# design 1

<file path="config.mk">
export PLATFORM = sky130hd
export DESIGN_NAME = modbus_slave_reg_bank
export DESIGN_NICKNAME = d
export VERILOG_FILES = /design/src/rtl/modbus_slave_reg_bank.sv
export SDC_FILE = /design/constraint.sdc
export NUM_CORES = 1
export LEC_CHECK = 0
export ABC_AREA = 1
export CORE_MARGIN = 3
export CORE_UTILIZATION = 48
export CTS_BUF_LIST = sky130_fd_sc_hd__clkbuf_16
export DETAILED_ROUTE_END_ITERATION = 16
export GPL_TIMING_DRIVEN = 0
export PLACE_DENSITY = 0.84
export SLEW_MARGIN = 20
export SYNTH_ARGS = -nofsm -noshare
export SYNTH_HDL_FRONTEND = slang
export SYNTH_SLANG_ARGS = --single-unit
</file>
<file path="constraint.sdc">
create_clock -name clk -period 5.9 [get_ports clk]
set_clock_uncertainty 0.15 [all_clocks]
set_input_delay 0.885 -clock clk [delete_from_list [all_inputs] [get_ports clk]]
set_output_delay 0.885 -clock clk [all_outputs]
set_load 0.005 [all_outputs]
</file>
<file path="src/rtl/modbus_slave_reg_bank.sv">
// modbus_slave_reg_bank
// Per-slave holding-register bank for the Modbus RTU master. Words addressed to SLAVE_ID are
// captured into a staging RAM and marked dirty. On a good CRC the dirty words are committed to
// data_out one index per cycle. A CRC error discards the pending frame.
//
// Optional build macro: DEMUX_STALE_EN adds a link-stale watchdog. Without it, link_stale is 0.
//
// Ports:
//   clk          system clock, rising edge
//   reset        asynchronous active-high reset
//   adr          slave address of the current frame
//   n_data       1-based register index of data_in
//   data_in      register word from the parser
//   data_strb    word-valid strobe (rising edge sampled)
//   crc_validate frame CRC good (rising edge sampled)
//   crc_error    frame CRC bad, 1-cycle pulse
//   data_out     packed registers, register k at [k*DATA_W-1 -: DATA_W]
//   reg_valid    bit k-1 set once register k has been committed
//   upd_strb     1-cycle pulse after a commit completes
//   busy         high during the commit sweep
//   overrun      sticky: a matching capture was dropped during commit
//   link_stale   watchdog flag
module modbus_slave_reg_bank #(
  parameter logic [7:0]  SLAVE_ID     = 8'd2,
  parameter int unsigned NUM_REGS     = 10,
  parameter int unsigned DATA_W       = 16,
  parameter int unsigned STALE_CYCLES = 50_000_000
) (
  input  logic                         clk,
  input  logic                         reset,
  input  logic [7:0]                   adr,
  input  logic [7:0]                   n_data,
  input  logic [DATA_W-1:0]            data_in,
  input  logic                         data_strb,
  input  logic                         crc_validate,
  input  logic                         crc_error,
  output logic [NUM_REGS*DATA_W-1:0]   data_out,
  output logic [NUM_REGS-1:0]          reg_valid,
  output logic                         upd_strb,
  output logic                         busy,
  output logic                         overrun,
  output logic                         link_stale
);

  typedef enum logic [1:0] {StIdle, StCommit, StDone} state_e;

  state_e                       state_q, state_d;
  logic [7:0]                   idx_q, idx_d;
  logic [NUM_REGS-1:0]          dirty_q, dirty_d;
  logic [NUM_REGS-1:0]          hit, commit_sel;
  logic                         overrun_q, overrun_d;
  logic                         strb_q, crc_q;
  logic                         strb_ev, crc_ev, adr_match, cap_en;
  logic [DATA_W-1:0]            staging_q [NUM_REGS];
  logic [NUM_REGS*DATA_W-1:0]   data_q;
  logic [NUM_REGS-1:0]          valid_q;

  assign strb_ev   = data_strb & ~strb_q;
  assign crc_ev    = crc_validate & ~crc_q;
  assign adr_match = (adr == SLAVE_ID);
  assign cap_en    = strb_ev && adr_match && (state_q == StIdle);

  always_comb begin
    state_d    = state_q;
    idx_d      = idx_q;
    overrun_d  = overrun_q;
    hit        = '0;
    commit_sel = '0;
    // Out-of-range indices match no slot and are therefore ignored.
    for (int k = 0; k < NUM_REGS; k++) begin
      hit[k]        = cap_en && (n_data == 8'(k + 1));
      commit_sel[k] = (state_q == StCommit) && (idx_q == 8'(k + 1)) && dirty_q[k];
    end
    dirty_d = (dirty_q | hit) & ~commit_sel;

    unique case (state_q)
      StIdle: begin
        // Error beats a coincident validate: the whole frame is discarded.
        if (crc_error) begin
          dirty_d = '0;
        end else if (crc_ev && (dirty_q != '0)) begin
          state_d = StCommit;
          idx_d   = 8'd1;
        end
      end
      StCommit: begin
        if (strb_ev && adr_match) overrun_d = 1'b1;
        if (idx_q == 8'(NUM_REGS)) begin
          state_d = StDone;
        end else begin
          idx_d = idx_q + 8'd1;
        end
      end
      StDone:  state_d = StIdle;
      default: state_d = StIdle;
    endcase
  end

  always_ff @(posedge clk or posedge reset) begin
    if (reset) begin
      state_q   <= StIdle;
      idx_q     <= 8'd0;
      dirty_q   <= '0;
      overrun_q <= 1'b0;
      strb_q    <= 1'b0;
      crc_q     <= 1'b0;
      data_q    <= '0;
      valid_q   <= '0;
    end else begin
      state_q   <= state_d;
      idx_q     <= idx_d;
      dirty_q   <= dirty_d;
      overrun_q <= overrun_d;
      strb_q    <= data_strb;
      crc_q     <= crc_validate;
      for (int k = 0; k < NUM_REGS; k++) begin
        if (commit_sel[k]) begin
          data_q[k*DATA_W +: DATA_W] <= staging_q[k];
          valid_q[k]                 <= 1'b1;
        end
      end
    end
  end

  // Staging contents only matter where dirty is set, so no reset is needed.
  always_ff @(posedge clk) begin
    for (int k = 0; k < NUM_REGS; k++) begin
      if (hit[k]) staging_q[k] <= data_in;
    end
  end

  assign data_out  = data_q;
  assign reg_valid = valid_q;
  assign busy      = (state_q == StCommit);
  assign upd_strb  = (state_q == StDone);
  assign overrun   = overrun_q;

`ifdef DEMUX_STALE_EN
  logic [31:0] stale_q;

  always_ff @(posedge clk or posedge reset) begin
    if (reset) begin
      stale_q <= 32'd0;
    end else if (upd_strb) begin
      stale_q <= 32'd0;
    end else if (stale_q != STALE_CYCLES) begin
      stale_q <= stale_q + 32'd1;
    end
  end

  assign link_stale = (stale_q == STALE_CYCLES);
`else
  logic unused_stale_cfg;
  assign unused_stale_cfg = ^STALE_CYCLES;
  assign link_stale       = 1'b0;
`endif

endmodule

</file>
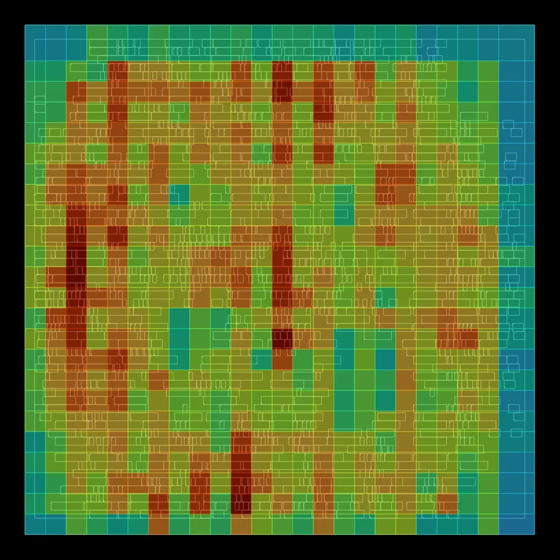
**Above:** design 1 (track usage over the die).
drt wl/cell: 18.7 um
Tot GR Track Use: 22.6%
gr busiest metal: met2
met1 global-route usage: 29.9%
met2 GRT Util: 37.3%

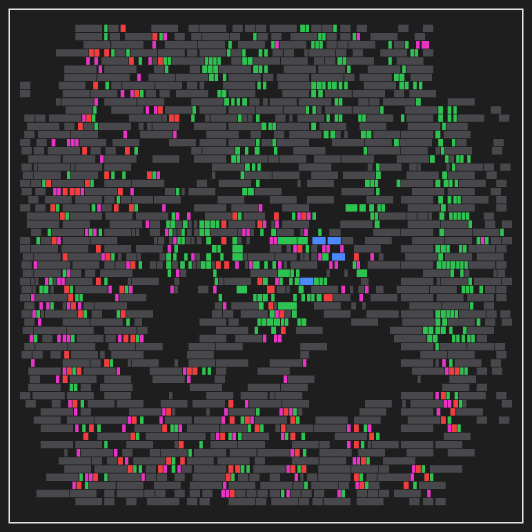
**Above:** design 1 (selected gate families).
Drawn at 3 px/um.
[red] aoi and oai cells | cells: 112
[blue] fa/ha/maj cells | cells: 4
[magenta] inv cells | cells: 157
[green] nand cells | cells: 393 | where: all over the die
Layout Cells excl Fill: 1734
Comb area share: 15.6%
Top cell excl fill/tap: nand2_1

==> flow_summary.json <==
{
  "fp.dieH_um": 171,
  "first_pass_iters": 5,
  "seq_area_mm2": 0.00963,
  "inverters": 157,
  "nMultiInputCombCells": 570,
  "top_level_ports": 211,
  "yosysSeqAreaShare_pct": 74.0,
  "fmax_mhz": 340,
  "synth.net_count": 1158,
  "topCellsByArea": "dfrtp_1 37%, edfxtp_1 37%, nand2_1 8.2%",
  "setup-violations-final": 0,
  "ys_sh_adder_pct": 0.384,
  "cts_max_level": 2,
  "diodes": 0,
  "cp.required_ps": 5880,
  "met3_usage_pct": 5.71,
  "highest_layer": "met5",
  "finalPower_mw": 4.96,
  "min_delay_worst_endpoint": "overrun",
  "synth.most_common_cell": "nand2_1",
  "min_from": "overrun",
  "pre_cts_ws_ps": 2450,
  "clock_net_power_mw": 2.27,
  "irDropWorstVdd_mv": 0.213,
  "status": "finished, final reports clean",
  "final_util_pct": 64.0,
  "critPathCaptureType": "flip-flop",
  "drt-initial-drc-count": 666
}

# design 2

**Design 2: track usage over the die**

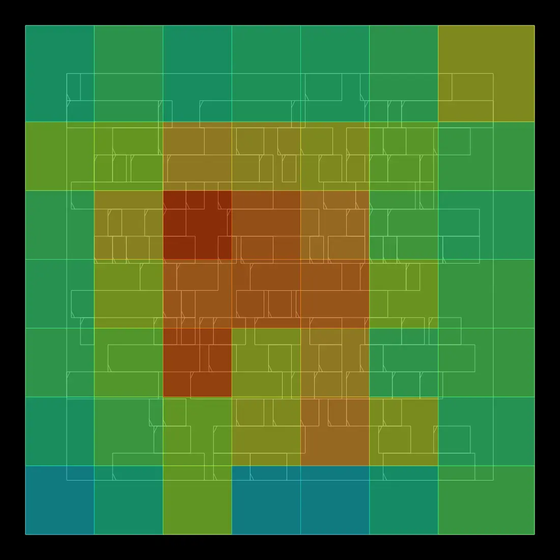
===== config.mk =====
export PLATFORM = sky130hd
export DESIGN_NAME = reset_sequencer
export DESIGN_NICKNAME = d
export VERILOG_FILES = /design/src/rtl/rst_seq_pkg.sv /design/src/rtl/rst_sync_cell.sv /design/src/rtl/reset_sequencer.sv
export SDC_FILE = /design/constraint.sdc
export NUM_CORES = 1
export LEC_CHECK = 0
export CAP_MARGIN = 5
export CORE_MARGIN = 4
export CORE_UTILIZATION = 55
export CTS_CLUSTER_DIAMETER = 100
export DETAILED_ROUTE_END_ITERATION = 16
export GPL_ROUTABILITY_DRIVEN = 0
export PLACE_DENSITY_LB_ADDON = 0.2
export REMOVE_ABC_BUFFERS = 1
export SYNTH_ARGS = -nofsm -noshare
export SYNTH_HDL_FRONTEND = slang
export SYNTH_SLANG_ARGS = --single-unit

===== constraint.sdc =====
create_clock -name clk -period 3.6 [get_ports clk]
set_input_delay 0.54 -clock clk [delete_from_list [all_inputs] [get_ports clk]]
set_output_delay 0.54 -clock clk [all_outputs]
set_load 0.02 [all_outputs]

===== src/rtl/rst_seq_pkg.sv =====
// Shared types and constants for the reset sequencer: FSM state encoding and reset-cause codes.
package rst_seq_pkg;

    typedef enum logic [1:0] {
        HOLD    = 2'd0,
        STRETCH = 2'd1,
        RELEASE = 2'd2,
        RUN     = 2'd3
    } state_e;

    localparam logic [1:0] CAUSE_EXT  = 2'b00;
    localparam logic [1:0] CAUSE_SW   = 2'b01;
    localparam logic [1:0] CAUSE_WDOG = 2'b10;

endpackage


===== src/rtl/rst_sync_cell.sv =====
// Async-assert / sync-deassert flop chain: output drops with rst_n at once and rises
// STAGES clock edges after rst_n is released.
module rst_sync_cell #(
    parameter int STAGES = 2
) (
    input  logic clk,
    input  logic rst_n,
    output logic sync_o
);

    logic [STAGES-1:0] sync_q;

    generate
        if (STAGES == 1) begin : g_single
            always_ff @(posedge clk or negedge rst_n) begin
                if (!rst_n) begin
                    sync_q <= '0;
                end else begin
                    // NOTE: state registers take non-blocking assignments so every flop samples pre-edge values.
                    sync_q <= 1'b1;
                end
            end
        end else begin : g_chain
            always_ff @(posedge clk or negedge rst_n) begin
                if (!rst_n) begin
                    sync_q <= '0;
                end else begin
                    sync_q <= {sync_q[STAGES-2:0], 1'b1};
                end
            end
        end
    endgenerate

    assign sync_o = sync_q[STAGES-1];

endmodule


===== src/rtl/reset_sequencer.sv =====
// Sequenced reset generator: stretch, ordered release, software reset, cause register.
// Optional watchdog built in when RST_SEQ_WDOG_EN is defined.
module reset_sequencer
    import rst_seq_pkg::*;
#(
    parameter int SYNC_STAGES    = 2,
    parameter int STRETCH_CYCLES = 16,
    parameter int NUM_OUTS       = 3,
    parameter int STAGE_GAP      = 4,
    parameter int WDOG_CYCLES    = 1024
) (
    input  logic                clk,
    input  logic                rst_n,
    input  logic                sw_rst_req,
    input  logic                wdog_kick,
    output logic [NUM_OUTS-1:0] rst_out_n,
    output logic                rst_done,
    output logic [1:0]          rst_cause
);

    localparam int CW = $clog2(STRETCH_CYCLES + 1);
    localparam int GW = $clog2(STAGE_GAP + 1);
    localparam int IW = $clog2(NUM_OUTS + 1);

    localparam logic [CW-1:0] STRETCH_LAST = CW'(STRETCH_CYCLES - 1);
    localparam logic [GW-1:0] GAP_LAST     = GW'(STAGE_GAP - 1);
    localparam logic [IW-1:0] IDX_LAST     = IW'(NUM_OUTS - 1);

    state_e                state_q, state_d;
    logic [CW-1:0]         cnt_q, cnt_d;
    logic [GW-1:0]         gap_q, gap_d;
    logic [IW-1:0]         idx_q, idx_d;
    logic [NUM_OUTS-1:0]   out_q, out_d;
    logic [1:0]            cause_q, cause_d;
    logic                  done_q, done_d;
    logic                  sync_rel;
    logic                  wdog_expire;
    logic                  restart;
    logic [1:0]            restart_cause;

    // The HOLD->STRETCH state edge acts as the last synchroniser stage, so the
    // cell is one flop shorter and STRETCH is entered SYNC_STAGES edges after release.
    rst_sync_cell #(
        .STAGES(SYNC_STAGES - 1)
    ) u_sync (
        .clk   (clk),
        .rst_n (rst_n),
        .sync_o(sync_rel)
    );

`ifdef RST_SEQ_WDOG_EN
    localparam int WW = $clog2(WDOG_CYCLES + 1);
    localparam logic [WW-1:0] WDOG_LAST = WW'(WDOG_CYCLES - 1);

    logic [WW-1:0] wdog_q, wdog_d;

    // A kick in the expiry cycle wins; the count only runs while in RUN.
    always_comb begin
        wdog_d      = '0;
        wdog_expire = 1'b0;
        if (state_q == RUN) begin
            if (wdog_kick) begin
                wdog_d = '0;
            end else if (wdog_q == WDOG_LAST) begin
                wdog_expire = 1'b1;
            end else begin
                wdog_d = wdog_q + WW'(1);
            end
        end
    end

    always_ff @(posedge clk or negedge rst_n) begin
        if (!rst_n) begin
            wdog_q <= '0;
        end else begin
            wdog_q <= wdog_d;
        end
    end
`else
    logic unused_wdog;

    assign wdog_expire = 1'b0;
    assign unused_wdog = wdog_kick & (WDOG_CYCLES > 0);
`endif

    always_comb begin
        // NOTE: every combinational output gets a default first so no path infers a latch.
        state_d       = state_q;
        cnt_d         = cnt_q;
        gap_d         = gap_q;
        idx_d         = idx_q;
        out_d         = out_q;
        cause_d       = cause_q;
        restart       = 1'b0;
        restart_cause = CAUSE_SW;

        case (state_q)
            HOLD: begin
                if (sync_rel) begin
                    state_d = STRETCH;
                    cnt_d   = '0;
                end
            end
            STRETCH: begin
                if (sw_rst_req) begin
                    restart = 1'b1;
                end else if (cnt_q == STRETCH_LAST) begin
                    out_d[0] = 1'b1;
                    gap_d    = '0;
                    idx_d    = IW'(1);
                    state_d  = (NUM_OUTS == 1) ? RUN : RELEASE;
                end else begin
                    cnt_d = cnt_q + CW'(1);
                end
            end
            RELEASE: begin
                if (sw_rst_req) begin
                    restart = 1'b1;
                end else if (gap_q == GAP_LAST) begin
                    out_d[idx_q] = 1'b1;
                    gap_d        = '0;
                    idx_d        = idx_q + IW'(1);
                    if (idx_q == IDX_LAST) begin
                        state_d = RUN;
                    end
                end else begin
                    gap_d = gap_q + GW'(1);
                end
            end
            RUN: begin
                if (sw_rst_req) begin
                    restart = 1'b1;
                end else if (wdog_expire) begin
                    restart       = 1'b1;
                    restart_cause = CAUSE_WDOG;
                end
            end
            default: begin
                state_d = HOLD;
            end
        endcase

        // Any in-band reset event re-enters STRETCH with everything asserted.
        if (restart) begin
            state_d = STRETCH;
            cnt_d   = '0;
            gap_d   = '0;
            idx_d   = '0;
            out_d   = '0;
            cause_d = restart_cause;
        end

        done_d = (state_q == RUN) && (state_d == RUN);
    end

    always_ff @(posedge clk or negedge rst_n) begin
        if (!rst_n) begin
            state_q <= HOLD;
            cnt_q   <= '0;
            gap_q   <= '0;
            idx_q   <= '0;
            out_q   <= '0;
            cause_q <= CAUSE_EXT;
            done_q  <= 1'b0;
        end else begin
            state_q <= state_d;
            cnt_q   <= cnt_d;
            gap_q   <= gap_d;
            idx_q   <= idx_d;
            out_q   <= out_d;
            cause_q <= cause_d;
            done_q  <= done_d;
        end
    end

    assign rst_out_n = out_q;
    assign rst_done  = done_q;
    assign rst_cause = cause_q;

endmodule


==> flow_summary.json <==
{
  "comb_cell_power_uw": 63.7,
  "seq-cell-share_pct": 41.0,
  "vias_per_cell": 5.77,
  "crit_end": "cnt_q[3]",
  "ys_dominant_reg_cell": "dfrtp_1",
  "via_count": 756,
  "hold_depth": 1,
  "dpl.hpwl_um": 1330,
  "cp_max_fo": 7,
  "final_layout_top_logic_cells": "18 x dfrtp_1, 7 x inv_1, 7 x nor2_1, 7 x clkdlybuf4s50_1",
  "yosysTopAreaCell": "dfrtp_1",
  "power_density_mw_per_mm2": 374,
  "yosysSeqAreaShare_pct": 44.2,
  "critPathCaptureType": "flip-flop",
  "fmax_mhz": 480,
  "dieArea_mm2": 0.00261,
  "synth_cell_types": 41,
  "status": "finished, final reports clean",
  "numCtsBuffers": 3
}
Notes on 'track usage over the die' of design 2 above:
met1 global-route usage: 22.4%
gr busiest metal: met2
final core occ: 63.0%
drt wl/cell: 14.7 um


# design 3

**Design 3: I/O nets highlighted**

Drawn at 12 px/um.
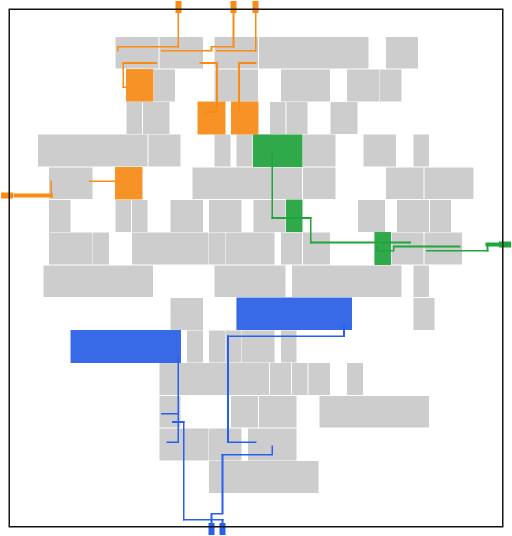
==> src/rtl/mux_scan_ctrl.sv <==
// mux_scan_ctrl: sequencer that turns an external combinational 4:1 bit mux
// into a 4-bit parallel-to-serial stage.
//
// Flow: a word is taken over the in_valid/in_ready handshake and held on `a`.
// The block then steps `sel` across the four channels and returns each mux
// output bit `y` over the out_valid/out_ready handshake. The final beat of a
// word is flagged with out_last.
//
// Optional feature, enabled with the macro MUX_SCAN_PARITY_EN:
//   After the four data beats, one extra parity beat carrying ^a is sent.
//   out_last is raised only on that beat.
//
// Parameter MSB_FIRST selects the scan direction:
//   0 scans sel 0 -> 3.
//   1 scans sel 3 -> 0.
//
// state | meaning
// ------+---------------------------------------------------------------
// IDLE  | no word held; in_ready high, waiting for in_valid
// SCAN  | presenting data beats; out_bit follows y for the current sel
// PAR   | (MUX_SCAN_PARITY_EN only) presenting the even-parity beat

module mux_scan_ctrl #(
  parameter bit MSB_FIRST = 1'b0
) (
  input  logic       clk,
  input  logic       rst,
  input  logic       in_valid,
  output logic       in_ready,
  input  logic [3:0] in_data,
  output logic [3:0] a,
  output logic [1:0] sel,
  input  logic       y,
  output logic       out_valid,
  output logic       out_bit,
  output logic       out_last,
  input  logic       out_ready
);

`ifdef MUX_SCAN_PARITY_EN
  typedef enum logic [1:0] {
    IDLE = 2'd0,
    SCAN = 2'd1,
    PAR  = 2'd2
  } state_t;
`else
  typedef enum logic [1:0] {
    IDLE = 2'd0,
    SCAN = 2'd1
  } state_t;
`endif

  localparam logic [1:0] SEL_START = MSB_FIRST ? 2'd3 : 2'd0;
  localparam logic [1:0] SEL_END   = MSB_FIRST ? 2'd0 : 2'd3;

  state_t     state;
  logic       beat_acc;
  logic       load;
  logic [1:0] sel_next;

  // A beat is consumed whenever the presented beat meets downstream ready.
  assign beat_acc = out_valid & out_ready;

  // in_ready is high while idle. It also rises on the accepted last beat, so
  // the next word can load with no bubble. out_last is only set while a beat
  // is presented, so it marks that last beat by itself.
  assign in_ready = (state == IDLE) | (out_last & out_ready);

  // A load happens on any cycle where the input handshake completes.
  // It feeds registers only, so in_valid never reaches out_* combinationally.
  assign load = in_valid & in_ready;

  // Next channel in the scan order.
  assign sel_next = MSB_FIRST ? (sel - 2'd1) : (sel + 2'd1);

  // Serial bit: mux output during data beats, parity during the parity beat,
  // and forced low whenever no beat is presented.
  always_comb begin
    out_bit = 1'b0;
    if (state == SCAN) begin
      out_bit = y;
    end
`ifdef MUX_SCAN_PARITY_EN
    else if (state == PAR) begin
      out_bit = ^a;
    end
`endif
  end

  // Sequencer: held word, select, beat flags and state in one registered FSM.
  always_ff @(posedge clk or posedge rst) begin
    if (rst) begin
      state     <= IDLE;
      a         <= 4'd0;
      sel       <= SEL_START;
      out_valid <= 1'b0;
      out_last  <= 1'b0;
    end else begin
      case (state)
        IDLE: begin
          if (load) begin
            a         <= in_data;
            sel       <= SEL_START;
            state     <= SCAN;
            out_valid <= 1'b1;
            out_last  <= 1'b0;
          end
        end

        SCAN: begin
          if (beat_acc) begin
            if (sel != SEL_END) begin
              sel <= sel_next;
`ifdef MUX_SCAN_PARITY_EN
              out_last <= 1'b0;
`else
              // The beat on the end channel is the last beat of the word.
              out_last <= (sel_next == SEL_END);
`endif
            end else begin
`ifdef MUX_SCAN_PARITY_EN
              // Data is done; sel parks on the end channel during parity.
              state    <= PAR;
              out_last <= 1'b1;
`else
              if (load) begin
                a         <= in_data;
                sel       <= SEL_START;
                state     <= SCAN;
                out_valid <= 1'b1;
                out_last  <= 1'b0;
              end else begin
                sel       <= SEL_START;
                state     <= IDLE;
                out_valid <= 1'b0;
                out_last  <= 1'b0;
              end
`endif
            end
          end
        end

`ifdef MUX_SCAN_PARITY_EN
        PAR: begin
          if (beat_acc) begin
            if (load) begin
              a         <= in_data;
              sel       <= SEL_START;
              state     <= SCAN;
              out_valid <= 1'b1;
              out_last  <= 1'b0;
            end else begin
              sel       <= SEL_START;
              state     <= IDLE;
              out_valid <= 1'b0;
              out_last  <= 1'b0;
            end
          end
        end
`endif

        default: begin
          state     <= IDLE;
          sel       <= SEL_START;
          out_valid <= 1'b0;
          out_last  <= 1'b0;
        end
      endcase
    end
  end

endmodule

==> config.mk <==
export PLATFORM = sky130hd
export DESIGN_NAME = mux_scan_ctrl
export DESIGN_NICKNAME = d
export VERILOG_FILES = /design/src/rtl/mux_scan_ctrl.sv
export SDC_FILE = /design/constraint.sdc
export NUM_CORES = 1
export LEC_CHECK = 0
export ABC_AREA = 1
export CAP_MARGIN = 20
export CORE_AREA = 2 2 39 41
export DETAILED_ROUTE_END_ITERATION = 7
export DIE_AREA = 0 0 41 43
export RECOVER_POWER = 100
export REMOVE_ABC_BUFFERS = 1
export SETUP_SLACK_MARGIN = 0.02
export SYNTH_ARGS = -nofsm -noshare
export SYNTH_HDL_FRONTEND = slang
export SYNTH_SLANG_ARGS = --single-unit
==> constraint.sdc <==
create_clock -name clk -period 1 [get_ports clk]
set_input_delay 0.3 -clock clk [delete_from_list [all_inputs] [get_ports clk]]
set_output_delay 0.3 -clock clk [all_outputs]
set_load 0.01 [all_outputs]
==> flow_summary.json <==
{
  "status": "complete, but fails checks",
  "violations": "setup timing",
  "final.setup.worst_slack_ps": -191,
  "grt_pass1_vias": 404,
  "critPathKind": "flip-flop to primary output",
  "ys_sh_mux_pct": 0,
  "comb_share_pct": 30.5,
  "numCtsBuffers": 3,
  "dpl.cell_count": 87,
  "setup-violations-final": 16,
  "die_w_um": 41,
  "n_all_buffers": 29,
  "largest-register": "a",
  "comb_area_um2": 225,
  "netlist_area_um2": 407,
  "final_cells": 94,
  "ys_dominant_reg_cell": "dfrtp_1"
}
## Picture notes: 'I/O nets highlighted' of design 3
[blue] sel | bits: 2 | direction: output | edge: south | end cells: 2 | buffers: 2 | wire: 55.1 um
[green] out_ready | bits: 1 | direction: input | edge: east | end cells: 3 | buffers: 2 | wire: 32.9 um
[orange] in_data | bits: 4 | direction: input | edge: 3 north, 1 west | end cells: 4 | buffers: 4 | wire: 47.6 um
I/O pins: 19
IO buf count: 18


# design 4

**Design 4: I/O nets highlighted**

Drawn at 8 px/um.
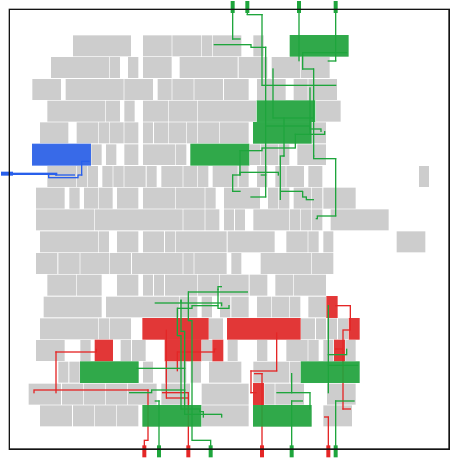
**Design 4: track usage over the die**

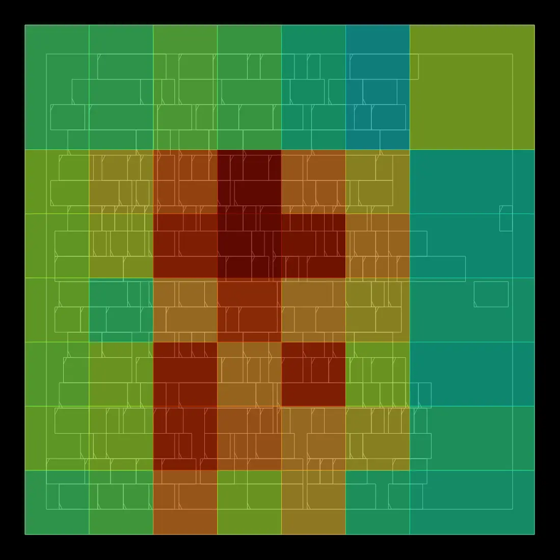
**config.mk**
```make
export PLATFORM = sky130hd
export DESIGN_NAME = count_wrap_tracker
export DESIGN_NICKNAME = d
export VERILOG_FILES = /design/src/rtl/count_wrap_tracker.sv
export SDC_FILE = /design/constraint.sdc
export NUM_CORES = 1
export LEC_CHECK = 0
export ABC_AREA = 1
export CORE_MARGIN = 2
export CORE_UTILIZATION = 43
export CTS_CLUSTER_DIAMETER = 80
export CTS_CLUSTER_SIZE = 10
export DETAILED_ROUTE_END_ITERATION = 8
export PLACE_DENSITY = 0.75
export RECOVER_POWER = 50
export SLEW_MARGIN = 10
export SYNTH_ARGS = -nofsm -noshare
export SYNTH_HDL_FRONTEND = slang
export SYNTH_SLANG_ARGS = --single-unit
```
**constraint.sdc**
```tcl
create_clock -name clk -period 2.3 [get_ports clk]
set_clock_uncertainty 0.05 [all_clocks]
set_input_delay 0.69 -clock clk [delete_from_list [all_inputs] [get_ports clk]]
set_output_delay 0.69 -clock clk [all_outputs]
set_load 0.01 [all_outputs]
```
**src/rtl/count_wrap_tracker.sv**
```systemverilog
// Tracks a 4-bit up/down counter, extends it with a wrap epoch and emits wrap events.
// Define COUNT_WRAP_JUMP_ERR_EN to enable the jump_err pulse on illegal steps.
module count_wrap_tracker #(
    parameter int EPOCH_W = 4
) (
    input  logic               clk,
    input  logic               rst,
    input  logic [3:0]         cnt_in,
    input  logic               ld_in,
    output logic [EPOCH_W+3:0] ext_count,
    output logic [1:0]         dir,
    output logic               wrap_up,
    output logic               wrap_dn,
    output logic               evt_valid,
    input  logic               evt_ready,
    output logic               evt_dir,
    output logic [EPOCH_W-1:0] evt_epoch,
    output logic               evt_ovf,
    output logic               jump_err
);

    typedef enum logic [1:0] {
        S_INIT = 2'b00,
        S_UP   = 2'b01,
        S_DOWN = 2'b10,
        S_HOLD = 2'b11
    } dir_t;

    dir_t               state;
    logic [3:0]         prev;
    logic               ld_q;
    logic [EPOCH_W-1:0] epoch;

    logic [3:0]         delta;
    logic               classify;
    logic               step_up;
    logic               step_dn;
    logic               up_wrap;
    logic               dn_wrap;
    logic               any_wrap;
    logic               evt_take;
    logic [EPOCH_W-1:0] epoch_nxt;

    // Steps are only meaningful once a first sample exists and no load is landing.
    assign delta    = cnt_in - prev;
    assign classify = (state != S_INIT) && !ld_q;
    assign step_up  = classify && (delta == 4'd1);
    assign step_dn  = classify && (delta == 4'd15);
    assign up_wrap  = step_up && (prev == 4'd15);
    assign dn_wrap  = step_dn && (prev == 4'd0);
    assign any_wrap = up_wrap || dn_wrap;
    assign evt_take = any_wrap && (!evt_valid || evt_ready);

`ifdef COUNT_WRAP_JUMP_ERR_EN
    logic is_jump;
    assign is_jump = classify && (delta != 4'd0) && !step_up && !step_dn;
`endif

    // NOTE: every signal written in always_comb gets a default first, so no latch is inferred.
    always_comb begin
        epoch_nxt = epoch;
        if (up_wrap)
            epoch_nxt = epoch + EPOCH_W'(1);
        else if (dn_wrap)
            epoch_nxt = epoch - EPOCH_W'(1);
    end

    assign ext_count = {epoch, prev};
    assign dir       = state;

    // NOTE: sequential state uses non-blocking assignments so every register sees pre-edge values.
    always_ff @(posedge clk) begin
        if (rst) begin
            state     <= S_INIT;
            prev      <= 4'd0;
            ld_q      <= 1'b0;
            epoch     <= '0;
            wrap_up   <= 1'b0;
            wrap_dn   <= 1'b0;
            evt_valid <= 1'b0;
            evt_dir   <= 1'b0;
            evt_epoch <= '0;
            evt_ovf   <= 1'b0;
            jump_err  <= 1'b0;
        end else begin
            prev    <= cnt_in;
            ld_q    <= ld_in;
            epoch   <= epoch_nxt;
            wrap_up <= up_wrap;
            wrap_dn <= dn_wrap;
`ifdef COUNT_WRAP_JUMP_ERR_EN
            jump_err <= is_jump;
`else
            jump_err <= 1'b0;
`endif
            if (step_up)
                state <= S_UP;
            else if (step_dn)
                state <= S_DOWN;
            else
                state <= S_HOLD;

            // A consume and a new wrap in the same cycle hand over without overflow.
            if (evt_take) begin
                evt_valid <= 1'b1;
                evt_dir   <= up_wrap;
                evt_epoch <= epoch_nxt;
            end else if (any_wrap) begin
                evt_ovf   <= 1'b1;
            end else if (evt_valid && evt_ready) begin
                evt_valid <= 1'b0;
            end
        end
    end

endmodule

```
==> flow_summary.json <==
{
  "antenna_left": 0,
  "setup-violations-final": 1,
  "yosysSeqAreaShare_pct": 36.1,
  "violations": "setup timing",
  "cts_setup_buffers": 17,
  "cp.required_ps": 2520,
  "final.setup.worst_slack_ps": -5.49,
  "yosys_area_mm2": 0.00111,
  "vias_per_cell": 5.15,
  "reg2reg_from": "prev[0]",
  "relSlewSlack_pct": 62.9,
  "edf_count": 0,
  "simple_gate_share_pct": 37.7,
  "final_util_pct": 70.1,
  "status": "complete, but fails checks",
  "cts_resized": 15,
  "highest_layer": "met4",
  "tool_warnings": 27,
  "cp_max_fo": 4,
  "cp_slowest_cell": "fa_2",
  "cts_buffer_depth": 2,
  "rr_worst_depth": 12
}
Notes on 'I/O nets highlighted' of design 4 above:
[red] cnt_in | bits: 4 | direction: input | edge: south | end cells: 9 | buffers: 5 | wire: 104 um
[green] ext_count | bits: 8 | direction: output | edge: 4 south, 4 north | end cells: 8 | buffers: 8 | wire: 310 um
[blue] evt_valid | bits: 1 | direction: output | edge: west | end cells: 1 | buffers: 1 | wire: 15.2 um
I/O pins: 28
IO buf count: 26

Notes on 'track usage over the die' of design 4 above:
Tot GR Track Use: 22.6%
gr busiest metal: met2


# design 5

**Design 5: selected gate families**

Drawn at 6 px/um.
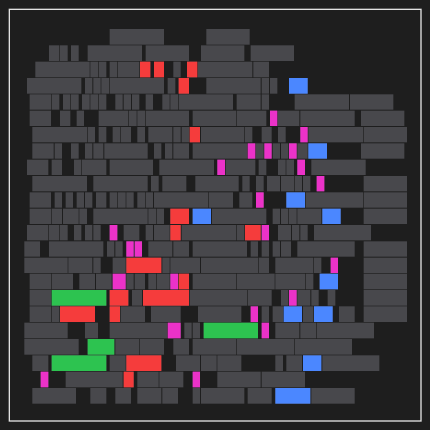
**Design 5: track usage over the die**

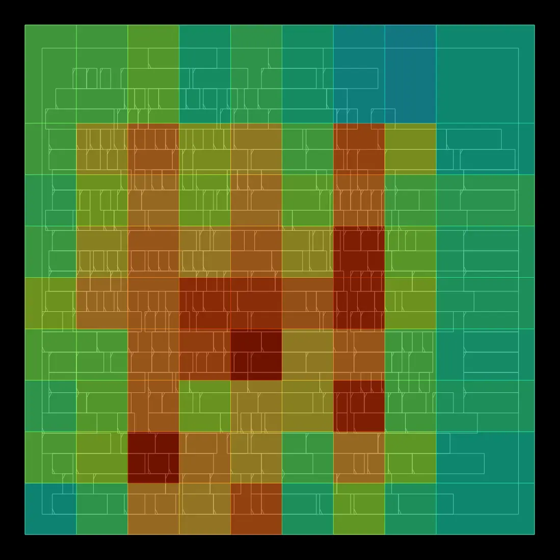
**Design 5: met2 routing**

Drawn at 4 px/um.
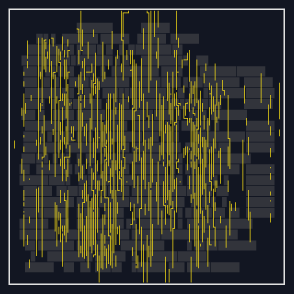
## src/rtl/fifo_pkg.sv

```systemverilog
`default_nettype none
// ============================================================================
// Module   : fifo_pkg
// Purpose  : Shared constants and output-buffer occupancy encoding for the
//            FIFO stream reader.
// Revision : 1.0 - initial release
// ============================================================================
package fifo_pkg;

  localparam int FIFO_DATA_W_DEFAULT = 8;
  localparam int FIFO_CNT_W_DEFAULT  = 16;
  localparam int SKID_DEPTH          = 2;

  typedef enum logic [1:0] {
    EMPTY = 2'd0,
    ONE   = 2'd1,
    TWO   = 2'd2
  } occ_state_e;

  function automatic logic [1:0] occ_count(input occ_state_e s);
    return (s == TWO) ? 2'd2 : ((s == ONE) ? 2'd1 : 2'd0);
  endfunction

endpackage
`default_nettype wire

```

## src/rtl/fifo_stream_reader_if.sv

```systemverilog
`default_nettype none
// ============================================================================
// Module   : fifo_stream_reader_if
// Purpose  : FIFO read port plus valid/ready stream bundle of the reader.
// Revision : 1.0 - initial release
// ============================================================================
interface fifo_stream_reader_if
  import fifo_pkg::*;
#(
  parameter int data_size = FIFO_DATA_W_DEFAULT
) ();
  logic                 fifo_empty;
  logic [data_size-1:0] fifo_dout;
  logic                 fifo_readEN;
  logic                 m_valid;
  logic [data_size-1:0] m_data;
  logic                 m_ready;

  modport master (
    input  fifo_empty, fifo_dout, m_ready,
    output fifo_readEN, m_valid, m_data
  );

  modport slave (
    output fifo_empty, fifo_dout, m_ready,
    input  fifo_readEN, m_valid, m_data
  );
endinterface
`default_nettype wire

```

## src/rtl/fifo_rd_skid.sv

```systemverilog
`default_nettype none
// ============================================================================
// Module   : fifo_rd_skid
// Purpose  : Two-entry in-order output buffer; head is always the oldest beat.
// Revision : 1.0 - initial release
// ============================================================================
module fifo_rd_skid
  import fifo_pkg::*;
#(
  parameter int data_size = FIFO_DATA_W_DEFAULT
) (
  input  wire logic                 clk,
  input  wire logic                 rst,
  input  wire logic                 capture,
  input  wire logic                 pop,
  input  wire logic [data_size-1:0] din,
  output logic [data_size-1:0]      head,
  output logic                      valid,
  output logic [1:0]                occ
);
  occ_state_e           state_q, state_d;
  logic [data_size-1:0] ent0_q, ent0_d;
  logic [data_size-1:0] ent1_q, ent1_d;
  logic                 pop_ok;

  always_ff @(posedge clk or posedge rst) begin
    if (rst) begin
      state_q <= EMPTY;
      ent0_q  <= '0;
      ent1_q  <= '0;
    end else begin
      state_q <= state_d;
      ent0_q  <= ent0_d;
      ent1_q  <= ent1_d;
    end
  end

  always_comb begin
    state_d = state_q;
    ent0_d  = ent0_q;
    ent1_d  = ent1_q;
    pop_ok  = pop && (state_q != EMPTY);
    case (state_q)
      EMPTY: begin
        if (capture) begin
          ent0_d  = din;
          state_d = ONE;
        end
      end
      ONE: begin
        if (capture && pop_ok) begin
          ent0_d = din;
        end else if (capture) begin
          ent1_d  = din;
          state_d = TWO;
        end else if (pop_ok) begin
          state_d = EMPTY;
        end
      end
      TWO: begin
        // the read gate upstream never lets a capture arrive here without a pop
        if (pop_ok) begin
          ent0_d = ent1_q;
          if (capture) begin
            ent1_d = din;
          end else begin
            state_d = ONE;
          end
        end
      end
      default: state_d = EMPTY;
    endcase
  end

  assign head  = ent0_q;
  assign valid = (state_q != EMPTY);
  assign occ   = occ_count(state_q);

endmodule
`default_nettype wire

```

## src/rtl/fifo_stream_reader.sv

```systemverilog
`default_nettype none
// ============================================================================
// Module   : fifo_stream_reader
// Purpose  : Drains a 1-cycle-latency synchronous FIFO into a valid/ready
//            stream without bubbles, counting delivered beats.
// Revision : 1.0 - initial release
// ============================================================================
module fifo_stream_reader
  import fifo_pkg::*;
#(
  parameter int data_size = FIFO_DATA_W_DEFAULT,
  parameter int CNT_W     = FIFO_CNT_W_DEFAULT
) (
  input  wire logic            clk,
  input  wire logic            rst,
  input  wire logic            enable,
  fifo_stream_reader_if.master bus,
  output logic [CNT_W-1:0]     beat_count,
  output logic                 busy
);
  logic                 inflight_q, inflight_d;
  logic [CNT_W-1:0]     beat_count_q, beat_count_d;
  logic                 skid_valid;
  logic [1:0]           skid_occ;
  logic [data_size-1:0] skid_head;
  logic                 pop;
  logic                 read_en;
  logic [2:0]           load;

  fifo_rd_skid #(
    .data_size(data_size)
  ) u_skid (
    .clk    (clk),
    .rst    (rst),
    .capture(inflight_q),
    .pop    (pop),
    .din    (bus.fifo_dout),
    .head   (skid_head),
    .valid  (skid_valid),
    .occ    (skid_occ)
  );

  always_comb begin
    pop  = skid_valid && bus.m_ready;
    // held entries plus the one in flight, less the one leaving, must leave a free slot
    load = {1'b0, skid_occ} + {2'b00, inflight_q};
    read_en      = enable && !bus.fifo_empty && !rst && (load < (3'd2 + {2'b00, pop}));
    inflight_d   = read_en;
    beat_count_d = pop ? (beat_count_q + CNT_W'(1)) : beat_count_q;
  end

  always_ff @(posedge clk or posedge rst) begin
    if (rst) begin
      inflight_q   <= 1'b0;
      beat_count_q <= '0;
    end else begin
      inflight_q   <= inflight_d;
      beat_count_q <= beat_count_d;
    end
  end

  assign bus.fifo_readEN = read_en;
  assign bus.m_valid     = skid_valid;
  assign bus.m_data      = skid_head;
  assign beat_count      = beat_count_q;
  assign busy            = skid_valid || inflight_q;

endmodule
`default_nettype wire
```

## src/flat_wrapper.sv

```systemverilog
// flat-port wrapper written by rule: the top's interface ports become plain ports
module fifo_stream_reader_flat import fifo_pkg::*;
#(
  parameter int data_size = FIFO_DATA_W_DEFAULT,
  parameter int CNT_W     = FIFO_CNT_W_DEFAULT
)
  (clk, rst, enable, beat_count, busy, bus_fifo_empty, bus_fifo_dout, bus_m_ready, bus_fifo_readEN, bus_m_valid, bus_m_data);
  fifo_stream_reader_if #(.data_size(data_size)) bus_i ();
  input  wire logic clk;
  input  wire logic rst;
  input  wire logic enable;
  output logic [CNT_W-1:0] beat_count;
  output logic busy;
  input wire logic [$bits(bus_i.fifo_empty)-1:0] bus_fifo_empty;
  input wire logic [$bits(bus_i.fifo_dout)-1:0] bus_fifo_dout;
  input wire logic [$bits(bus_i.m_ready)-1:0] bus_m_ready;
  output wire logic [$bits(bus_i.fifo_readEN)-1:0] bus_fifo_readEN;
  output wire logic [$bits(bus_i.m_valid)-1:0] bus_m_valid;
  output wire logic [$bits(bus_i.m_data)-1:0] bus_m_data;
  assign bus_i.fifo_empty = bus_fifo_empty;
  assign bus_i.fifo_dout = bus_fifo_dout;
  assign bus_i.m_ready = bus_m_ready;
  assign bus_fifo_readEN = bus_i.fifo_readEN;
  assign bus_m_valid = bus_i.m_valid;
  assign bus_m_data = bus_i.m_data;
  fifo_stream_reader #(.data_size(data_size), .CNT_W(CNT_W)) u_core (.clk(clk), .rst(rst), .enable(enable), .bus(bus_i), .beat_count(beat_count), .busy(busy));
endmodule
```

## config.mk

```make
export PLATFORM = sky130hd
export DESIGN_NAME = fifo_stream_reader_flat
export DESIGN_NICKNAME = d
export VERILOG_FILES = /design/src/rtl/fifo_pkg.sv /design/src/rtl/fifo_stream_reader_if.sv /design/src/rtl/fifo_rd_skid.sv /design/src/rtl/fifo_stream_reader.sv /design/src/flat_wrapper.sv
export SDC_FILE = /design/constraint.sdc
export NUM_CORES = 1
export LEC_CHECK = 0
export ABC_AREA = 1
export CAP_MARGIN = 20
export CORE_MARGIN = 2
export CORE_UTILIZATION = 45
export DETAILED_ROUTE_END_ITERATION = 16
export PLACE_DENSITY = 0.75
export SYNTH_ARGS = -nofsm -noshare
export SYNTH_HDL_FRONTEND = slang
export SYNTH_SLANG_ARGS = --single-unit
```

## constraint.sdc

```tcl
create_clock -name clk -period 1.4 [get_ports clk]
set_input_delay 0.14 -clock clk [delete_from_list [all_inputs] [get_ports clk]]
set_output_delay 0.14 -clock clk [all_outputs]
set_load 0.05 [all_outputs]
```

==> flow_summary.json <==
{
  "status": "complete, but fails checks",
  "violations": "setup timing",
  "drt-initial-drc-count": 85,
  "synth_cells": 225,
  "reg2reg_from": "u_core.u_skid.state_q[1]",
  "irDropWorstVdd_mv": 1.20,
  "setup-violations-final": 38,
  "synth.most_common_cell": "nand2_1",
  "period_needed_ps": 1830,
  "largest_reg_flops": 16,
  "maxCapViolations": 0,
  "tightestPinTransition_ps": 274,
  "cp_slowest_cell": "dfrtp_2",
  "final.setup.worst_slack_ps": -431,
  "seq_area_um2": 890,
  "insertion_delay_ps": 290,
  "synth_cell_types": 27,
  "ys_sh_adder_pct": 2.68,
  "syn_area_per_cell_um2": 8.29
}
About 'selected gate families' of design 5:
[red] aoi and oai cells | cells: 16
[magenta] inv cells | cells: 22
[blue] xor and xnor cells | cells: 10
[green] fa/ha/maj cells | cells: 4 | where: south-west
Comb area share: 33.4%
Layout Cells excl Fill: 348

About 'track usage over the die' of design 5:
gr busiest metal: met2
met2 GRT Util: 38.1%
final core occ: 77.4%

About 'met2 routing' of design 5:
nets with wire on the layer: 255
share of all routed wire: 54%
longest straight run: 39.8 um
Vias: 1741
Post-Route WL: 4500 um


# design 6

**Design 6: track usage over the die**

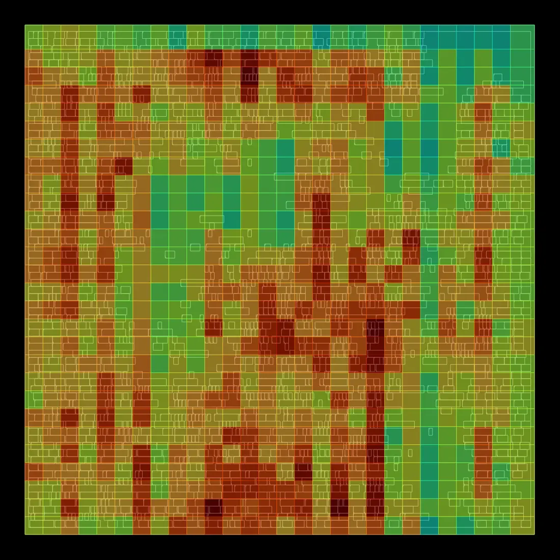
**Design 6: selected gate families**

Drawn at 2 px/um.
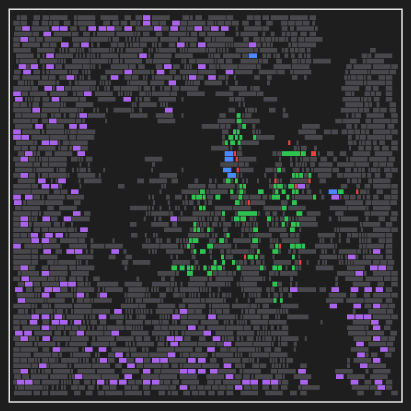
--- config.mk ---
export PLATFORM = sky130hd
export DESIGN_NAME = mpi_eth_rx_parser
export DESIGN_NICKNAME = d
export VERILOG_FILES = /design/src/rtl/mpi_eth_rx_parser.sv
export SDC_FILE = /design/constraint.sdc
export NUM_CORES = 1
export LEC_CHECK = 0
export CAP_MARGIN = 25
export CORE_UTILIZATION = 45
export CTS_BUF_LIST = sky130_fd_sc_hd__clkbuf_2
export DETAILED_ROUTE_END_ITERATION = 7
export GPL_TIMING_DRIVEN = 0
export PLACE_DENSITY = 0.85
export SLEW_MARGIN = 20
export SYNTH_ARGS = -nofsm -noshare
export SYNTH_HDL_FRONTEND = slang
export SYNTH_SLANG_ARGS = --single-unit
--- constraint.sdc ---
create_clock -name clk -period 13 [get_ports clk]
set_clock_uncertainty 0.15 [all_clocks]
set_input_delay 2.6 -clock clk [delete_from_list [all_inputs] [get_ports clk]]
set_output_delay 2.6 -clock clk [all_outputs]
set_load 0.02 [all_outputs]
--- src/rtl/mpi_eth_rx_parser.sv ---
// Receive deframer for MPI-over-Ethernet: parses the 4-beat header into a valid/ready
// header port and forwards the payload through a one-deep stage with regenerated KEEP/LAST.
module mpi_eth_rx_parser #(
  parameter int unsigned MAX_SIZE = 9000
) (
  input  logic        clk,
  input  logic        reset,
  input  logic [63:0] stream_in_DATA,
  input  logic [7:0]  stream_in_KEEP,
  input  logic        stream_in_LAST,
  input  logic        stream_in_VALID,
  output logic        stream_in_READY,
  output logic [63:0] stream_out_DATA,
  output logic [7:0]  stream_out_KEEP,
  output logic        stream_out_LAST,
  output logic        stream_out_VALID,
  input  logic        stream_out_READY,
  output logic [47:0] mac_dst,
  output logic [47:0] mac_src,
  output logic [15:0] dst,
  output logic [15:0] dst_rank,
  output logic [7:0]  src_rank,
  output logic [7:0]  packet_type,
  output logic [7:0]  tag,
  output logic [31:0] size,
  output logic [31:0] ip_src,
  output logic [31:0] ip_dst,
  output logic        last,
  output logic        hdr_valid,
  input  logic        hdr_ready,
  output logic        err_trunc,
  output logic        err_len,
  output logic        err_size,
  output logic [31:0] pkt_count,
  output logic [15:0] drop_count
);

  typedef enum logic [2:0] {
    StHdr0, StHdr1, StHdr2, StHdr3, StHdrOut, StPayload, StDrain
  } state_e;

  state_e      state_q, state_d;
  logic [31:0] rem_q;
  logic [31:0] beat_size;
  logic        rem_le8;
  logic [7:0]  keep_now;
  logic        in_ready, in_fire;
  logic        err_trunc_d, err_len_d, err_size_d, pkt_inc;
  logic        unused_keep;

  assign unused_keep = ^stream_in_KEEP;
  assign beat_size   = stream_in_DATA[47:16];
  assign rem_le8     = (rem_q <= 32'd8);
  assign keep_now    = rem_le8 ? (8'hFF << (4'd8 - rem_q[3:0])) : 8'hFF;
  // READY is forced low while reset is held.
  assign stream_in_READY = in_ready & ~reset;
  assign in_fire         = stream_in_VALID & stream_in_READY;

  always_ff @(posedge clk or posedge reset) begin
    if (reset) state_q <= StHdr0;
    else       state_q <= state_d;
  end

  always_comb begin
    state_d = state_q;
    case (state_q)
      StHdr0: if (in_fire) state_d = stream_in_LAST ? StHdr0 : StHdr1;
      StHdr1: if (in_fire) state_d = stream_in_LAST ? StHdr0 : StHdr2;
      StHdr2: if (in_fire) state_d = stream_in_LAST ? StHdr0 : StHdr3;
      StHdr3: begin
        if (in_fire) begin
          if (beat_size > MAX_SIZE)  state_d = stream_in_LAST ? StHdr0 : StDrain;
          else if (beat_size == '0) state_d = stream_in_LAST ? StHdrOut : StDrain;
          else                       state_d = stream_in_LAST ? StHdr0 : StHdrOut;
        end
      end
      StHdrOut:  if (hdr_ready) state_d = (size == '0) ? StHdr0 : StPayload;
      StPayload: begin
        if (in_fire) begin
          if (stream_in_LAST) state_d = StHdr0;
          else if (rem_le8)   state_d = StDrain;
        end
      end
      StDrain: if (in_fire && stream_in_LAST) state_d = StHdr0;
      default: state_d = StHdr0;
    endcase
  end

  always_comb begin
    in_ready    = 1'b0;
    err_trunc_d = 1'b0;
    err_len_d   = 1'b0;
    err_size_d  = 1'b0;
    pkt_inc     = 1'b0;
    hdr_valid   = (state_q == StHdrOut);
    case (state_q)
      StHdr0, StHdr1, StHdr2: begin
        in_ready    = 1'b1;
        err_trunc_d = in_fire & stream_in_LAST;
      end
      StHdr3: begin
        in_ready = 1'b1;
        if (in_fire) begin
          err_size_d  = (beat_size > MAX_SIZE);
          err_len_d   = (beat_size == '0) & ~stream_in_LAST;
          err_trunc_d = (beat_size <= MAX_SIZE) & (beat_size != '0) & stream_in_LAST;
        end
      end
      StHdrOut: pkt_inc = hdr_ready & (size == '0);
      StPayload: begin
        in_ready = ~stream_out_VALID | stream_out_READY;
        if (in_fire) begin
          pkt_inc     = rem_le8 & stream_in_LAST;
          err_trunc_d = ~rem_le8 & stream_in_LAST;
          err_len_d   = rem_le8 & ~stream_in_LAST;
        end
      end
      StDrain: in_ready = 1'b1;
      default: in_ready = 1'b0;
    endcase
  end

  always_ff @(posedge clk or posedge reset) begin
    if (reset) begin
      {mac_dst, mac_src, dst, dst_rank} <= '0;
      {ip_src, ip_dst, src_rank, packet_type, size, tag, last} <= '0;
      rem_q            <= '0;
      stream_out_VALID <= 1'b0;
      stream_out_DATA  <= '0;
      stream_out_KEEP  <= '0;
      stream_out_LAST  <= 1'b0;
      err_trunc        <= 1'b0;
      err_len          <= 1'b0;
      err_size         <= 1'b0;
      pkt_count        <= '0;
      drop_count       <= '0;
    end else begin
      if (in_fire && state_q == StHdr0) begin
        mac_dst         <= stream_in_DATA[63:16];
        mac_src[47:32]  <= stream_in_DATA[15:0];
      end
      if (in_fire && state_q == StHdr1) begin
        mac_src[31:0]   <= stream_in_DATA[63:32];
        dst             <= stream_in_DATA[31:16];
        dst_rank        <= stream_in_DATA[15:0];
      end
      if (in_fire && state_q == StHdr2) begin
        ip_src          <= stream_in_DATA[63:32];
        ip_dst          <= stream_in_DATA[31:0];
      end
      if (in_fire && state_q == StHdr3) begin
        src_rank        <= stream_in_DATA[63:56];
        packet_type     <= stream_in_DATA[55:48];
        size            <= beat_size;
        tag             <= stream_in_DATA[15:8];
        last            <= stream_in_DATA[0];
        rem_q           <= beat_size;
      end
      if (in_fire && state_q == StPayload) begin
        rem_q            <= rem_q - (rem_le8 ? rem_q : 32'd8);
        stream_out_VALID <= 1'b1;
        stream_out_DATA  <= stream_in_DATA;
        stream_out_KEEP  <= keep_now;
        stream_out_LAST  <= rem_le8 | stream_in_LAST;
      end else if (stream_out_READY) begin
        stream_out_VALID <= 1'b0;
      end
      err_trunc <= err_trunc_d;
      err_len   <= err_len_d;
      err_size  <= err_size_d;
      if (pkt_inc) pkt_count <= pkt_count + 32'd1;
      if ((err_trunc_d | err_len_d | err_size_d) && drop_count != 16'hFFFF) begin
        drop_count <= drop_count + 16'd1;
      end
    end
  end

endmodule

==> flow_summary.json <==
{
  "status": "finished, final reports clean",
  "netlist_area_mm2": 0.0169,
  "rsz0062_at_grt": "false",
  "xor_share_pct": 2.49,
  "start_kind": "input port",
  "nClkBuffers": 139,
  "synthDominantCellAreaShare_pct": 60.7,
  "fillCellCount": 2833,
  "grt_max_degree": 37,
  "clock_net_power_uw": 851,
  "comb_cell_power_mw": 2.55,
  "io_buffer_count": 443,
  "logic_family": "simple AND/OR/NAND/NOR gates",
  "cp_slowest_cell": "clkdlybuf4s50_1",
  "hold_violations": 0,
  "power_leader": "combinational logic",
  "synth.cellmix.compoundShare_pct": 5.19,
  "highest_layer": "met4",
  "power_density_mw_per_mm2": 240,
  "area_growth_pct": 37.0,
  "diodes": 2
}
About 'track usage over the die' of design 6:
drt wl/cell: 21.4 um
Tot GR Track Use: 29.0%

About 'selected gate families' of design 6:
[blue] fa/ha/maj cells | cells: 6 | where: center
[purple] mux cells | cells: 196 | where: all over the die
[green] aoi and oai cells | cells: 103 | where: center
[red] inv cells | cells: 13
Layout Cells excl Fill: 2576
Comb area share: 27.2%
Top cell excl fill/tap: clkdlybuf4s50_1


# design 7

**Design 7: a small window of the routed layout**

Window x 46 to 86, y 74 to 114 um. Cells in gray, sequential cells in the stronger gray; small squares are vias.
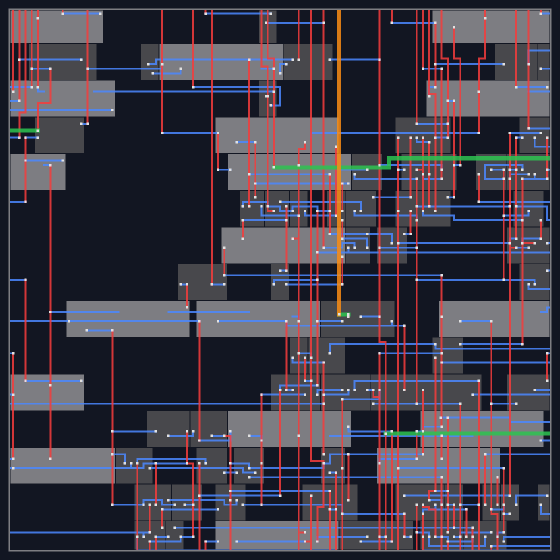
## src/rtl/ldp_video_out.sv

```systemverilog
// ldp_video_out: pass-through / test-pattern formatter for the decoder pixel stream.
// Latency PIPE dot_clk cycles, timing and colour aligned; no backpressure (free-running stream).
module ldp_video_out #(
  parameter int          DW        = 8,
  parameter int          PIPE      = 2,
  parameter int          BAR_SHIFT = 4,
  parameter logic [23:0] ERR_RGB   = 24'hFF0000,
  parameter logic [23:0] SYNC_RGB  = 24'hFF00FF,
  parameter logic [23:0] BLANK_RGB = 24'h444444
) (
  input  logic          dot_clk,
  input  logic          rst,
  input  logic [1:0]    mode_in,
  input  logic          mode_wr,
  input  logic [3*DW-1:0] fill_in,
  input  logic [DW-1:0] in_r,
  input  logic [DW-1:0] in_g,
  input  logic [DW-1:0] in_b,
  input  logic          in_valid,
  input  logic          in_pixel_en,
  input  logic          in_h_sync,
  input  logic          in_v_sync,
  output logic [DW-1:0] out_r,
  output logic [DW-1:0] out_g,
  output logic [DW-1:0] out_b,
  output logic          out_pixel_en,
  output logic          out_h_sync,
  output logic          out_v_sync,
  output logic [10:0]   x_pos,
  output logic [9:0]    y_pos,
  output logic [15:0]   underflow_cnt
);

  typedef struct packed {
    logic [DW-1:0] r;
    logic [DW-1:0] g;
    logic [DW-1:0] b;
  } rgb_t;

  typedef struct packed {
    rgb_t pix;
    logic pixel_en;
    logic h_sync;
    logic v_sync;
  } stage_t;

  typedef enum logic [1:0] {
    MODE_PASS = 2'd0,
    MODE_BARS = 2'd1,
    MODE_FILL = 2'd2,
    MODE_GRID = 2'd3
  } mode_t;

  // 8-bit colour constants are placed in the top bits of a DW-wide component.
  function automatic logic [DW-1:0] align8(input logic [7:0] c);
    return DW'({c, {DW{1'b0}}} >> 8);
  endfunction

  localparam rgb_t ERR_C   = {align8(ERR_RGB[23:16]),   align8(ERR_RGB[15:8]),   align8(ERR_RGB[7:0])};
  localparam rgb_t SYNC_C  = {align8(SYNC_RGB[23:16]),  align8(SYNC_RGB[15:8]),  align8(SYNC_RGB[7:0])};
  localparam rgb_t BLANK_C = {align8(BLANK_RGB[23:16]), align8(BLANK_RGB[15:8]), align8(BLANK_RGB[7:0])};
  localparam logic [DW-1:0] ONES = {DW{1'b1}};

  logic   h_prev, v_prev;
  logic   h_rise, v_rise;
  mode_t  shadow_mode, active_mode, shadow_mode_nxt, eff_mode;
  rgb_t   shadow_fill, active_fill, shadow_fill_nxt, eff_fill;
  rgb_t   mode_pix;
  logic [2:0] bar_k;
  logic   underflow;
  stage_t st0;
  stage_t pipe_q [PIPE];

  assign h_rise = in_h_sync & ~h_prev;
  assign v_rise = in_v_sync & ~v_prev;

  // A strobe coinciding with the frame start must take effect on that very pixel.
  assign shadow_mode_nxt = mode_wr ? mode_t'(mode_in) : shadow_mode;
  assign shadow_fill_nxt = mode_wr ? rgb_t'(fill_in)  : shadow_fill;
  assign eff_mode        = v_rise  ? shadow_mode_nxt  : active_mode;
  assign eff_fill        = v_rise  ? shadow_fill_nxt  : active_fill;

  assign bar_k = x_pos[BAR_SHIFT+2:BAR_SHIFT];

  always_comb begin
    mode_pix  = '0;
    underflow = 1'b0;
    case (eff_mode)
      MODE_PASS: begin
        if (in_valid) begin
          mode_pix.r = in_r;
          mode_pix.g = in_g;
          mode_pix.b = in_b;
        end else begin
          mode_pix  = ERR_C;
          underflow = in_pixel_en;
        end
      end
      MODE_BARS: begin
        mode_pix.r = bar_k[1] ? '0 : ONES;
        mode_pix.g = bar_k[2] ? '0 : ONES;
        mode_pix.b = bar_k[0] ? '0 : ONES;
      end
      MODE_FILL: mode_pix = eff_fill;
      MODE_GRID: begin
        if ((x_pos[3:0] == 4'd0) || (y_pos[3:0] == 4'd0))
          mode_pix = {ONES, ONES, ONES};
      end
      default: mode_pix = '0;
    endcase
  end

  always_comb begin
    st0          = '0;
    st0.pixel_en = in_pixel_en;
    st0.h_sync   = in_h_sync;
    st0.v_sync   = in_v_sync;
    if (in_pixel_en)
      st0.pix = mode_pix;
    else if (in_h_sync || in_v_sync)
      st0.pix = SYNC_C;
    else
      st0.pix = BLANK_C;
  end

  always_ff @(posedge dot_clk or posedge rst) begin
    if (rst) begin
      h_prev      <= 1'b0;
      v_prev      <= 1'b0;
      shadow_mode <= MODE_PASS;
      active_mode <= MODE_PASS;
      shadow_fill <= '0;
      active_fill <= '0;
    end else begin
      h_prev      <= in_h_sync;
      v_prev      <= in_v_sync;
      shadow_mode <= shadow_mode_nxt;
      shadow_fill <= shadow_fill_nxt;
      active_mode <= eff_mode;
      active_fill <= eff_fill;
    end
  end

  always_ff @(posedge dot_clk or posedge rst) begin
    if (rst) begin
      x_pos <= '0;
      y_pos <= '0;
    end else begin
      if (h_rise)
        x_pos <= '0;
      else if (in_pixel_en && (x_pos != 11'd2047))
        x_pos <= x_pos + 11'd1;

      if (v_rise)
        y_pos <= '0;
      else if (h_rise && (y_pos != 10'd1023))
        y_pos <= y_pos + 10'd1;
    end
  end

  always_ff @(posedge dot_clk or posedge rst) begin
    if (rst)
      underflow_cnt <= '0;
    else if (underflow && (underflow_cnt != 16'hFFFF))
      underflow_cnt <= underflow_cnt + 16'd1;
  end

  always_ff @(posedge dot_clk or posedge rst) begin
    if (rst) begin
      for (int i = 0; i < PIPE; i++)
        pipe_q[i] <= '0;
    end else begin
      pipe_q[0] <= st0;
      for (int i = 1; i < PIPE; i++)
        pipe_q[i] <= pipe_q[i-1];
    end
  end

  assign out_r        = pipe_q[PIPE-1].pix.r;
  assign out_g        = pipe_q[PIPE-1].pix.g;
  assign out_b        = pipe_q[PIPE-1].pix.b;
  assign out_pixel_en = pipe_q[PIPE-1].pixel_en;
  assign out_h_sync   = pipe_q[PIPE-1].h_sync;
  assign out_v_sync   = pipe_q[PIPE-1].v_sync;

endmodule

```

## config.mk

```make
export PLATFORM = sky130hd
export DESIGN_NAME = ldp_video_out
export DESIGN_NICKNAME = d
export VERILOG_FILES = /design/src/rtl/ldp_video_out.sv
export SDC_FILE = /design/constraint.sdc
export NUM_CORES = 1
export LEC_CHECK = 0
export ABC_CLOCK_PERIOD_IN_PS = 9500
export CAP_MARGIN = 20
export CORE_AREA = 4 4 129 131
export CTS_BUF_LIST = sky130_fd_sc_hd__clkbuf_4 sky130_fd_sc_hd__clkbuf_8
export CTS_CLUSTER_SIZE = 12
export DETAILED_ROUTE_END_ITERATION = 6
export DIE_AREA = 0 0 133 135
export HOLD_SLACK_MARGIN = 0.02
export PLACE_DENSITY = 0.69
export SYNTH_ARGS = -nofsm -noshare
export SYNTH_HDL_FRONTEND = slang
export SYNTH_SLANG_ARGS = --single-unit
```

## constraint.sdc

```tcl
create_clock -name dot_clk -period 9.5 [get_ports dot_clk]
set_input_delay 1.9 -clock dot_clk [delete_from_list [all_inputs] [get_ports dot_clk]]
set_output_delay 1.9 -clock dot_clk [all_outputs]
set_load 0.01 [all_outputs]
```

==> flow_summary.json <==
{
  "status": "finished, final reports clean",
  "cts_resized": 0,
  "largest_reg_flops": 27,
  "netSwitchingPower_uw": 417,
  "netlist_area_mm2": 0.00605,
  "die_w_um": 133,
  "min_delay_worst_endpoint": "out_r[5]",
  "synth-async-reset-ratio_pct": 100,
  "slew_viol_final": 0,
  "buffer_area_share_pct": 16.5,
  "tightestPinTransition_ps": 1070,
  "pre_cts_ws_ps": 4780,
  "met3_usage_pct": 4.84,
  "topCellsByArea": "dfrtp_1 59%, nand2_1 4.3%, buf_4 3.1%",
  "area_growth_pct": 26.3,
  "min_from": "pipe_q[51]",
  "diodes": 0,
  "crit_arrival_ps": 4550,
  "internal_power_mw": 1.03
}
## Picture notes: 'a small window of the routed layout' of design 7
[red] metal 2
[green] metal 3
[blue] metal 1
[orange] metal 4
cells with their middle in the window: 71
netlist names of flops here include: active_fill (6), pipe_q (3), underflow_cnt (3)
most frequent: dfrtp_1 (17)
sequential cells in the window: 17


# design 8

File: config.mk
export PLATFORM = sky130hd
export DESIGN_NAME = cacheline_adaptor
export DESIGN_NICKNAME = d
export VERILOG_FILES = /design/src/rtl/cache_types_pkg.sv /design/src/rtl/line_beat_buffer.sv /design/src/rtl/cacheline_adaptor.sv
export SDC_FILE = /design/constraint.sdc
export NUM_CORES = 1
export LEC_CHECK = 0
export ABC_CLOCK_PERIOD_IN_PS = 14700
export CAP_MARGIN = 20
export CORE_AREA = 2 2 277 279
export CTS_CLUSTER_DIAMETER = 200
export CTS_CLUSTER_SIZE = 25
export DETAILED_ROUTE_END_ITERATION = 16
export DIE_AREA = 0 0 279 281
export GPL_ROUTABILITY_DRIVEN = 0
export PLACE_DENSITY = 0.43
export SKIP_CTS_REPAIR_TIMING = 1
export SYNTH_ARGS = -nofsm -noshare
export SYNTH_HDL_FRONTEND = slang
export SYNTH_SLANG_ARGS = --single-unit
File: constraint.sdc
create_clock -name clk -period 14.7 [get_ports clk]
set_clock_uncertainty 0.2 [all_clocks]
set_input_delay 1.47 -clock clk [delete_from_list [all_inputs] [get_ports clk]]
set_output_delay 1.47 -clock clk [all_outputs]
set_load 0.01 [all_outputs]
File: src/rtl/cache_types_pkg.sv
// Shared types and sizing constants for the cache-side memory adaptor.
package cache_types_pkg;

  localparam int S_LINE      = 256;
  localparam int S_BURST     = 64;
  localparam int NUM_BEATS   = S_LINE / S_BURST;
  localparam int OFFSET_BITS = 5;
  localparam int CNT_BITS    = $clog2(NUM_BEATS);

  // Clears the byte-offset bits so the burst starts on a line boundary
  localparam logic [31:0] LINE_ALIGN_MASK = ~((32'd1 << OFFSET_BITS) - 32'd1);

  typedef enum logic [2:0] {
    IDLE,
    RD_BURST,
    RD_DONE,
    WR_BURST,
    WR_DONE
  } adaptor_state_t;

  // Returns the line-aligned base address of any byte address
  function automatic logic [31:0] align_line(input logic [31:0] addr);
    return addr & LINE_ALIGN_MASK;
  endfunction

endpackage

File: src/rtl/line_beat_buffer.sv
// Line-wide staging register: loaded whole from the cache on a write-back,
// filled one beat at a time from memory on a read, and read out per beat.
module line_beat_buffer
  import cache_types_pkg::*;
(
  input  logic                clk,
  input  logic                rst,
  input  logic                i_load,
  input  logic [S_LINE-1:0]   i_line,
  input  logic                i_beat_we,
  input  logic [CNT_BITS-1:0] i_beat_idx,
  input  logic [S_BURST-1:0]  i_beat,
  output logic [S_LINE-1:0]   o_line,
  output logic [S_BURST-1:0]  o_beat
);

  logic [S_LINE-1:0] r_line;

  // A full-line load takes priority; otherwise one beat slice is overwritten
  always_ff @(posedge clk or posedge rst) begin
    if (rst) begin
      r_line <= '0;
    end else if (i_load) begin
      r_line <= i_line;
    end else if (i_beat_we) begin
      r_line[S_BURST*i_beat_idx +: S_BURST] <= i_beat;
    end
  end

  assign o_line = r_line;
  assign o_beat = r_line[S_BURST*i_beat_idx +: S_BURST];

endmodule

File: src/rtl/cacheline_adaptor.sv
// Converts one 256-bit cache line read/write into a 4-beat 64-bit burst
// toward memory and answers the cache with a single-cycle response.
module cacheline_adaptor
  import cache_types_pkg::*;
(
  input  logic               clk,
  input  logic               rst,
  input  logic [31:0]        address_i,
  input  logic [S_LINE-1:0]  line_i,
  output logic [S_LINE-1:0]  line_o,
  input  logic               read_i,
  input  logic               write_i,
  output logic               resp_o,
  output logic [31:0]        address_o,
  input  logic [S_BURST-1:0] burst_i,
  output logic [S_BURST-1:0] burst_o,
  output logic               read_o,
  output logic               write_o,
  input  logic               resp_i
);

  localparam logic [CNT_BITS-1:0] LAST_BEAT = CNT_BITS'(NUM_BEATS - 1);

  adaptor_state_t      r_state;
  adaptor_state_t      w_next;
  logic [CNT_BITS-1:0] r_cnt;
  logic [31:0]         r_addr;
  logic                w_start;
  logic                w_load;
  logic                w_beat_we;
  logic                w_advance;
  logic [S_BURST-1:0]  w_beat;
  logic [S_LINE-1:0]   w_line;

  line_beat_buffer u_buffer (
    .clk        (clk),
    .rst        (rst),
    .i_load     (w_load),
    .i_line     (line_i),
    .i_beat_we  (w_beat_we),
    .i_beat_idx (r_cnt),
    .i_beat     (burst_i),
    .o_line     (w_line),
    .o_beat     (w_beat)
  );

  // Next-state decode; a write request beats a simultaneous read request
  always_comb begin
    w_next    = r_state;
    w_start   = 1'b0;
    w_load    = 1'b0;
    w_beat_we = 1'b0;
    case (r_state)
      IDLE: begin
        if (write_i) begin
          w_next  = WR_BURST;
          w_start = 1'b1;
          w_load  = 1'b1;
        end else if (read_i) begin
          w_next  = RD_BURST;
          w_start = 1'b1;
        end
      end
      RD_BURST: begin
        if (resp_i) begin
          w_beat_we = 1'b1;
          if (r_cnt == LAST_BEAT) w_next = RD_DONE;
        end
      end
      RD_DONE:  w_next = IDLE;
      WR_BURST: begin
        if (resp_i && (r_cnt == LAST_BEAT)) w_next = WR_DONE;
      end
      WR_DONE:  w_next = IDLE;
      default:  w_next = IDLE;
    endcase
  end

  // State register; reset abandons any burst in flight
  always_ff @(posedge clk or posedge rst) begin
    if (rst) r_state <= IDLE;
    else     r_state <= w_next;
  end

  assign w_advance = resp_i && ((r_state == RD_BURST) || (r_state == WR_BURST));

  // Latch the aligned address at transaction start; count accepted beats,
  // letting the counter wrap to zero on the final beat
  always_ff @(posedge clk or posedge rst) begin
    if (rst) begin
      r_addr <= '0;
      r_cnt  <= '0;
    end else if (w_start) begin
      r_addr <= align_line(address_i);
      r_cnt  <= '0;
    end else if (w_advance) begin
      r_cnt  <= r_cnt + 1'b1;
    end
  end

  assign read_o    = (r_state == RD_BURST);
  assign write_o   = (r_state == WR_BURST);
  assign resp_o    = (r_state == RD_DONE) || (r_state == WR_DONE);
  assign address_o = (r_state == IDLE) ? '0 : r_addr;
  assign burst_o   = (r_state == WR_BURST) ? w_beat : '0;
  assign line_o    = w_line;

endmodule

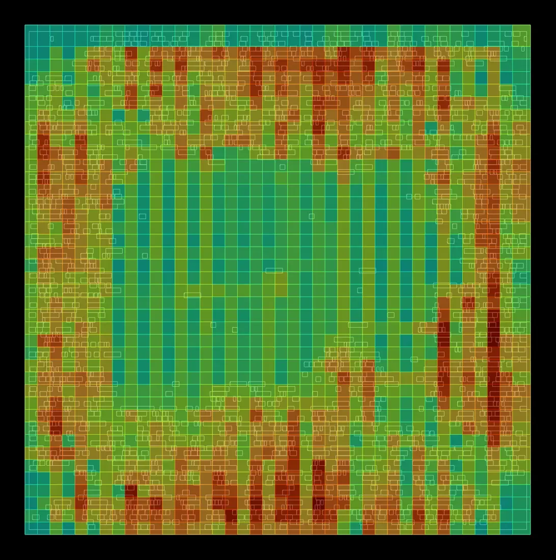
**Above:** design 8 (track usage over the die).
gr busiest metal: met2
Tot GR Track Use: 19.2%

==> flow_summary.json <==
{
  "topCellsByArea": "dfrtp_1 49%, mux4_2 9.8%, a22oi_1 9.1%",
  "flop-count": 288,
  "ys_dominant_reg_cell": "dfrtp_1",
  "rsz0062_at_grt": "false",
  "fin_hold_ws_ps": 308,
  "seq_cell_power_mw": 1.59,
  "crit_cells": 4,
  "cp_slowest_cell": "nor2b_4",
  "combPwrFrac_pct": 56.4,
  "fillCellCount": 7808,
  "worstPathBufferInverterCount": 2,
  "fp_util_pct": 19.5,
  "status": "finished, final reports clean",
  "cp-startpoint": "r_state[0]",
  "crit_arrival_ps": 3760,
  "cts_max_level": 1,
  "inverters": 24,
  "nClkBuffers": 17,
  "largest_cell_class": "non-clock buffers",
  "min_delay_worst_endpoint": "r_addr[19]",
  "antenna_left": 0
}

# design 9

**Design 9: met2 routing**

Drawn at 2 px/um.
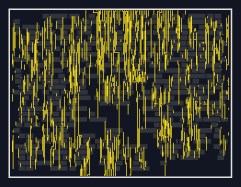
**Design 9: I/O nets highlighted**

Drawn at 4 px/um.
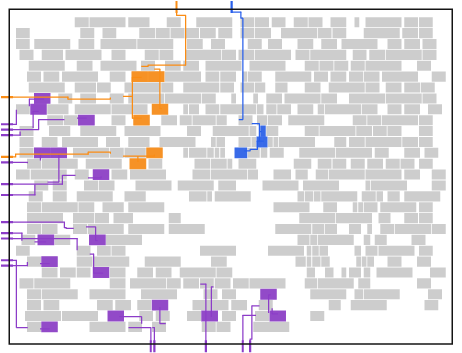
`src/rtl/mem_wb_stage.sv`:
```
// mem_wb_stage: memory access and register writeback stage with a load/store FSM.
// Optional MEM_TIMEOUT_EN: abort a memory wait after TIMEOUT_CYCLES and set sticky memErr.
//
// Ports:
//   clk, rst_n              clock, async active-low reset
//   aluResult, writeReg,    execute-side result and register write request
//   regAddress
//   address, storeData,     execute-side memory request
//   readEnable, writeEnable
//   dmemReq, dmemWe,        data memory request (held until dmemAck)
//   dmemAddr, dmemWdata
//   dmemAck, dmemRdata      memory completion, read data valid with ack
//   rfWe, rfAddr, rfData    register-file write port (one-cycle pulse)
//   stall                   upstream hold, high whenever not IDLE
//   instCount, memErr       retired instruction count, sticky timeout flag
module mem_wb_stage #(
  parameter int TIMEOUT_CYCLES = 16
) (
  input  logic        clk,
  input  logic        rst_n,
  input  logic [15:0] aluResult,
  input  logic        writeReg,
  input  logic [2:0]  regAddress,
  input  logic [15:0] address,
  input  logic [15:0] storeData,
  input  logic        readEnable,
  input  logic        writeEnable,
  output logic        dmemReq,
  output logic        dmemWe,
  output logic [15:0] dmemAddr,
  output logic [15:0] dmemWdata,
  input  logic        dmemAck,
  input  logic [15:0] dmemRdata,
  output logic        rfWe,
  output logic [2:0]  rfAddr,
  output logic [15:0] rfData,
  output logic        stall,
  output logic [15:0] instCount,
  output logic        memErr
);

`ifdef MEM_TIMEOUT_EN
  localparam bit TO_EN = 1'b1;
`else
  localparam bit TO_EN = 1'b0;
`endif

  // Wait cycles are numbered from 0, so the abort fires on the last one.
  localparam logic [15:0] LIMIT = 16'(TIMEOUT_CYCLES - 1);

  typedef enum logic [1:0] {
    IDLE,
    LOAD_WAIT,
    STORE_WAIT,
    WB
  } state_t;

  state_t      state, state_n;

  logic        req_n, we_n;
  logic [15:0] addr_n, wdata_n;
  logic        rfwe_n;
  logic [2:0]  rfaddr_n;
  logic [15:0] rfdata_n;
  logic [15:0] cnt_n;
  logic        err_n;

  logic        ld_wr, ld_wr_n;
  logic [2:0]  ld_reg, ld_reg_n;
  logic [15:0] ld_data, ld_data_n;

  logic [15:0] wait_cnt, wait_cnt_n;
  logic        timeout;
  logic        retire;

  assign stall   = (state != IDLE);
  assign timeout = TO_EN && (wait_cnt == LIMIT);

  always_comb begin
    state_n    = state;
    req_n      = dmemReq;
    we_n       = dmemWe;
    addr_n     = dmemAddr;
    wdata_n    = dmemWdata;
    rfwe_n     = 1'b0;
    rfaddr_n   = rfAddr;
    rfdata_n   = rfData;
    err_n      = memErr;
    ld_wr_n    = ld_wr;
    ld_reg_n   = ld_reg;
    ld_data_n  = ld_data;
    wait_cnt_n = wait_cnt;
    retire     = 1'b0;

    unique case (state)
      IDLE: begin
        if (writeEnable) begin
          state_n    = STORE_WAIT;
          req_n      = 1'b1;
          we_n       = 1'b1;
          addr_n     = address;
          wdata_n    = storeData;
          wait_cnt_n = '0;
        end else if (readEnable) begin
          state_n    = LOAD_WAIT;
          req_n      = 1'b1;
          we_n       = 1'b0;
          addr_n     = address;
          ld_wr_n    = writeReg;
          ld_reg_n   = regAddress;
          wait_cnt_n = '0;
        end else begin
          // ALU ops and bubbles both retire here.
          retire = 1'b1;
          if (writeReg) begin
            rfwe_n   = 1'b1;
            rfaddr_n = regAddress;
            rfdata_n = aluResult;
          end
        end
      end

      LOAD_WAIT: begin
        if (dmemAck) begin
          state_n   = WB;
          req_n     = 1'b0;
          ld_data_n = dmemRdata;
        end else if (timeout) begin
          state_n = IDLE;
          req_n   = 1'b0;
          err_n   = 1'b1;
        end else begin
          wait_cnt_n = wait_cnt + 16'd1;
        end
      end

      STORE_WAIT: begin
        if (dmemAck) begin
          state_n = IDLE;
          req_n   = 1'b0;
          we_n    = 1'b0;
          retire  = 1'b1;
        end else if (timeout) begin
          state_n = IDLE;
          req_n   = 1'b0;
          we_n    = 1'b0;
          err_n   = 1'b1;
        end else begin
          wait_cnt_n = wait_cnt + 16'd1;
        end
      end

      WB: begin
        state_n = IDLE;
        retire  = 1'b1;
        if (ld_wr) begin
          rfwe_n   = 1'b1;
          rfaddr_n = ld_reg;
          rfdata_n = ld_data;
        end
      end
    endcase

    cnt_n = instCount + {15'd0, retire};
  end

  always_ff @(posedge clk or negedge rst_n) begin
    if (!rst_n) begin
      state     <= IDLE;
      dmemReq   <= 1'b0;
      dmemWe    <= 1'b0;
      dmemAddr  <= '0;
      dmemWdata <= '0;
      rfWe      <= 1'b0;
      rfAddr    <= '0;
      rfData    <= '0;
      instCount <= '0;
      memErr    <= 1'b0;
      ld_wr     <= 1'b0;
      ld_reg    <= '0;
      ld_data   <= '0;
      wait_cnt  <= '0;
    end else begin
      state     <= state_n;
      dmemReq   <= req_n;
      dmemWe    <= we_n;
      dmemAddr  <= addr_n;
      dmemWdata <= wdata_n;
      rfWe      <= rfwe_n;
      rfAddr    <= rfaddr_n;
      rfData    <= rfdata_n;
      instCount <= cnt_n;
      memErr    <= err_n;
      ld_wr     <= ld_wr_n;
      ld_reg    <= ld_reg_n;
      ld_data   <= ld_data_n;
      wait_cnt  <= wait_cnt_n;
    end
  end

endmodule
```
`config.mk`:
```
export PLATFORM = sky130hd
export DESIGN_NAME = mem_wb_stage
export DESIGN_NICKNAME = d
export VERILOG_FILES = /design/src/rtl/mem_wb_stage.sv
export SDC_FILE = /design/constraint.sdc
export NUM_CORES = 1
export LEC_CHECK = 0
export CORE_ASPECT_RATIO = 0.75
export CORE_MARGIN = 1
export CORE_UTILIZATION = 45
export CTS_CLUSTER_SIZE = 24
export DETAILED_ROUTE_END_ITERATION = 6
export PLACE_DENSITY = 0.81
export SLEW_MARGIN = 20
export SYNTH_ARGS = -nofsm -noshare
export SYNTH_HDL_FRONTEND = slang
export SYNTH_SLANG_ARGS = --single-unit
```
`constraint.sdc`:
```
create_clock -name clk -period 3.2 [get_ports clk]
set_input_delay 0.64 -clock clk [delete_from_list [all_inputs] [get_ports clk]]
set_output_delay 0.64 -clock clk [all_outputs]
set_load 0.03 [all_outputs]
```
==> flow_summary.json <==
{
  "wl_per_cell_um": 16.4,
  "synthDominantCellAreaShare_pct": 58.0,
  "final_layout_top_logic_cells": "142 x clkdlybuf4s50_1, 92 x dfrtp_1, 82 x mux2_2",
  "r2r_end": "instCount[14]",
  "dpl.cell_count": 518,
  "layout-drive-gt1-share_pct": 27.2,
  "dr_wl_met3_um": 716,
  "seqPwrFrac_pct": 33.3,
  "yosysTopAreaCell": "dfrtp_1",
  "final_area_mm2": 0.00579,
  "rows": 29,
  "flop-count": 92,
  "status": "finished, final reports clean",
  "grt_antenna_before_repair": 0,
  "nClkBuffers": 10,
  "grt-ovfl-total": 0,
  "cp_cell_sequence": "inv_1, ha_1, inv_1, clkdlybuf4s50_1",
  "dieArea_mm2": 0.00920,
  "cp_max_fo": 12,
  "leakagePower_nw": 2.50,
  "combPwrFrac_pct": 50.0
}
## Picture notes: 'met2 routing' of design 9
longest straight run: 41.5 um
share of all routed wire: 46%
nets with wire on the layer: 457
Post-Route WL: 8770 um
Vias: 2691
met2 GRT Util: 30.7%

## Picture notes: 'I/O nets highlighted' of design 9
[orange] regAddress | bits: 3 | direction: input | edge: 2 west, 1 north | end cells: 6 | buffers: 3 | wire: 117 um
[blue] dmemAck | bits: 1 | direction: input | edge: north | end cells: 4 | buffers: 1 | wire: 45.2 um
[purple] dmemRdata | bits: 16 | direction: input | edge: 11 west, 5 south | end cells: 16 | buffers: 16 | wire: 248 um
IO buf count: 143
I/O pins: 145


# design 10

### src/rtl/iic_slave_regs.sv
// I2C target with a 16x8 register file.
// The first byte after the address loads the register pointer. Following
// bytes are written to the register file with a pointer auto-increment.
// Reads return bytes from the current pointer. The pointer wraps 15 -> 0.
// Bus pins are oversampled on GCLK. SCL is never stretched.
module iic_slave_regs #(
    parameter logic [6:0] C_SLAVE_ADDR = 7'h50
) (
    input  logic       GCLK,
    input  logic       RESET,
    input  logic       Scl_I,
    input  logic       Sda_I,
    output logic       Sda_O,
    output logic       Sda_T,
    output logic       wr_valid,
    output logic [3:0] wr_addr,
    output logic [7:0] wr_data,
    output logic       busy
);

    typedef enum logic [3:0] {
        IDLE, ADDR, ADDR_ACK, PTR, PTR_ACK, WRITE, WRITE_ACK, READ, READ_ACK, WAIT_STOP
    } state_t;

    logic       scl_sync1_reg, scl_sync2_reg, scl_hist_reg;
    logic       sda_sync1_reg, sda_sync2_reg, sda_hist_reg;
    state_t     state_reg;
    logic [2:0] cnt_reg;
    logic [7:0] shift_reg;
    logic       phase_reg;
    logic       rw_reg;
    logic       ack_reg;
    logic [3:0] ptr_reg;
    logic       sda_t_reg;
    logic       busy_reg;
    logic       wr_valid_reg;
    logic [3:0] wr_addr_reg;
    logic [7:0] wr_data_reg;
    logic [7:0] rd_data_reg;
    logic [7:0] regfile [16];

    logic       scl_rise, scl_fall, start_det, stop_det;
    logic [7:0] byte_in;

    assign scl_rise  =  scl_sync2_reg & ~scl_hist_reg;
    assign scl_fall  = ~scl_sync2_reg &  scl_hist_reg;
    assign start_det =  scl_sync2_reg &  sda_hist_reg & ~sda_sync2_reg;
    assign stop_det  =  scl_sync2_reg & ~sda_hist_reg &  sda_sync2_reg;
    assign byte_in   = {shift_reg[6:0], sda_sync2_reg};

    assign Sda_O    = 1'b0;
    assign Sda_T    = sda_t_reg;
    assign wr_valid = wr_valid_reg;
    assign wr_addr  = wr_addr_reg;
    assign wr_data  = wr_data_reg;
    assign busy     = busy_reg;

    // Two-flop synchronizers plus one history flop for edge detection; idle bus is high.
    always_ff @(posedge GCLK) begin
        if (RESET) begin
            scl_sync1_reg <= 1'b1; scl_sync2_reg <= 1'b1; scl_hist_reg <= 1'b1;
            sda_sync1_reg <= 1'b1; sda_sync2_reg <= 1'b1; sda_hist_reg <= 1'b1;
        end else begin
            scl_sync1_reg <= Scl_I;  scl_sync2_reg <= scl_sync1_reg; scl_hist_reg <= scl_sync2_reg;
            sda_sync1_reg <= Sda_I;  sda_sync2_reg <= sda_sync1_reg; sda_hist_reg <= sda_sync2_reg;
        end
    end

    // Register file: committed one GCLK after the wr_valid pulse. The read port is registered.
    always_ff @(posedge GCLK) begin
        if (RESET) begin
            for (int i = 0; i < 16; i++) regfile[i] <= 8'h00;
            rd_data_reg <= 8'h00;
        end else begin
            if (wr_valid_reg) regfile[wr_addr_reg] <= wr_data_reg;
            rd_data_reg <= regfile[ptr_reg];
        end
    end

    // Protocol FSM. Each *_ACK state spans the 9th clock. The first SCL fall
    // sets up the ACK level, and the second SCL fall ends the ACK bit.
    always_ff @(posedge GCLK) begin
        if (RESET) begin
            state_reg    <= IDLE;
            cnt_reg      <= 3'd0;
            shift_reg    <= 8'h00;
            phase_reg    <= 1'b0;
            rw_reg       <= 1'b0;
            ack_reg      <= 1'b1;
            ptr_reg      <= 4'd0;
            sda_t_reg    <= 1'b1;
            busy_reg     <= 1'b0;
            wr_valid_reg <= 1'b0;
            wr_addr_reg  <= 4'd0;
            wr_data_reg  <= 8'h00;
        end else begin
            wr_valid_reg <= 1'b0;
            if (stop_det) begin
                state_reg <= IDLE;
                sda_t_reg <= 1'b1;
                busy_reg  <= 1'b0;
            end else if (start_det) begin
                state_reg <= ADDR;
                cnt_reg   <= 3'd0;
                phase_reg <= 1'b0;
                sda_t_reg <= 1'b1;
            end else begin
                case (state_reg)
                    ADDR: if (scl_rise) begin
                        shift_reg <= byte_in;
                        cnt_reg   <= cnt_reg + 3'd1;
                        if (cnt_reg == 3'd7) begin
                            if (byte_in[7:1] == C_SLAVE_ADDR && byte_in[7:1] != 7'h00) begin
                                state_reg <= ADDR_ACK;
                                rw_reg    <= byte_in[0];
                                busy_reg  <= 1'b1;
                                phase_reg <= 1'b0;
                            end else begin
                                state_reg <= IDLE;
                                busy_reg  <= 1'b0;
                            end
                        end
                    end
                    PTR, WRITE: if (scl_rise) begin
                        shift_reg <= byte_in;
                        cnt_reg   <= cnt_reg + 3'd1;
                        if (cnt_reg == 3'd7) begin
                            phase_reg <= 1'b0;
                            if (state_reg == PTR) begin
                                ptr_reg   <= byte_in[3:0];
                                state_reg <= PTR_ACK;
                            end else begin
                                wr_valid_reg <= 1'b1;
                                wr_addr_reg  <= ptr_reg;
                                wr_data_reg  <= byte_in;
                                ptr_reg      <= ptr_reg + 4'd1;
                                state_reg    <= WRITE_ACK;
                            end
                        end
                    end
                    ADDR_ACK, PTR_ACK, WRITE_ACK: if (scl_fall) begin
                        if (!phase_reg) begin
                            sda_t_reg <= 1'b0;
                            phase_reg <= 1'b1;
                        end else begin
                            phase_reg <= 1'b0;
                            cnt_reg   <= 3'd0;
                            if (state_reg == ADDR_ACK && rw_reg) begin
                                state_reg <= READ;
                                sda_t_reg <= rd_data_reg[7];
                                shift_reg <= {rd_data_reg[6:0], 1'b1};
                            end else begin
                                state_reg <= (state_reg == ADDR_ACK) ? PTR : WRITE;
                                sda_t_reg <= 1'b1;
                            end
                        end
                    end
                    READ: begin
                        if (scl_rise) begin
                            cnt_reg <= cnt_reg + 3'd1;
                            if (cnt_reg == 3'd7) begin
                                state_reg <= READ_ACK;
                                phase_reg <= 1'b0;
                            end
                        end else if (scl_fall) begin
                            sda_t_reg <= shift_reg[7];
                            shift_reg <= {shift_reg[6:0], 1'b1};
                        end
                    end
                    READ_ACK: begin
                        if (scl_rise && phase_reg) begin
                            ack_reg <= sda_sync2_reg;
                            ptr_reg <= ptr_reg + 4'd1;
                        end else if (scl_fall) begin
                            if (!phase_reg) begin
                                sda_t_reg <= 1'b1;
                                phase_reg <= 1'b1;
                            end else begin
                                phase_reg <= 1'b0;
                                cnt_reg   <= 3'd0;
                                if (!ack_reg) begin
                                    state_reg <= READ;
                                    sda_t_reg <= rd_data_reg[7];
                                    shift_reg <= {rd_data_reg[6:0], 1'b1};
                                end else begin
                                    state_reg <= WAIT_STOP;
                                    sda_t_reg <= 1'b1;
                                end
                            end
                        end
                    end
                    IDLE, WAIT_STOP: ;
                    default: state_reg <= IDLE;
                endcase
            end
        end
    end

endmodule
### config.mk
export PLATFORM = sky130hd
export DESIGN_NAME = iic_slave_regs
export DESIGN_NICKNAME = d
export VERILOG_FILES = /design/src/rtl/iic_slave_regs.sv
export SDC_FILE = /design/constraint.sdc
export NUM_CORES = 1
export LEC_CHECK = 0
export ABC_AREA = 1
export CAP_MARGIN = 10
export CORE_ASPECT_RATIO = 2
export CORE_MARGIN = 4
export CORE_UTILIZATION = 66
export DETAILED_ROUTE_END_ITERATION = 16
export PLACE_DENSITY = 0.94
export SETUP_SLACK_MARGIN = 0.05
export SLEW_MARGIN = 20
export SYNTH_ARGS = -nofsm -noshare
export SYNTH_HDL_FRONTEND = slang
export SYNTH_SLANG_ARGS = --single-unit
### constraint.sdc
create_clock -name GCLK -period 4 [get_ports GCLK]
set_clock_uncertainty 0.1 [all_clocks]
set_input_delay 1.2 -clock GCLK [delete_from_list [all_inputs] [get_ports GCLK]]
set_output_delay 1.2 -clock GCLK [all_outputs]
set_load 0.005 [all_outputs]
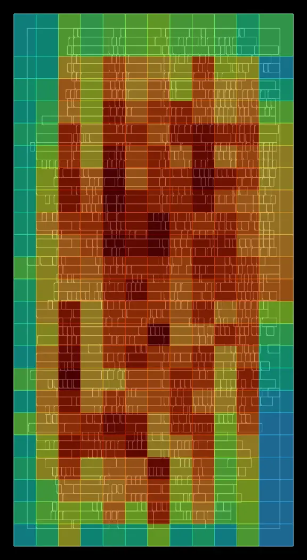
**Above:** design 10 (track usage over the die).
global routing usage on met3: 6.24%
gr busiest metal: met2
final core occ: 73.5%
drt wl/cell: 22.3 um
Tot GR Track Use: 34.5%

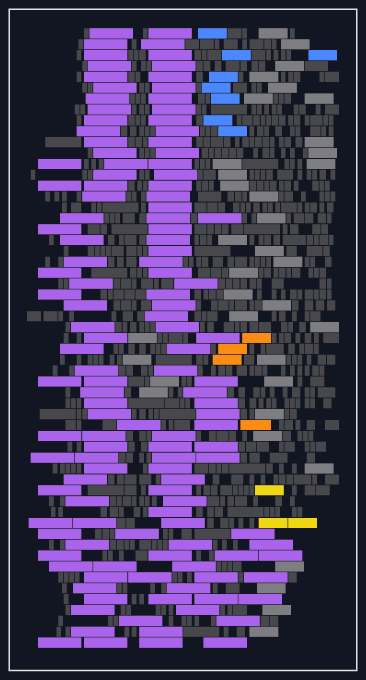
**Above:** design 10 (register map, names as in the netlist).
Drawn at 4 px/um.
[blue] wr_data | placed flops: 8
[purple] regfile | placed flops: 128
[orange] ptr_reg | placed flops: 4
[yellow] cnt_reg | placed flops: 3
not colored: 36
seq pwr: 2.17 mW
Seq/total area: 54.6%
Seq. cell area: 0.00487 mm2

==> flow_summary.json <==
{
  "grt-ovfl-total": 0,
  "dieArea_mm2": 0.0143,
  "relSlewSlack_pct": 30.3,
  "status": "finished, final reports clean",
  "min_path_type": "flip-flop to flip-flop",
  "grt_max_degree": 68,
  "fillCellCount": 799,
  "cts_resized": 0,
  "layout-drive-gt1-share_pct": 8.57,
  "dr_wl_met3_um": 2190,
  "fp_util_pct": 67.1,
  "maxCapViolations": 0,
  "inverters": 52,
  "cts_root_buffer": "clkbuf_16",
  "comb_cell_power_uw": 654,
  "reg2reg_slack_ps": 1350,
  "common_cells": "250 x nor2_1, 128 x edfxtp_1, 109 x nand2_1",
  "logic_family": "simple AND/OR/NAND/NOR gates",
  "synth.cellmix.compoundShare_pct": 12.4,
  "cp_slowest_cell": "nor3_2"
}

# design 11

**Design 11: register map, names as in the netlist**

Drawn at 6 px/um.
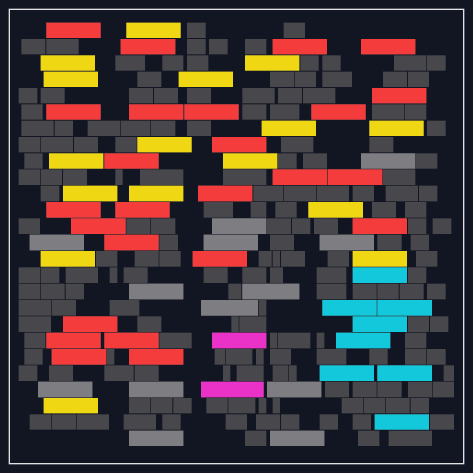
**config.mk**
```make
export PLATFORM = sky130hd
export DESIGN_NAME = bus_master
export DESIGN_NICKNAME = d
export VERILOG_FILES = /design/src/rtl/m6502_bus_pkg.sv /design/src/rtl/bus_phase_gen.sv /design/src/rtl/bus_master.sv
export SDC_FILE = /design/constraint.sdc
export NUM_CORES = 1
export LEC_CHECK = 0
export CORE_UTILIZATION = 47
export DETAILED_ROUTE_END_ITERATION = 8
export GPL_TIMING_DRIVEN = 0
export PLACE_DENSITY = 0.76
export SYNTH_ARGS = -nofsm -noshare
export SYNTH_HDL_FRONTEND = slang
export SYNTH_SLANG_ARGS = --single-unit
```
**constraint.sdc**
```tcl
create_clock -name i_clk -period 1.8 [get_ports i_clk]
set_input_delay 0.18 -clock i_clk [delete_from_list [all_inputs] [get_ports i_clk]]
set_output_delay 0.18 -clock i_clk [all_outputs]
set_load 0.1 [all_outputs]
```
**src/rtl/m6502_bus_pkg.sv**
```systemverilog
// Shared types and constants for the 6502-style phi2 bus initiator.
// Bus width constants, R/W encodings, the request record and a counter-width helper.
package m6502_bus_pkg;

    localparam logic RW_READ  = 1'b1;
    localparam logic RW_WRITE = 1'b0;

    localparam int BUS_ADDR_W = 16;
    localparam int BUS_DATA_W = 8;

    typedef struct packed {
        logic                  we;
        logic [BUS_ADDR_W-1:0] addr;
        logic [BUS_DATA_W-1:0] wdata;
    } bus_req_t;

    function automatic int phase_cnt_w(input int phase_clks);
        return $clog2(2 * phase_clks);
    endfunction

endpackage

```
**src/rtl/bus_phase_gen.sv**
```systemverilog
// Free-running phi2 generator: phase counter, registered phi2 and the
// launch (cnt 0->1) / sample (cnt wraps to 0) strobes.
module bus_phase_gen
    import m6502_bus_pkg::*;
#(
    parameter int PHASE_CLKS = 2
) (
    input  logic i_clk,
    input  logic i_rst_n,
    output logic o_phi2,
    output logic o_launch,
    output logic o_sample
);

    localparam int CNT_W = phase_cnt_w(PHASE_CLKS);
    localparam int LAST  = 2 * PHASE_CLKS - 1;

    generate
        if (PHASE_CLKS < 2) begin : g_bad_phase
            $error("bus_phase_gen: PHASE_CLKS must be >= 2");
        end
    endgenerate

    logic [CNT_W-1:0] cnt_q, cnt_d;
    logic             phi2_q;

    always_comb begin
        cnt_d = (cnt_q == CNT_W'(LAST)) ? '0 : cnt_q + 1'b1;
    end

    // phi2 follows the counter value being loaded, so it changes on the same edge as cnt
    always_ff @(posedge i_clk or negedge i_rst_n) begin
        if (!i_rst_n) begin
            cnt_q  <= '0;
            phi2_q <= 1'b0;
        end else begin
            cnt_q  <= cnt_d;
            phi2_q <= (cnt_d >= CNT_W'(PHASE_CLKS));
        end
    end

    assign o_phi2   = phi2_q;
    assign o_launch = (cnt_q == '0);
    assign o_sample = (cnt_q == CNT_W'(LAST));

endmodule

```
**src/rtl/bus_master.sv**
```systemverilog
// Initiator for the phi2 bus: one-entry request buffer, bus drivers held from
// launch through sample, and a one-clock response pulse per completed transfer.
module bus_master
    import m6502_bus_pkg::*;
#(
    parameter int PHASE_CLKS = 2,
    parameter int ADDR_W     = BUS_ADDR_W,
    parameter int DATA_W     = BUS_DATA_W
) (
    input  logic              i_clk,
    input  logic              i_rst_n,
    input  logic              i_req_valid,
    output logic              o_req_ready,
    input  logic              i_req_we,
    input  logic [ADDR_W-1:0] i_req_addr,
    input  logic [DATA_W-1:0] i_req_wdata,
    output logic              o_rsp_valid,
    output logic              o_rsp_we,
    output logic [DATA_W-1:0] o_rsp_rdata,
    output logic              o_phi2,
    output logic              o_rw,
    output logic [ADDR_W-1:0] o_addr,
    output logic [DATA_W-1:0] o_data,
    input  logic [DATA_W-1:0] i_data,
    output logic              o_busy
);

    // The request record is sized to the 6502 bus, so the port widths must match it.
    generate
        if (ADDR_W != BUS_ADDR_W || DATA_W != BUS_DATA_W) begin : g_bad_width
            $error("bus_master: ADDR_W/DATA_W must match the bus_req_t field widths");
        end
    endgenerate

    logic launch, sample;

    bus_phase_gen #(
        .PHASE_CLKS (PHASE_CLKS)
    ) u_phase (
        .i_clk    (i_clk),
        .i_rst_n  (i_rst_n),
        .o_phi2   (o_phi2),
        .o_launch (launch),
        .o_sample (sample)
    );

    bus_req_t          req_q, req_d;
    logic              pending_q, pending_d;
    logic              rw_q, rw_d;
    logic [ADDR_W-1:0] addr_q, addr_d;
    logic [DATA_W-1:0] data_q, data_d;
    logic              busy_q, busy_d;
    logic              rsp_valid_q, rsp_valid_d;
    logic              rsp_we_q, rsp_we_d;
    logic [DATA_W-1:0] rsp_rdata_q, rsp_rdata_d;

    always_comb begin
        req_d       = req_q;
        pending_d   = pending_q;
        rw_d        = rw_q;
        addr_d      = addr_q;
        data_d      = data_q;
        busy_d      = busy_q;
        rsp_valid_d = 1'b0;
        rsp_we_d    = rsp_we_q;
        rsp_rdata_d = rsp_rdata_q;

        if (launch) begin
            if (pending_q) begin
                addr_d    = req_q.addr;
                rw_d      = req_q.we ? RW_WRITE : RW_READ;
                data_d    = req_q.wdata;
                busy_d    = 1'b1;
                pending_d = 1'b0;
            end else begin
                rw_d   = RW_READ;
                busy_d = 1'b0;
            end
        end else if (sample) begin
            if (busy_q) begin
                rsp_valid_d = 1'b1;
                rsp_we_d    = (rw_q == RW_WRITE);
                if (rw_q == RW_READ) begin
                    rsp_rdata_d = i_data;
                end
            end
            busy_d = 1'b0;
        end

        // A launch only consumes pending when it is already set, so this never collides with it
        if (i_req_valid && !pending_q) begin
            pending_d = 1'b1;
            req_d     = '{we: i_req_we, addr: i_req_addr, wdata: i_req_wdata};
        end
    end

    always_ff @(posedge i_clk or negedge i_rst_n) begin
        if (!i_rst_n) begin
            req_q       <= '0;
            pending_q   <= 1'b0;
            rw_q        <= RW_READ;
            addr_q      <= '0;
            data_q      <= '0;
            busy_q      <= 1'b0;
            rsp_valid_q <= 1'b0;
            rsp_we_q    <= 1'b0;
            rsp_rdata_q <= '0;
        end else begin
            req_q       <= req_d;
            pending_q   <= pending_d;
            rw_q        <= rw_d;
            addr_q      <= addr_d;
            data_q      <= data_d;
            busy_q      <= busy_d;
            rsp_valid_q <= rsp_valid_d;
            rsp_we_q    <= rsp_we_d;
            rsp_rdata_q <= rsp_rdata_d;
        end
    end

    assign o_req_ready = !pending_q;
    assign o_rw        = rw_q;
    assign o_addr      = addr_q;
    assign o_data      = data_q;
    assign o_busy      = busy_q;
    assign o_rsp_valid = rsp_valid_q;
    assign o_rsp_we    = rsp_we_q;
    assign o_rsp_rdata = rsp_rdata_q;

endmodule

```
==> flow_summary.json <==
{
  "status": "finished, final reports clean",
  "common_cells": "63 x dfrtp_1, 38 x mux2_2, 19 x mux2_4",
  "cp-startpoint": "u_phase.cnt_q[1]",
  "finalPower_mw": 5.87,
  "synth-async-reset-ratio_pct": 100,
  "dr_wl_met3_um": 338,
  "grt_pass1_vias": 1617,
  "simple_gate_share_pct": 2.12,
  "min_path_type": "input port to asynchronous set/reset pin",
  "power_leader": "combinational logic",
  "final_layout_top_logic_cells": "61 x dfrtp_1, 38 x mux2_2, 34 x clkdlybuf4s50_1",
  "comb_cell_power_mw": 2.80,
  "logic_family": "multiplexers",
  "synth_cell_types": 18,
  "ys_dominant_reg_cell": "dfrtp_1",
  "fin_hold_ws_ps": 402,
  "busiest_layer": "met2",
  "reg2reg_slack_ps": 190,
  "fin_worst_skew_ps": 5.96,
  "cts_sinks": 64,
  "rows": 26,
  "ys_sh_mux_pct": 28.5,
  "inverters": 4,
  "cts_resized": 43,
  "xor_share_pct": 0,
  "lay_top_count": "dfrtp_1",
  "fp.dieH_um": 75.5,
  "diodes": 0,
  "cts_max_level": 3,
  "ys_sh_adder_pct": 1.97
}
About 'register map, names as in the netlist' of design 11:
[yellow] o_addr | placed flops: 16
[red] req_q | placed flops: 25 | where: all over the die
[magenta] u_phase.cnt_q | placed flops: 2
[cyan] o_rsp_rdata | placed flops: 8
seq pwr: 2.02 mW
final core occ: 68.4%
Seq. cell area: 0.00161 mm2
Seq/total area: 45.8%


# design 12

**Design 12: a small window of the routed layout**

Window x 39 to 79, y 63 to 103 um. Cells in gray, sequential cells in the stronger gray; small squares are vias.
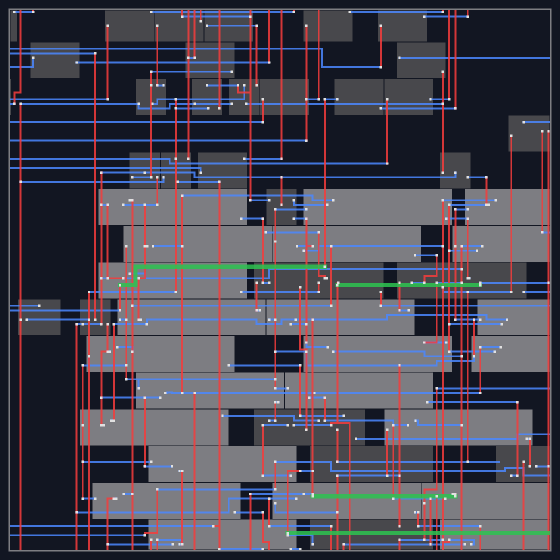
**Design 12: met2 routing**

Drawn at 2 px/um.
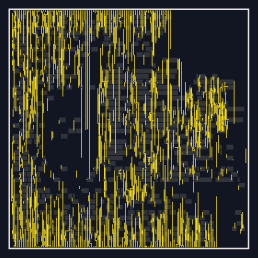
**Design 12: selected gate families**

Drawn at 4 px/um.
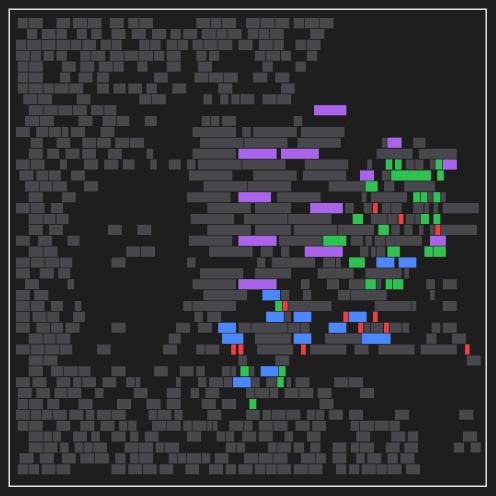
<file path="src/rtl/dsi_mem_arb_pkg.sv">
// ============================================================================
// Module   : dsi_mem_arb_pkg
// Brief    : Shared types and constants for the DDR port arbiter
//            (state encoding, owner IDs, owner-queue entry width).
// Revision : 1.0 - initial release
// ============================================================================
`default_nettype none

package dsi_mem_arb_pkg;

    // Arbiter state encoding
    typedef enum logic [1:0] {
        IDLE = 2'd0,
        G0   = 2'd1,
        G1   = 2'd2
    } arb_state_t;

    // Owner tags stored in the in-order read queue
    localparam logic OWN_DMA = 1'b0;
    localparam logic OWN_CPU = 1'b1;

    // Queue entry = {owner, beats}; default burst width gives 1 + 7 bits
    localparam int DEF_BURST_W = 7;
    localparam int ENTRY_W     = 1 + DEF_BURST_W;

    // Entry width for an arbitrary burstcount width
    function automatic int entry_width(input int burst_w);
        return 1 + burst_w;
    endfunction

endpackage

`default_nettype wire

</file>
<file path="src/rtl/dsi_arb_owner_fifo.sv">
// ============================================================================
// Module   : dsi_arb_owner_fifo
// Brief    : Synchronous FIFO holding {owner, beats} for each accepted read.
//            Power-of-two depth, full/empty flags, push and pop allowed in the
//            same cycle (including when full).
// Revision : 1.0 - initial release
// ============================================================================
`default_nettype none

module dsi_arb_owner_fifo #(
    parameter int DEPTH = 4,
    parameter int WIDTH = 8
) (
    input  logic             clk_in,
    input  logic             rst_in,
    input  logic             push,
    input  logic [WIDTH-1:0] push_data,
    input  logic             pop,
    output logic [WIDTH-1:0] pop_data,
    output logic             full,
    output logic             empty
);

    localparam int PTR_W = (DEPTH > 1) ? $clog2(DEPTH) : 1;
    localparam int CNT_W = $clog2(DEPTH + 1);

    logic [WIDTH-1:0] mem_q [DEPTH];
    logic [PTR_W-1:0] wr_ptr_q, wr_ptr_d;
    logic [PTR_W-1:0] rd_ptr_q, rd_ptr_d;
    logic [CNT_W-1:0] count_q, count_d;
    logic             do_push;
    logic             do_pop;

    assign full     = (count_q == CNT_W'(DEPTH));
    assign empty    = (count_q == '0);
    assign pop_data = mem_q[rd_ptr_q];

    // Qualify requests; a pop frees the slot a same-cycle push needs when full
    always_comb begin
        do_pop   = pop && !empty;
        do_push  = push && (!full || do_pop);
        wr_ptr_d = do_push ? wr_ptr_q + PTR_W'(1) : wr_ptr_q;
        rd_ptr_d = do_pop  ? rd_ptr_q + PTR_W'(1) : rd_ptr_q;
        count_d  = count_q + CNT_W'(do_push) - CNT_W'(do_pop);
    end

    // Pointer/occupancy registers; pointers wrap naturally at DEPTH
    always_ff @(posedge clk_in or posedge rst_in) begin
        if (rst_in) begin
            wr_ptr_q <= '0;
            rd_ptr_q <= '0;
            count_q  <= '0;
        end else begin
            wr_ptr_q <= wr_ptr_d;
            rd_ptr_q <= rd_ptr_d;
            count_q  <= count_d;
        end
    end

    // Entry storage; contents are meaningless while empty so no reset needed
    always_ff @(posedge clk_in) begin
        if (do_push) begin
            mem_q[wr_ptr_q] <= push_data;
        end
    end

endmodule

`default_nettype wire

</file>
<file path="src/rtl/dsi_mem_arbiter.sv">
// ============================================================================
// Module   : dsi_mem_arbiter
// Brief    : Two-master arbiter for the DDR command/response port.
//            m0 = display fetch DMA (burst reads, fixed high priority),
//            m1 = CPU (single-beat reads/writes). Read data is steered back
//            through an in-order owner queue with zero added latency.
//            Optional macro DSI_ARB_STARVE_GUARD_EN: after m1 has waited
//            STARVE_LIMIT cycles it is granted ahead of m0.
// Revision : 1.0 - initial release
// ============================================================================
`default_nettype none

module dsi_mem_arbiter
    import dsi_mem_arb_pkg::*;
#(
    parameter int ADDR_W       = 32,
    parameter int DATA_W       = 32,
    parameter int BURST_W      = 7,
    parameter int MAX_OUTST    = 4,
    parameter int STARVE_LIMIT = 64
) (
    input  logic                clk_in,
    input  logic                rst_in,
    input  logic [ADDR_W-1:0]   m0_address,
    input  logic                m0_read,
    input  logic [BURST_W-1:0]  m0_burstcount,
    output logic                m0_waitrequest,
    output logic [DATA_W-1:0]   m0_readdata,
    output logic                m0_readdatavalid,
    input  logic [ADDR_W-1:0]   m1_address,
    input  logic                m1_read,
    input  logic                m1_write,
    input  logic [DATA_W-1:0]   m1_writedata,
    input  logic [DATA_W/8-1:0] m1_byteenable,
    output logic                m1_waitrequest,
    output logic [DATA_W-1:0]   m1_readdata,
    output logic                m1_readdatavalid,
    output logic [ADDR_W-1:0]   s_address,
    output logic                s_read,
    output logic                s_write,
    output logic [DATA_W-1:0]   s_writedata,
    output logic [DATA_W/8-1:0] s_byteenable,
    output logic [BURST_W-1:0]  s_burstcount,
    input  logic                s_waitrequest,
    input  logic [DATA_W-1:0]   s_readdata,
    input  logic                s_readdatavalid,
    output logic                err_orphan
);

    localparam int Q_W = entry_width(BURST_W);

    arb_state_t         state_q, state_d;
    logic [BURST_W-1:0] beat_cnt_q, beat_cnt_d;   // 0 = head not yet loaded
    logic               err_q, err_d;

    logic               q_push, q_pop, q_full, q_empty;
    logic [Q_W-1:0]     q_push_data, q_head;
    logic               head_owner;
    logic [BURST_W-1:0] head_beats, remaining;
    logic               cmd_accept;
    logic               m0_ok, m1_ok;
    logic               m1_starved;

    assign head_owner = q_head[Q_W-1];
    assign head_beats = q_head[BURST_W-1:0];
    assign err_orphan = err_q;

`ifdef DSI_ARB_STARVE_GUARD_EN
    localparam int STARVE_W = $clog2(STARVE_LIMIT + 1);
    logic [STARVE_W-1:0] starve_q, starve_d;

    // Count cycles m1 is asking but not holding the bus; saturate at the limit
    always_comb begin
        starve_d = starve_q;
        if (state_q == G1) begin
            starve_d = '0;
        end else if ((m1_read || m1_write) && (starve_q != STARVE_W'(STARVE_LIMIT))) begin
            starve_d = starve_q + STARVE_W'(1);
        end
    end

    // Starvation counter register
    always_ff @(posedge clk_in or posedge rst_in) begin
        if (rst_in) begin
            starve_q <= '0;
        end else begin
            starve_q <= starve_d;
        end
    end

    assign m1_starved = (starve_q == STARVE_W'(STARVE_LIMIT));
`else
    logic unused_starve_limit;
    assign unused_starve_limit = ^STARVE_LIMIT;
    assign m1_starved          = 1'b0;
`endif

    // Command mux: only the granted master reaches the DDR port
    always_comb begin
        s_address      = '0;
        s_read         = 1'b0;
        s_write        = 1'b0;
        s_writedata    = '0;
        s_byteenable   = '0;
        s_burstcount   = '0;
        m0_waitrequest = 1'b1;
        m1_waitrequest = 1'b1;
        case (state_q)
            G0: begin
                s_address      = m0_address;
                s_read         = m0_read;
                s_burstcount   = m0_burstcount;
                m0_waitrequest = s_waitrequest;
            end
            G1: begin
                s_address      = m1_address;
                s_read         = m1_read;
                s_write        = m1_write;
                s_writedata    = m1_writedata;
                s_byteenable   = m1_byteenable;
                s_burstcount   = BURST_W'(1);
                m1_waitrequest = s_waitrequest;
            end
            default: ;
        endcase
    end

    assign cmd_accept = (s_read || s_write) && !s_waitrequest;
    assign m0_ok      = m0_read && !q_full;
    assign m1_ok      = m1_write || (m1_read && !q_full);

    // Grant selection and owner-queue push on command acceptance
    always_comb begin
        state_d     = state_q;
        q_push      = 1'b0;
        q_push_data = {OWN_DMA, m0_burstcount};
        case (state_q)
            IDLE: begin
                if (m1_starved && m1_ok) begin
                    state_d = G1;
                end else if (m0_ok) begin
                    state_d = G0;
                end else if (m1_ok) begin
                    state_d = G1;
                end
            end
            G0: begin
                // A withdrawn request frees the bus rather than wedging it
                if (!m0_read) begin
                    state_d = IDLE;
                end else if (cmd_accept) begin
                    q_push  = 1'b1;
                    state_d = IDLE;
                end
            end
            G1: begin
                if (!(m1_read || m1_write)) begin
                    state_d = IDLE;
                end else if (cmd_accept) begin
                    q_push      = m1_read;
                    q_push_data = {OWN_CPU, BURST_W'(1)};
                    state_d     = IDLE;
                end
            end
            default: state_d = IDLE;
        endcase
    end

    // Response steering: head owner gets the valid; pop on the last beat
    always_comb begin
        m0_readdata      = s_readdata;
        m1_readdata      = s_readdata;
        m0_readdatavalid = 1'b0;
        m1_readdatavalid = 1'b0;
        q_pop            = 1'b0;
        beat_cnt_d       = beat_cnt_q;
        err_d            = err_q;
        remaining        = (beat_cnt_q == '0) ? head_beats : beat_cnt_q;
        if (s_readdatavalid) begin
            if (q_empty) begin
                err_d = 1'b1;
            end else begin
                m0_readdatavalid = (head_owner == OWN_DMA);
                m1_readdatavalid = (head_owner == OWN_CPU);
                if (remaining <= BURST_W'(1)) begin
                    q_pop      = 1'b1;
                    beat_cnt_d = '0;
                end else begin
                    beat_cnt_d = remaining - BURST_W'(1);
                end
            end
        end
    end

    // Arbiter state, beat counter and sticky orphan flag
    always_ff @(posedge clk_in or posedge rst_in) begin
        if (rst_in) begin
            state_q    <= IDLE;
            beat_cnt_q <= '0;
            err_q      <= 1'b0;
        end else begin
            state_q    <= state_d;
            beat_cnt_q <= beat_cnt_d;
            err_q      <= err_d;
        end
    end

    dsi_arb_owner_fifo #(
        .DEPTH (MAX_OUTST),
        .WIDTH (Q_W)
    ) u_owner_fifo (
        .clk_in    (clk_in),
        .rst_in    (rst_in),
        .push      (q_push),
        .push_data (q_push_data),
        .pop       (q_pop),
        .pop_data  (q_head),
        .full      (q_full),
        .empty     (q_empty)
    );

endmodule

`default_nettype wire

</file>
<file path="config.mk">
export PLATFORM = sky130hd
export DESIGN_NAME = dsi_mem_arbiter
export DESIGN_NICKNAME = d
export VERILOG_FILES = /design/src/rtl/dsi_mem_arb_pkg.sv /design/src/rtl/dsi_arb_owner_fifo.sv /design/src/rtl/dsi_mem_arbiter.sv
export SDC_FILE = /design/constraint.sdc
export NUM_CORES = 1
export LEC_CHECK = 0
export CORE_UTILIZATION = 26
export DETAILED_ROUTE_END_ITERATION = 6
export GPL_TIMING_DRIVEN = 0
export PLACE_DENSITY_LB_ADDON = 0.3
export SLEW_MARGIN = 30
export SYNTH_ARGS = -nofsm -noshare
export SYNTH_HDL_FRONTEND = slang
export SYNTH_SLANG_ARGS = --single-unit
</file>
<file path="constraint.sdc">
create_clock -name clk_in -period 3.1 [get_ports clk_in]
set_input_delay 0.465 -clock clk_in [delete_from_list [all_inputs] [get_ports clk_in]]
set_output_delay 0.465 -clock clk_in [all_outputs]
set_load 0.01 [all_outputs]
</file>
==> flow_summary.json <==
{
  "dpl_cell_area_mm2": 0.00636,
  "status": "finished, final reports clean",
  "cts_buffer_depth": 2,
  "synth.most_common_cell": "buf_4",
  "grt_pass1_wl_um": 19800,
  "start_kind": "flip-flop",
  "wl_per_cell_um": 17.1,
  "yosysTopAreaCell": "edfxtp_1",
  "top_regs": "u_owner_fifo.mem_q x32, beat_cnt_q x7, u_owner_fifo.count_q x3",
  "maxCapViolations": 0,
  "clk_pin_slew_ps": 70,
  "inverters": 12,
  "fin_worst_skew_ps": 6.92,
  "simple_gate_share_pct": 16.5,
  "largest_reg_flops": 32,
  "insertion_delay_ps": 290
}
## Picture notes: 'a small window of the routed layout' of design 12
[red] metal 2
[green] metal 3
[blue] metal 1
most frequent: edfxtp_1 (22), clkdlybuf4s50_1 (12), and3_1 (4)
cells with their middle in the window: 48
netlist names of flops here include: u_owner_fifo.mem_q (22)
sequential cells in the window: 22

## Picture notes: 'met2 routing' of design 12
share of all routed wire: 51%
wire length on this layer: 6820 um
nets with wire on the layer: 654
main direction: vertical
Vias: 3384
Post-Route WL: 13300 um

## Picture notes: 'selected gate families' of design 12
[red] inv cells | cells: 12
[purple] mux cells | cells: 12
[green] aoi and oai cells | cells: 26
[blue] fa/ha/maj cells | cells: 13
Comb area share: 24.4%
Layout Cells excl Fill: 780
Top cell excl fill/tap: clkdlybuf4s50_1


# design 13

[src/rtl/vend_pkg.sv]
// Shared definitions for the vending machine: state encodings, product
// one-hot codes, default prices and the coin unit. Also used by the credit FSM.
package vend_pkg;

    localparam int unsigned CREDIT_W_DEF     = 3;
    localparam int unsigned TMO_W_DEF        = 8;
    localparam int unsigned PRICE_SNACK_DEF  = 3;
    localparam int unsigned PRICE_COFFEE_DEF = 3;
    localparam int unsigned PRICE_DRINK_DEF  = 4;
    localparam int unsigned PRICE_CANDY_DEF  = 2;

    // Value of one credit coin in currency units.
    localparam int unsigned COIN_UNIT = 10;

    localparam logic [3:0] SNACK  = 4'b0001;
    localparam logic [3:0] COFFEE = 4'b0010;
    localparam logic [3:0] DRINK  = 4'b0100;
    localparam logic [3:0] CANDY  = 4'b1000;

    typedef enum logic [2:0] {
        S_IDLE     = 3'd0,
        S_CHECK    = 3'd1,
        S_DISPENSE = 3'd2,
        S_CHANGE   = 3'd3,
        S_REFUND   = 3'd4,
        S_DONE     = 3'd5
    } vend_state_t;

    // True when exactly one selection bit is set.
    function automatic logic is_onehot4(input logic [3:0] v);
        return (v != 4'd0) && ((v & (v - 4'd1)) == 4'd0);
    endfunction

endpackage

[src/rtl/vend_payout.sv]
// Loadable coin down-counter driving the hopper pay_req/pay_ack handshake.
// Ports: clock, reset (async active-low), en (payout allowed this cycle),
// load/load_val (set remaining coins), pay_ack (hopper released a coin),
// pay_req (request one coin), empty (no coins remaining).
module vend_payout
    import vend_pkg::*;
#(
    parameter int unsigned CNT_W = CREDIT_W_DEF
) (
    input  logic             clock,
    input  logic             reset,
    input  logic             en,
    input  logic             load,
    input  logic [CNT_W-1:0] load_val,
    input  logic             pay_ack,
    output logic             pay_req,
    output logic             empty
);

    logic [CNT_W-1:0] count;

    // An accepted coin always clears pay_req for one cycle; the next cycle
    // re-raises it from the updated count, giving the one-cycle minimum gap.
    always_ff @(posedge clock or negedge reset) begin
        if (!reset) begin
            count   <= '0;
            empty   <= 1'b1;
            pay_req <= 1'b0;
        end else if (load) begin
            count   <= load_val;
            empty   <= (load_val == '0);
            pay_req <= en && (load_val != '0);
        end else if (pay_req && pay_ack && (count != '0)) begin
            count   <= count - CNT_W'(1);
            empty   <= (count == CNT_W'(1));
            pay_req <= 1'b0;
        end else begin
            pay_req <= en && (count != '0);
        end
    end

endmodule

[src/rtl/vend_dispense_ctrl.sv]
// Dispense controller behind the credit FSM: price check, motor sequencing
// with timeout, change/refund payout and credit-consumed notification.
// Ports: clock, reset (async active-low); credit, choice, start, cancel from
// the credit FSM; motor_done from the motor; pay_ack from the hopper.
// Outputs motor_req, pay_req, vend_ok, reject, clear_credit, fault, busy, state.
module vend_dispense_ctrl
    import vend_pkg::*;
#(
    parameter int unsigned CREDIT_W     = CREDIT_W_DEF,
    parameter int unsigned PRICE_SNACK  = PRICE_SNACK_DEF,
    parameter int unsigned PRICE_COFFEE = PRICE_COFFEE_DEF,
    parameter int unsigned PRICE_DRINK  = PRICE_DRINK_DEF,
    parameter int unsigned PRICE_CANDY  = PRICE_CANDY_DEF,
    parameter int unsigned TMO_W        = TMO_W_DEF
) (
    input  logic                clock,
    input  logic                reset,
    input  logic [CREDIT_W-1:0] credit,
    input  logic [3:0]          choice,
    input  logic                start,
    input  logic                cancel,
    input  logic                motor_done,
    input  logic                pay_ack,
    output logic [3:0]          motor_req,
    output logic                pay_req,
    output logic                vend_ok,
    output logic                reject,
    output logic                clear_credit,
    output logic                fault,
    output logic                busy,
    output logic [2:0]          state
);

    localparam logic [TMO_W-1:0] TMO_MAX = {TMO_W{1'b1}};

    vend_state_t         state_q, state_d;
    logic [3:0]          choice_q, choice_d;
    logic [CREDIT_W-1:0] credit_q, credit_d;
    logic [TMO_W-1:0]    timer_q, timer_d;
    logic                fault_d, vend_ok_d, reject_d;
    logic [CREDIT_W-1:0] price;
    logic                load;
    logic [CREDIT_W-1:0] load_val;
    logic                pay_en;
    logic                pay_empty;

    // Price of the latched selection; invalid selections are rejected anyway.
    always_comb begin
        price = '0;
        case (choice_q)
            SNACK:   price = CREDIT_W'(PRICE_SNACK);
            COFFEE:  price = CREDIT_W'(PRICE_COFFEE);
            DRINK:   price = CREDIT_W'(PRICE_DRINK);
            CANDY:   price = CREDIT_W'(PRICE_CANDY);
            default: price = '0;
        endcase
    end

    // Next-state and next-output logic.
    always_comb begin
        state_d   = state_q;
        choice_d  = choice_q;
        credit_d  = credit_q;
        timer_d   = '0;
        fault_d   = fault;
        vend_ok_d = 1'b0;
        reject_d  = 1'b0;
        load      = 1'b0;
        load_val  = '0;

        case (state_q)
            S_IDLE: begin
                if (cancel && (credit != '0)) begin
                    load     = 1'b1;
                    load_val = credit;
                    state_d  = S_REFUND;
                end else if (start) begin
                    if (fault) begin
                        reject_d = 1'b1;
                    end else begin
                        choice_d = choice;
                        credit_d = credit;
                        state_d  = S_CHECK;
                    end
                end
            end
            S_CHECK: begin
                if (!is_onehot4(choice_q) || (credit_q < price)) begin
                    reject_d = 1'b1;
                    state_d  = S_IDLE;
                end else begin
                    load     = 1'b1;
                    load_val = credit_q - price;
                    state_d  = S_DISPENSE;
                end
            end
            S_DISPENSE: begin
                timer_d = (timer_q == TMO_MAX) ? timer_q : timer_q + TMO_W'(1);
                if (motor_done) begin
                    vend_ok_d = 1'b1;
                    state_d   = pay_empty ? S_DONE : S_CHANGE;
                end else if (timer_q == TMO_MAX) begin
                    // Motor stuck: nothing dispensed, return the whole credit.
                    fault_d  = 1'b1;
                    load     = 1'b1;
                    load_val = credit_q;
                    state_d  = S_REFUND;
                end
            end
            S_CHANGE, S_REFUND: begin
                if (pay_empty) begin
                    state_d = S_DONE;
                end
            end
            S_DONE: begin
                state_d = S_IDLE;
            end
            default: begin
                state_d = S_IDLE;
            end
        endcase
    end

    // Payout only runs in the cycles the FSM will spend in CHANGE/REFUND,
    // which keeps pay_req and motor_req mutually exclusive.
    assign pay_en = (state_d == S_CHANGE) || (state_d == S_REFUND);

    // State, latched request and registered outputs.
    always_ff @(posedge clock or negedge reset) begin
        if (!reset) begin
            state_q      <= S_IDLE;
            choice_q     <= '0;
            credit_q     <= '0;
            timer_q      <= '0;
            motor_req    <= '0;
            vend_ok      <= 1'b0;
            reject       <= 1'b0;
            clear_credit <= 1'b0;
            fault        <= 1'b0;
            busy         <= 1'b0;
        end else begin
            state_q      <= state_d;
            choice_q     <= choice_d;
            credit_q     <= credit_d;
            timer_q      <= timer_d;
            motor_req    <= (state_d == S_DISPENSE) ? choice_d : 4'd0;
            vend_ok      <= vend_ok_d;
            reject       <= reject_d;
            clear_credit <= (state_d == S_DONE);
            fault        <= fault_d;
            busy         <= (state_d != S_IDLE);
        end
    end

    assign state = state_q;

    vend_payout #(
        .CNT_W (CREDIT_W)
    ) u_payout (
        .clock    (clock),
        .reset    (reset),
        .en       (pay_en),
        .load     (load),
        .load_val (load_val),
        .pay_ack  (pay_ack),
        .pay_req  (pay_req),
        .empty    (pay_empty)
    );

endmodule

[config.mk]
export PLATFORM = sky130hd
export DESIGN_NAME = vend_dispense_ctrl
export DESIGN_NICKNAME = d
export VERILOG_FILES = /design/src/rtl/vend_pkg.sv /design/src/rtl/vend_payout.sv /design/src/rtl/vend_dispense_ctrl.sv
export SDC_FILE = /design/constraint.sdc
export NUM_CORES = 1
export LEC_CHECK = 0
export CORE_ASPECT_RATIO = 1.25
export CORE_MARGIN = 8
export CORE_UTILIZATION = 48
export CTS_BUF_LIST = sky130_fd_sc_hd__clkbuf_16
export CTS_CLUSTER_DIAMETER = 60
export DETAILED_ROUTE_END_ITERATION = 10
export PLACE_DENSITY = 0.75
export SLEW_MARGIN = 5
export SYNTH_ARGS = -nofsm -noshare
export SYNTH_HDL_FRONTEND = slang
export SYNTH_SLANG_ARGS = --single-unit
[constraint.sdc]
create_clock -name clock -period 2.9 [get_ports clock]
set_clock_uncertainty 0.1 [all_clocks]
set_input_delay 0.29 -clock clock [delete_from_list [all_inputs] [get_ports clock]]
set_output_delay 0.29 -clock clock [all_outputs]
set_load 0.01 [all_outputs]
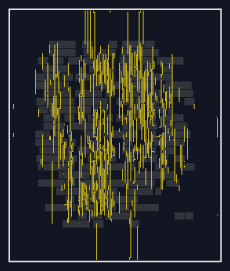
**Above:** design 13 (met2 routing).
Drawn at 3 px/um.
share of all routed wire: 49%
wire length on this layer: 1990 um
met2 GRT Util: 23.3%
Post-Route WL: 4060 um
Vias: 1437

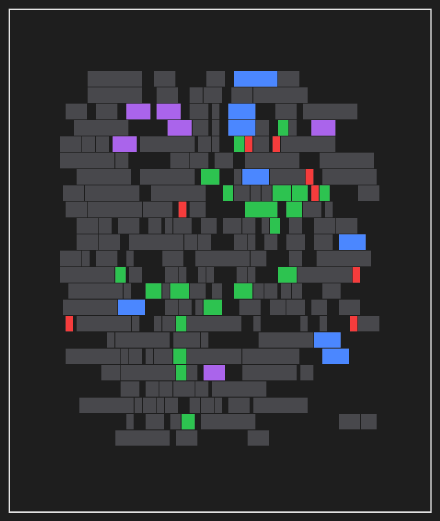
**Above:** design 13 (selected gate families).
Drawn at 6 px/um.
[purple] mux cells | cells: 6
[red] inv cells | cells: 8
[green] aoi and oai cells | cells: 20 | where: center
[blue] fa/ha/maj cells | cells: 8
Layout Cells excl Fill: 246
Comb area share: 41.0%

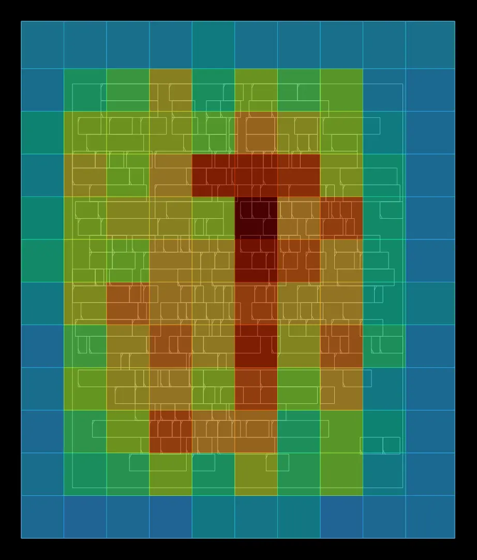
**Above:** design 13 (track usage over the die).
final core occ: 63.6%
Tot GR Track Use: 14.2%
global routing usage on met3: 4.17%
met1 global-route usage: 16.3%
drt wl/cell: 16.5 um

==> flow_summary.json <==
{
  "seq_area_um2": 802,
  "topCellsByArea": "dfrtp_1 44%, ha_1 5.0%, nor2_1 4.3%",
  "reg2reg_slack_ps": 170,
  "simple_gate_share_pct": 24.8,
  "top_level_ports": 26,
  "busiest_layer": "met2",
  "synth.cellmix.compoundShare_pct": 11.8,
  "taps": 39,
  "status": "finished, final reports clean",
  "ys_ff": 32,
  "top_regs": "timer_q x8, choice_q x4, motor_req x4",
  "fp.dieH_um": 83.6,
  "rows": 24,
  "crit_end": "u_payout.count[0]",
  "highest_layer": "met4",
  "cp_slowest_cell": "or3b_2",
  "netlist_area_mm2": 0.00175,
  "lay_top_count": "dfrtp_1",
  "yosys_cells": 172,
  "ys_sh_mux_pct": 3.78,
  "seq-cell-share_pct": 36.2,
  "power_density_mw_per_mm2": 927,
  "synthDominantCellAreaShare_pct": 44.3,
  "power_leader": "combinational logic",
  "xor_share_pct": 5.00,
  "comb_cell_power_uw": 873
}


==> screenshots <==
A small window of the routed layout.
Plate I
Window x 23 to 63, y 95 to 135 um. Cells in gray, sequential cells in the stronger gray; small squares are vias.
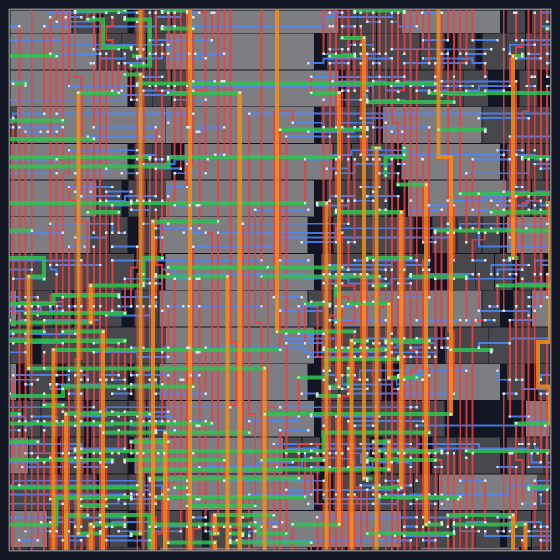
Plate II
Window x 120 to 160, y 177 to 217 um. Cells in gray, sequential cells in the stronger gray; small squares are vias.
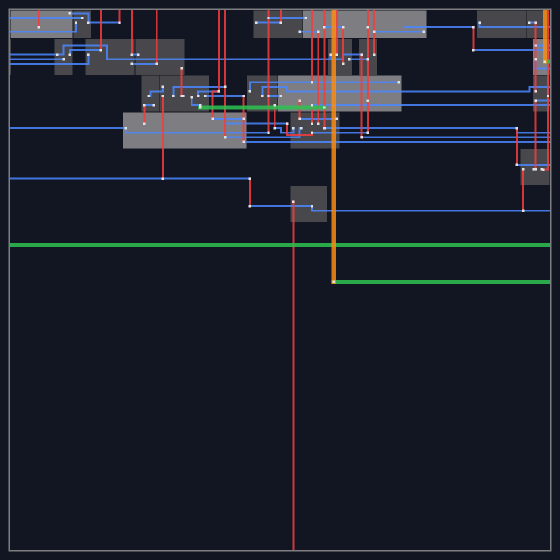
Plate III
Window x 78 to 118, y 117 to 157 um. Cells in gray, sequential cells in the stronger gray; small squares are vias.
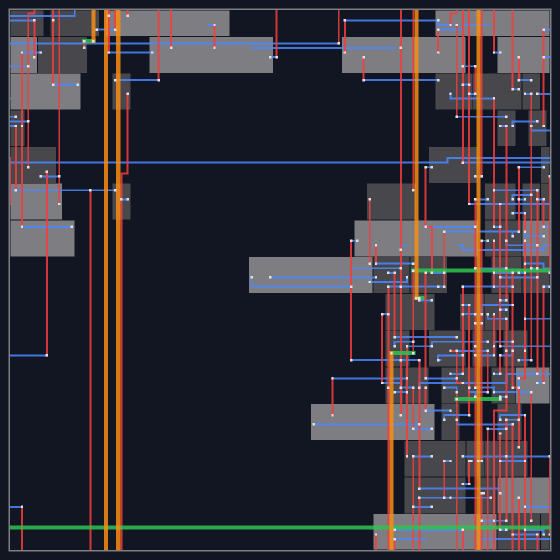
Plate IV
Window x 35 to 75, y 38 to 78 um. Cells in gray, sequential cells in the stronger gray; small squares are vias.
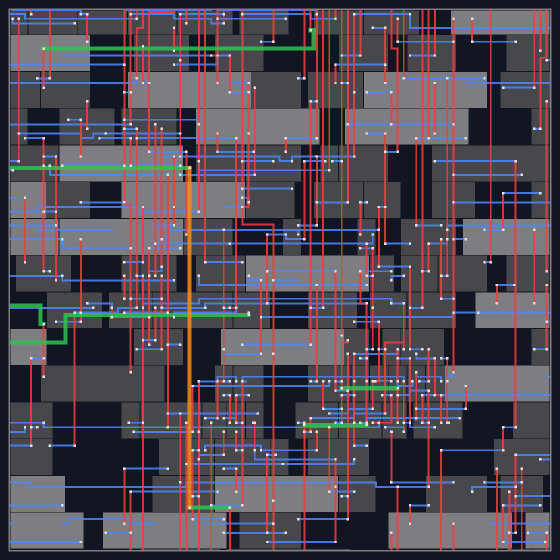
Plate V
Window x 14 to 54, y 28 to 68 um. Cells in gray, sequential cells in the stronger gray; small squares are vias.
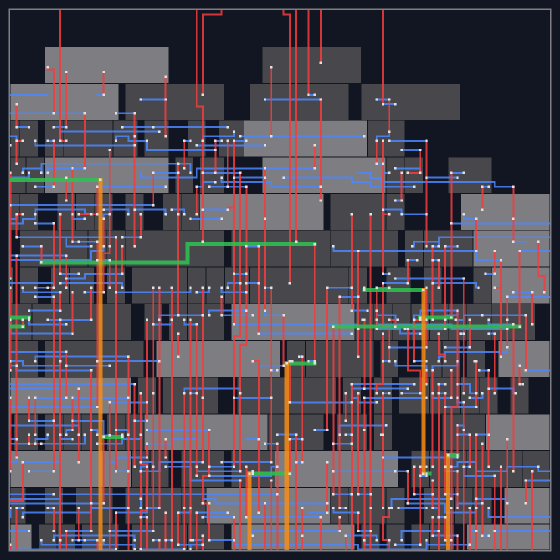
Plate VI
Window x 18 to 58, y 33 to 73 um. Cells in gray, sequential cells in the stronger gray; small squares are vias.
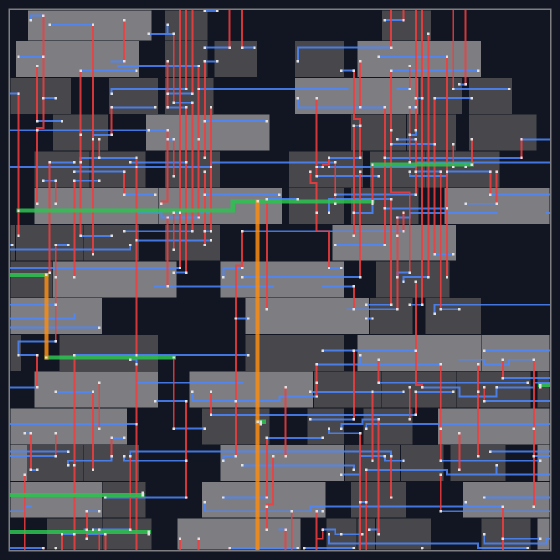
| from | picture |
|---|---|
| design 11 | Plate VI |
| design 9 | Plate IV |
| design 10 | Plate I |
| design 8 | Plate II |
| design 6 | Plate III |
| design 5 | Plate V |


==> notes/layouts.md <==
Pictures saved along the way, in no particular order.

Register map, names as in the netlist.
image #1
Drawn at 4 px/um.
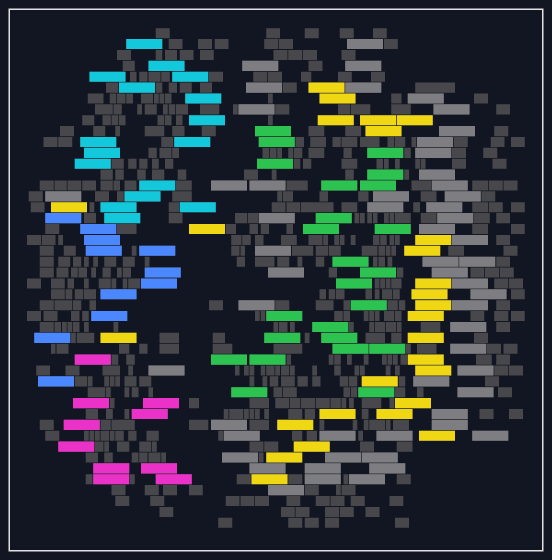
image #2
Drawn at 6 px/um.
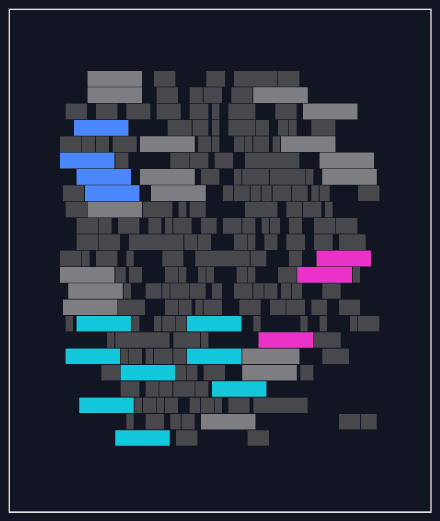
image #3
Drawn at 1.5 px/um.
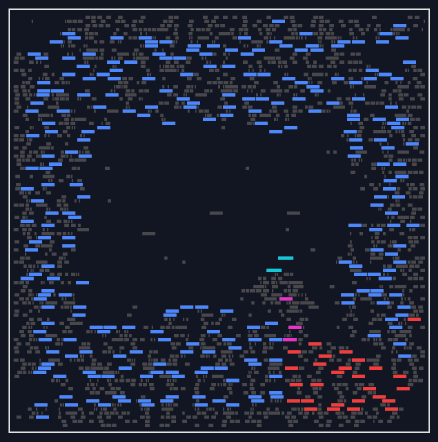
image #4
Drawn at 6 px/um.
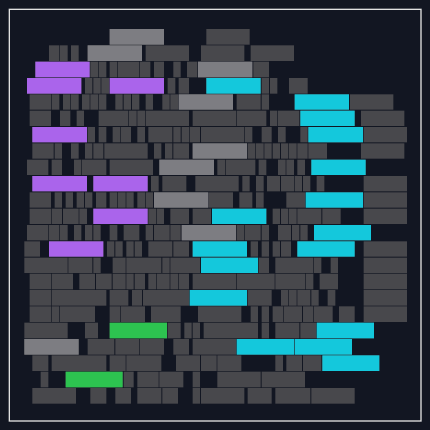
image #5
Drawn at 2 px/um.
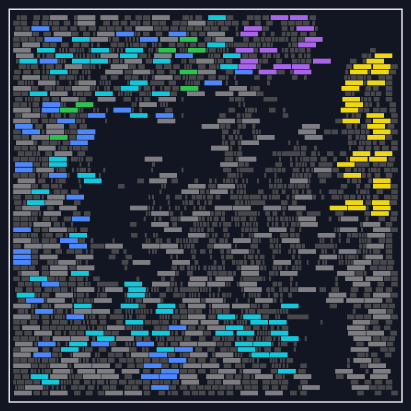
image #6
Drawn at 3 px/um.
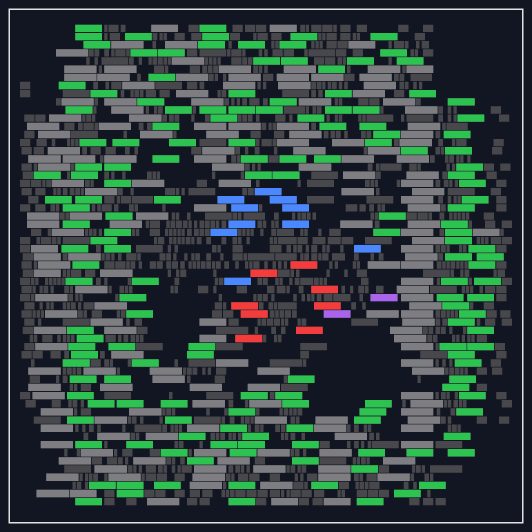
| picture | from |
|---|---|
| image #6 | design 1 |
| image #3 | design 8 |
| image #1 | design 7 |
| image #4 | design 5 |
| image #5 | design 6 |
| image #2 | design 13 |
The one with the smallest die is image #4.
The one with the largest die is image #3.

Power figures rest on the tool's default switching activity, not on a simulated workload.
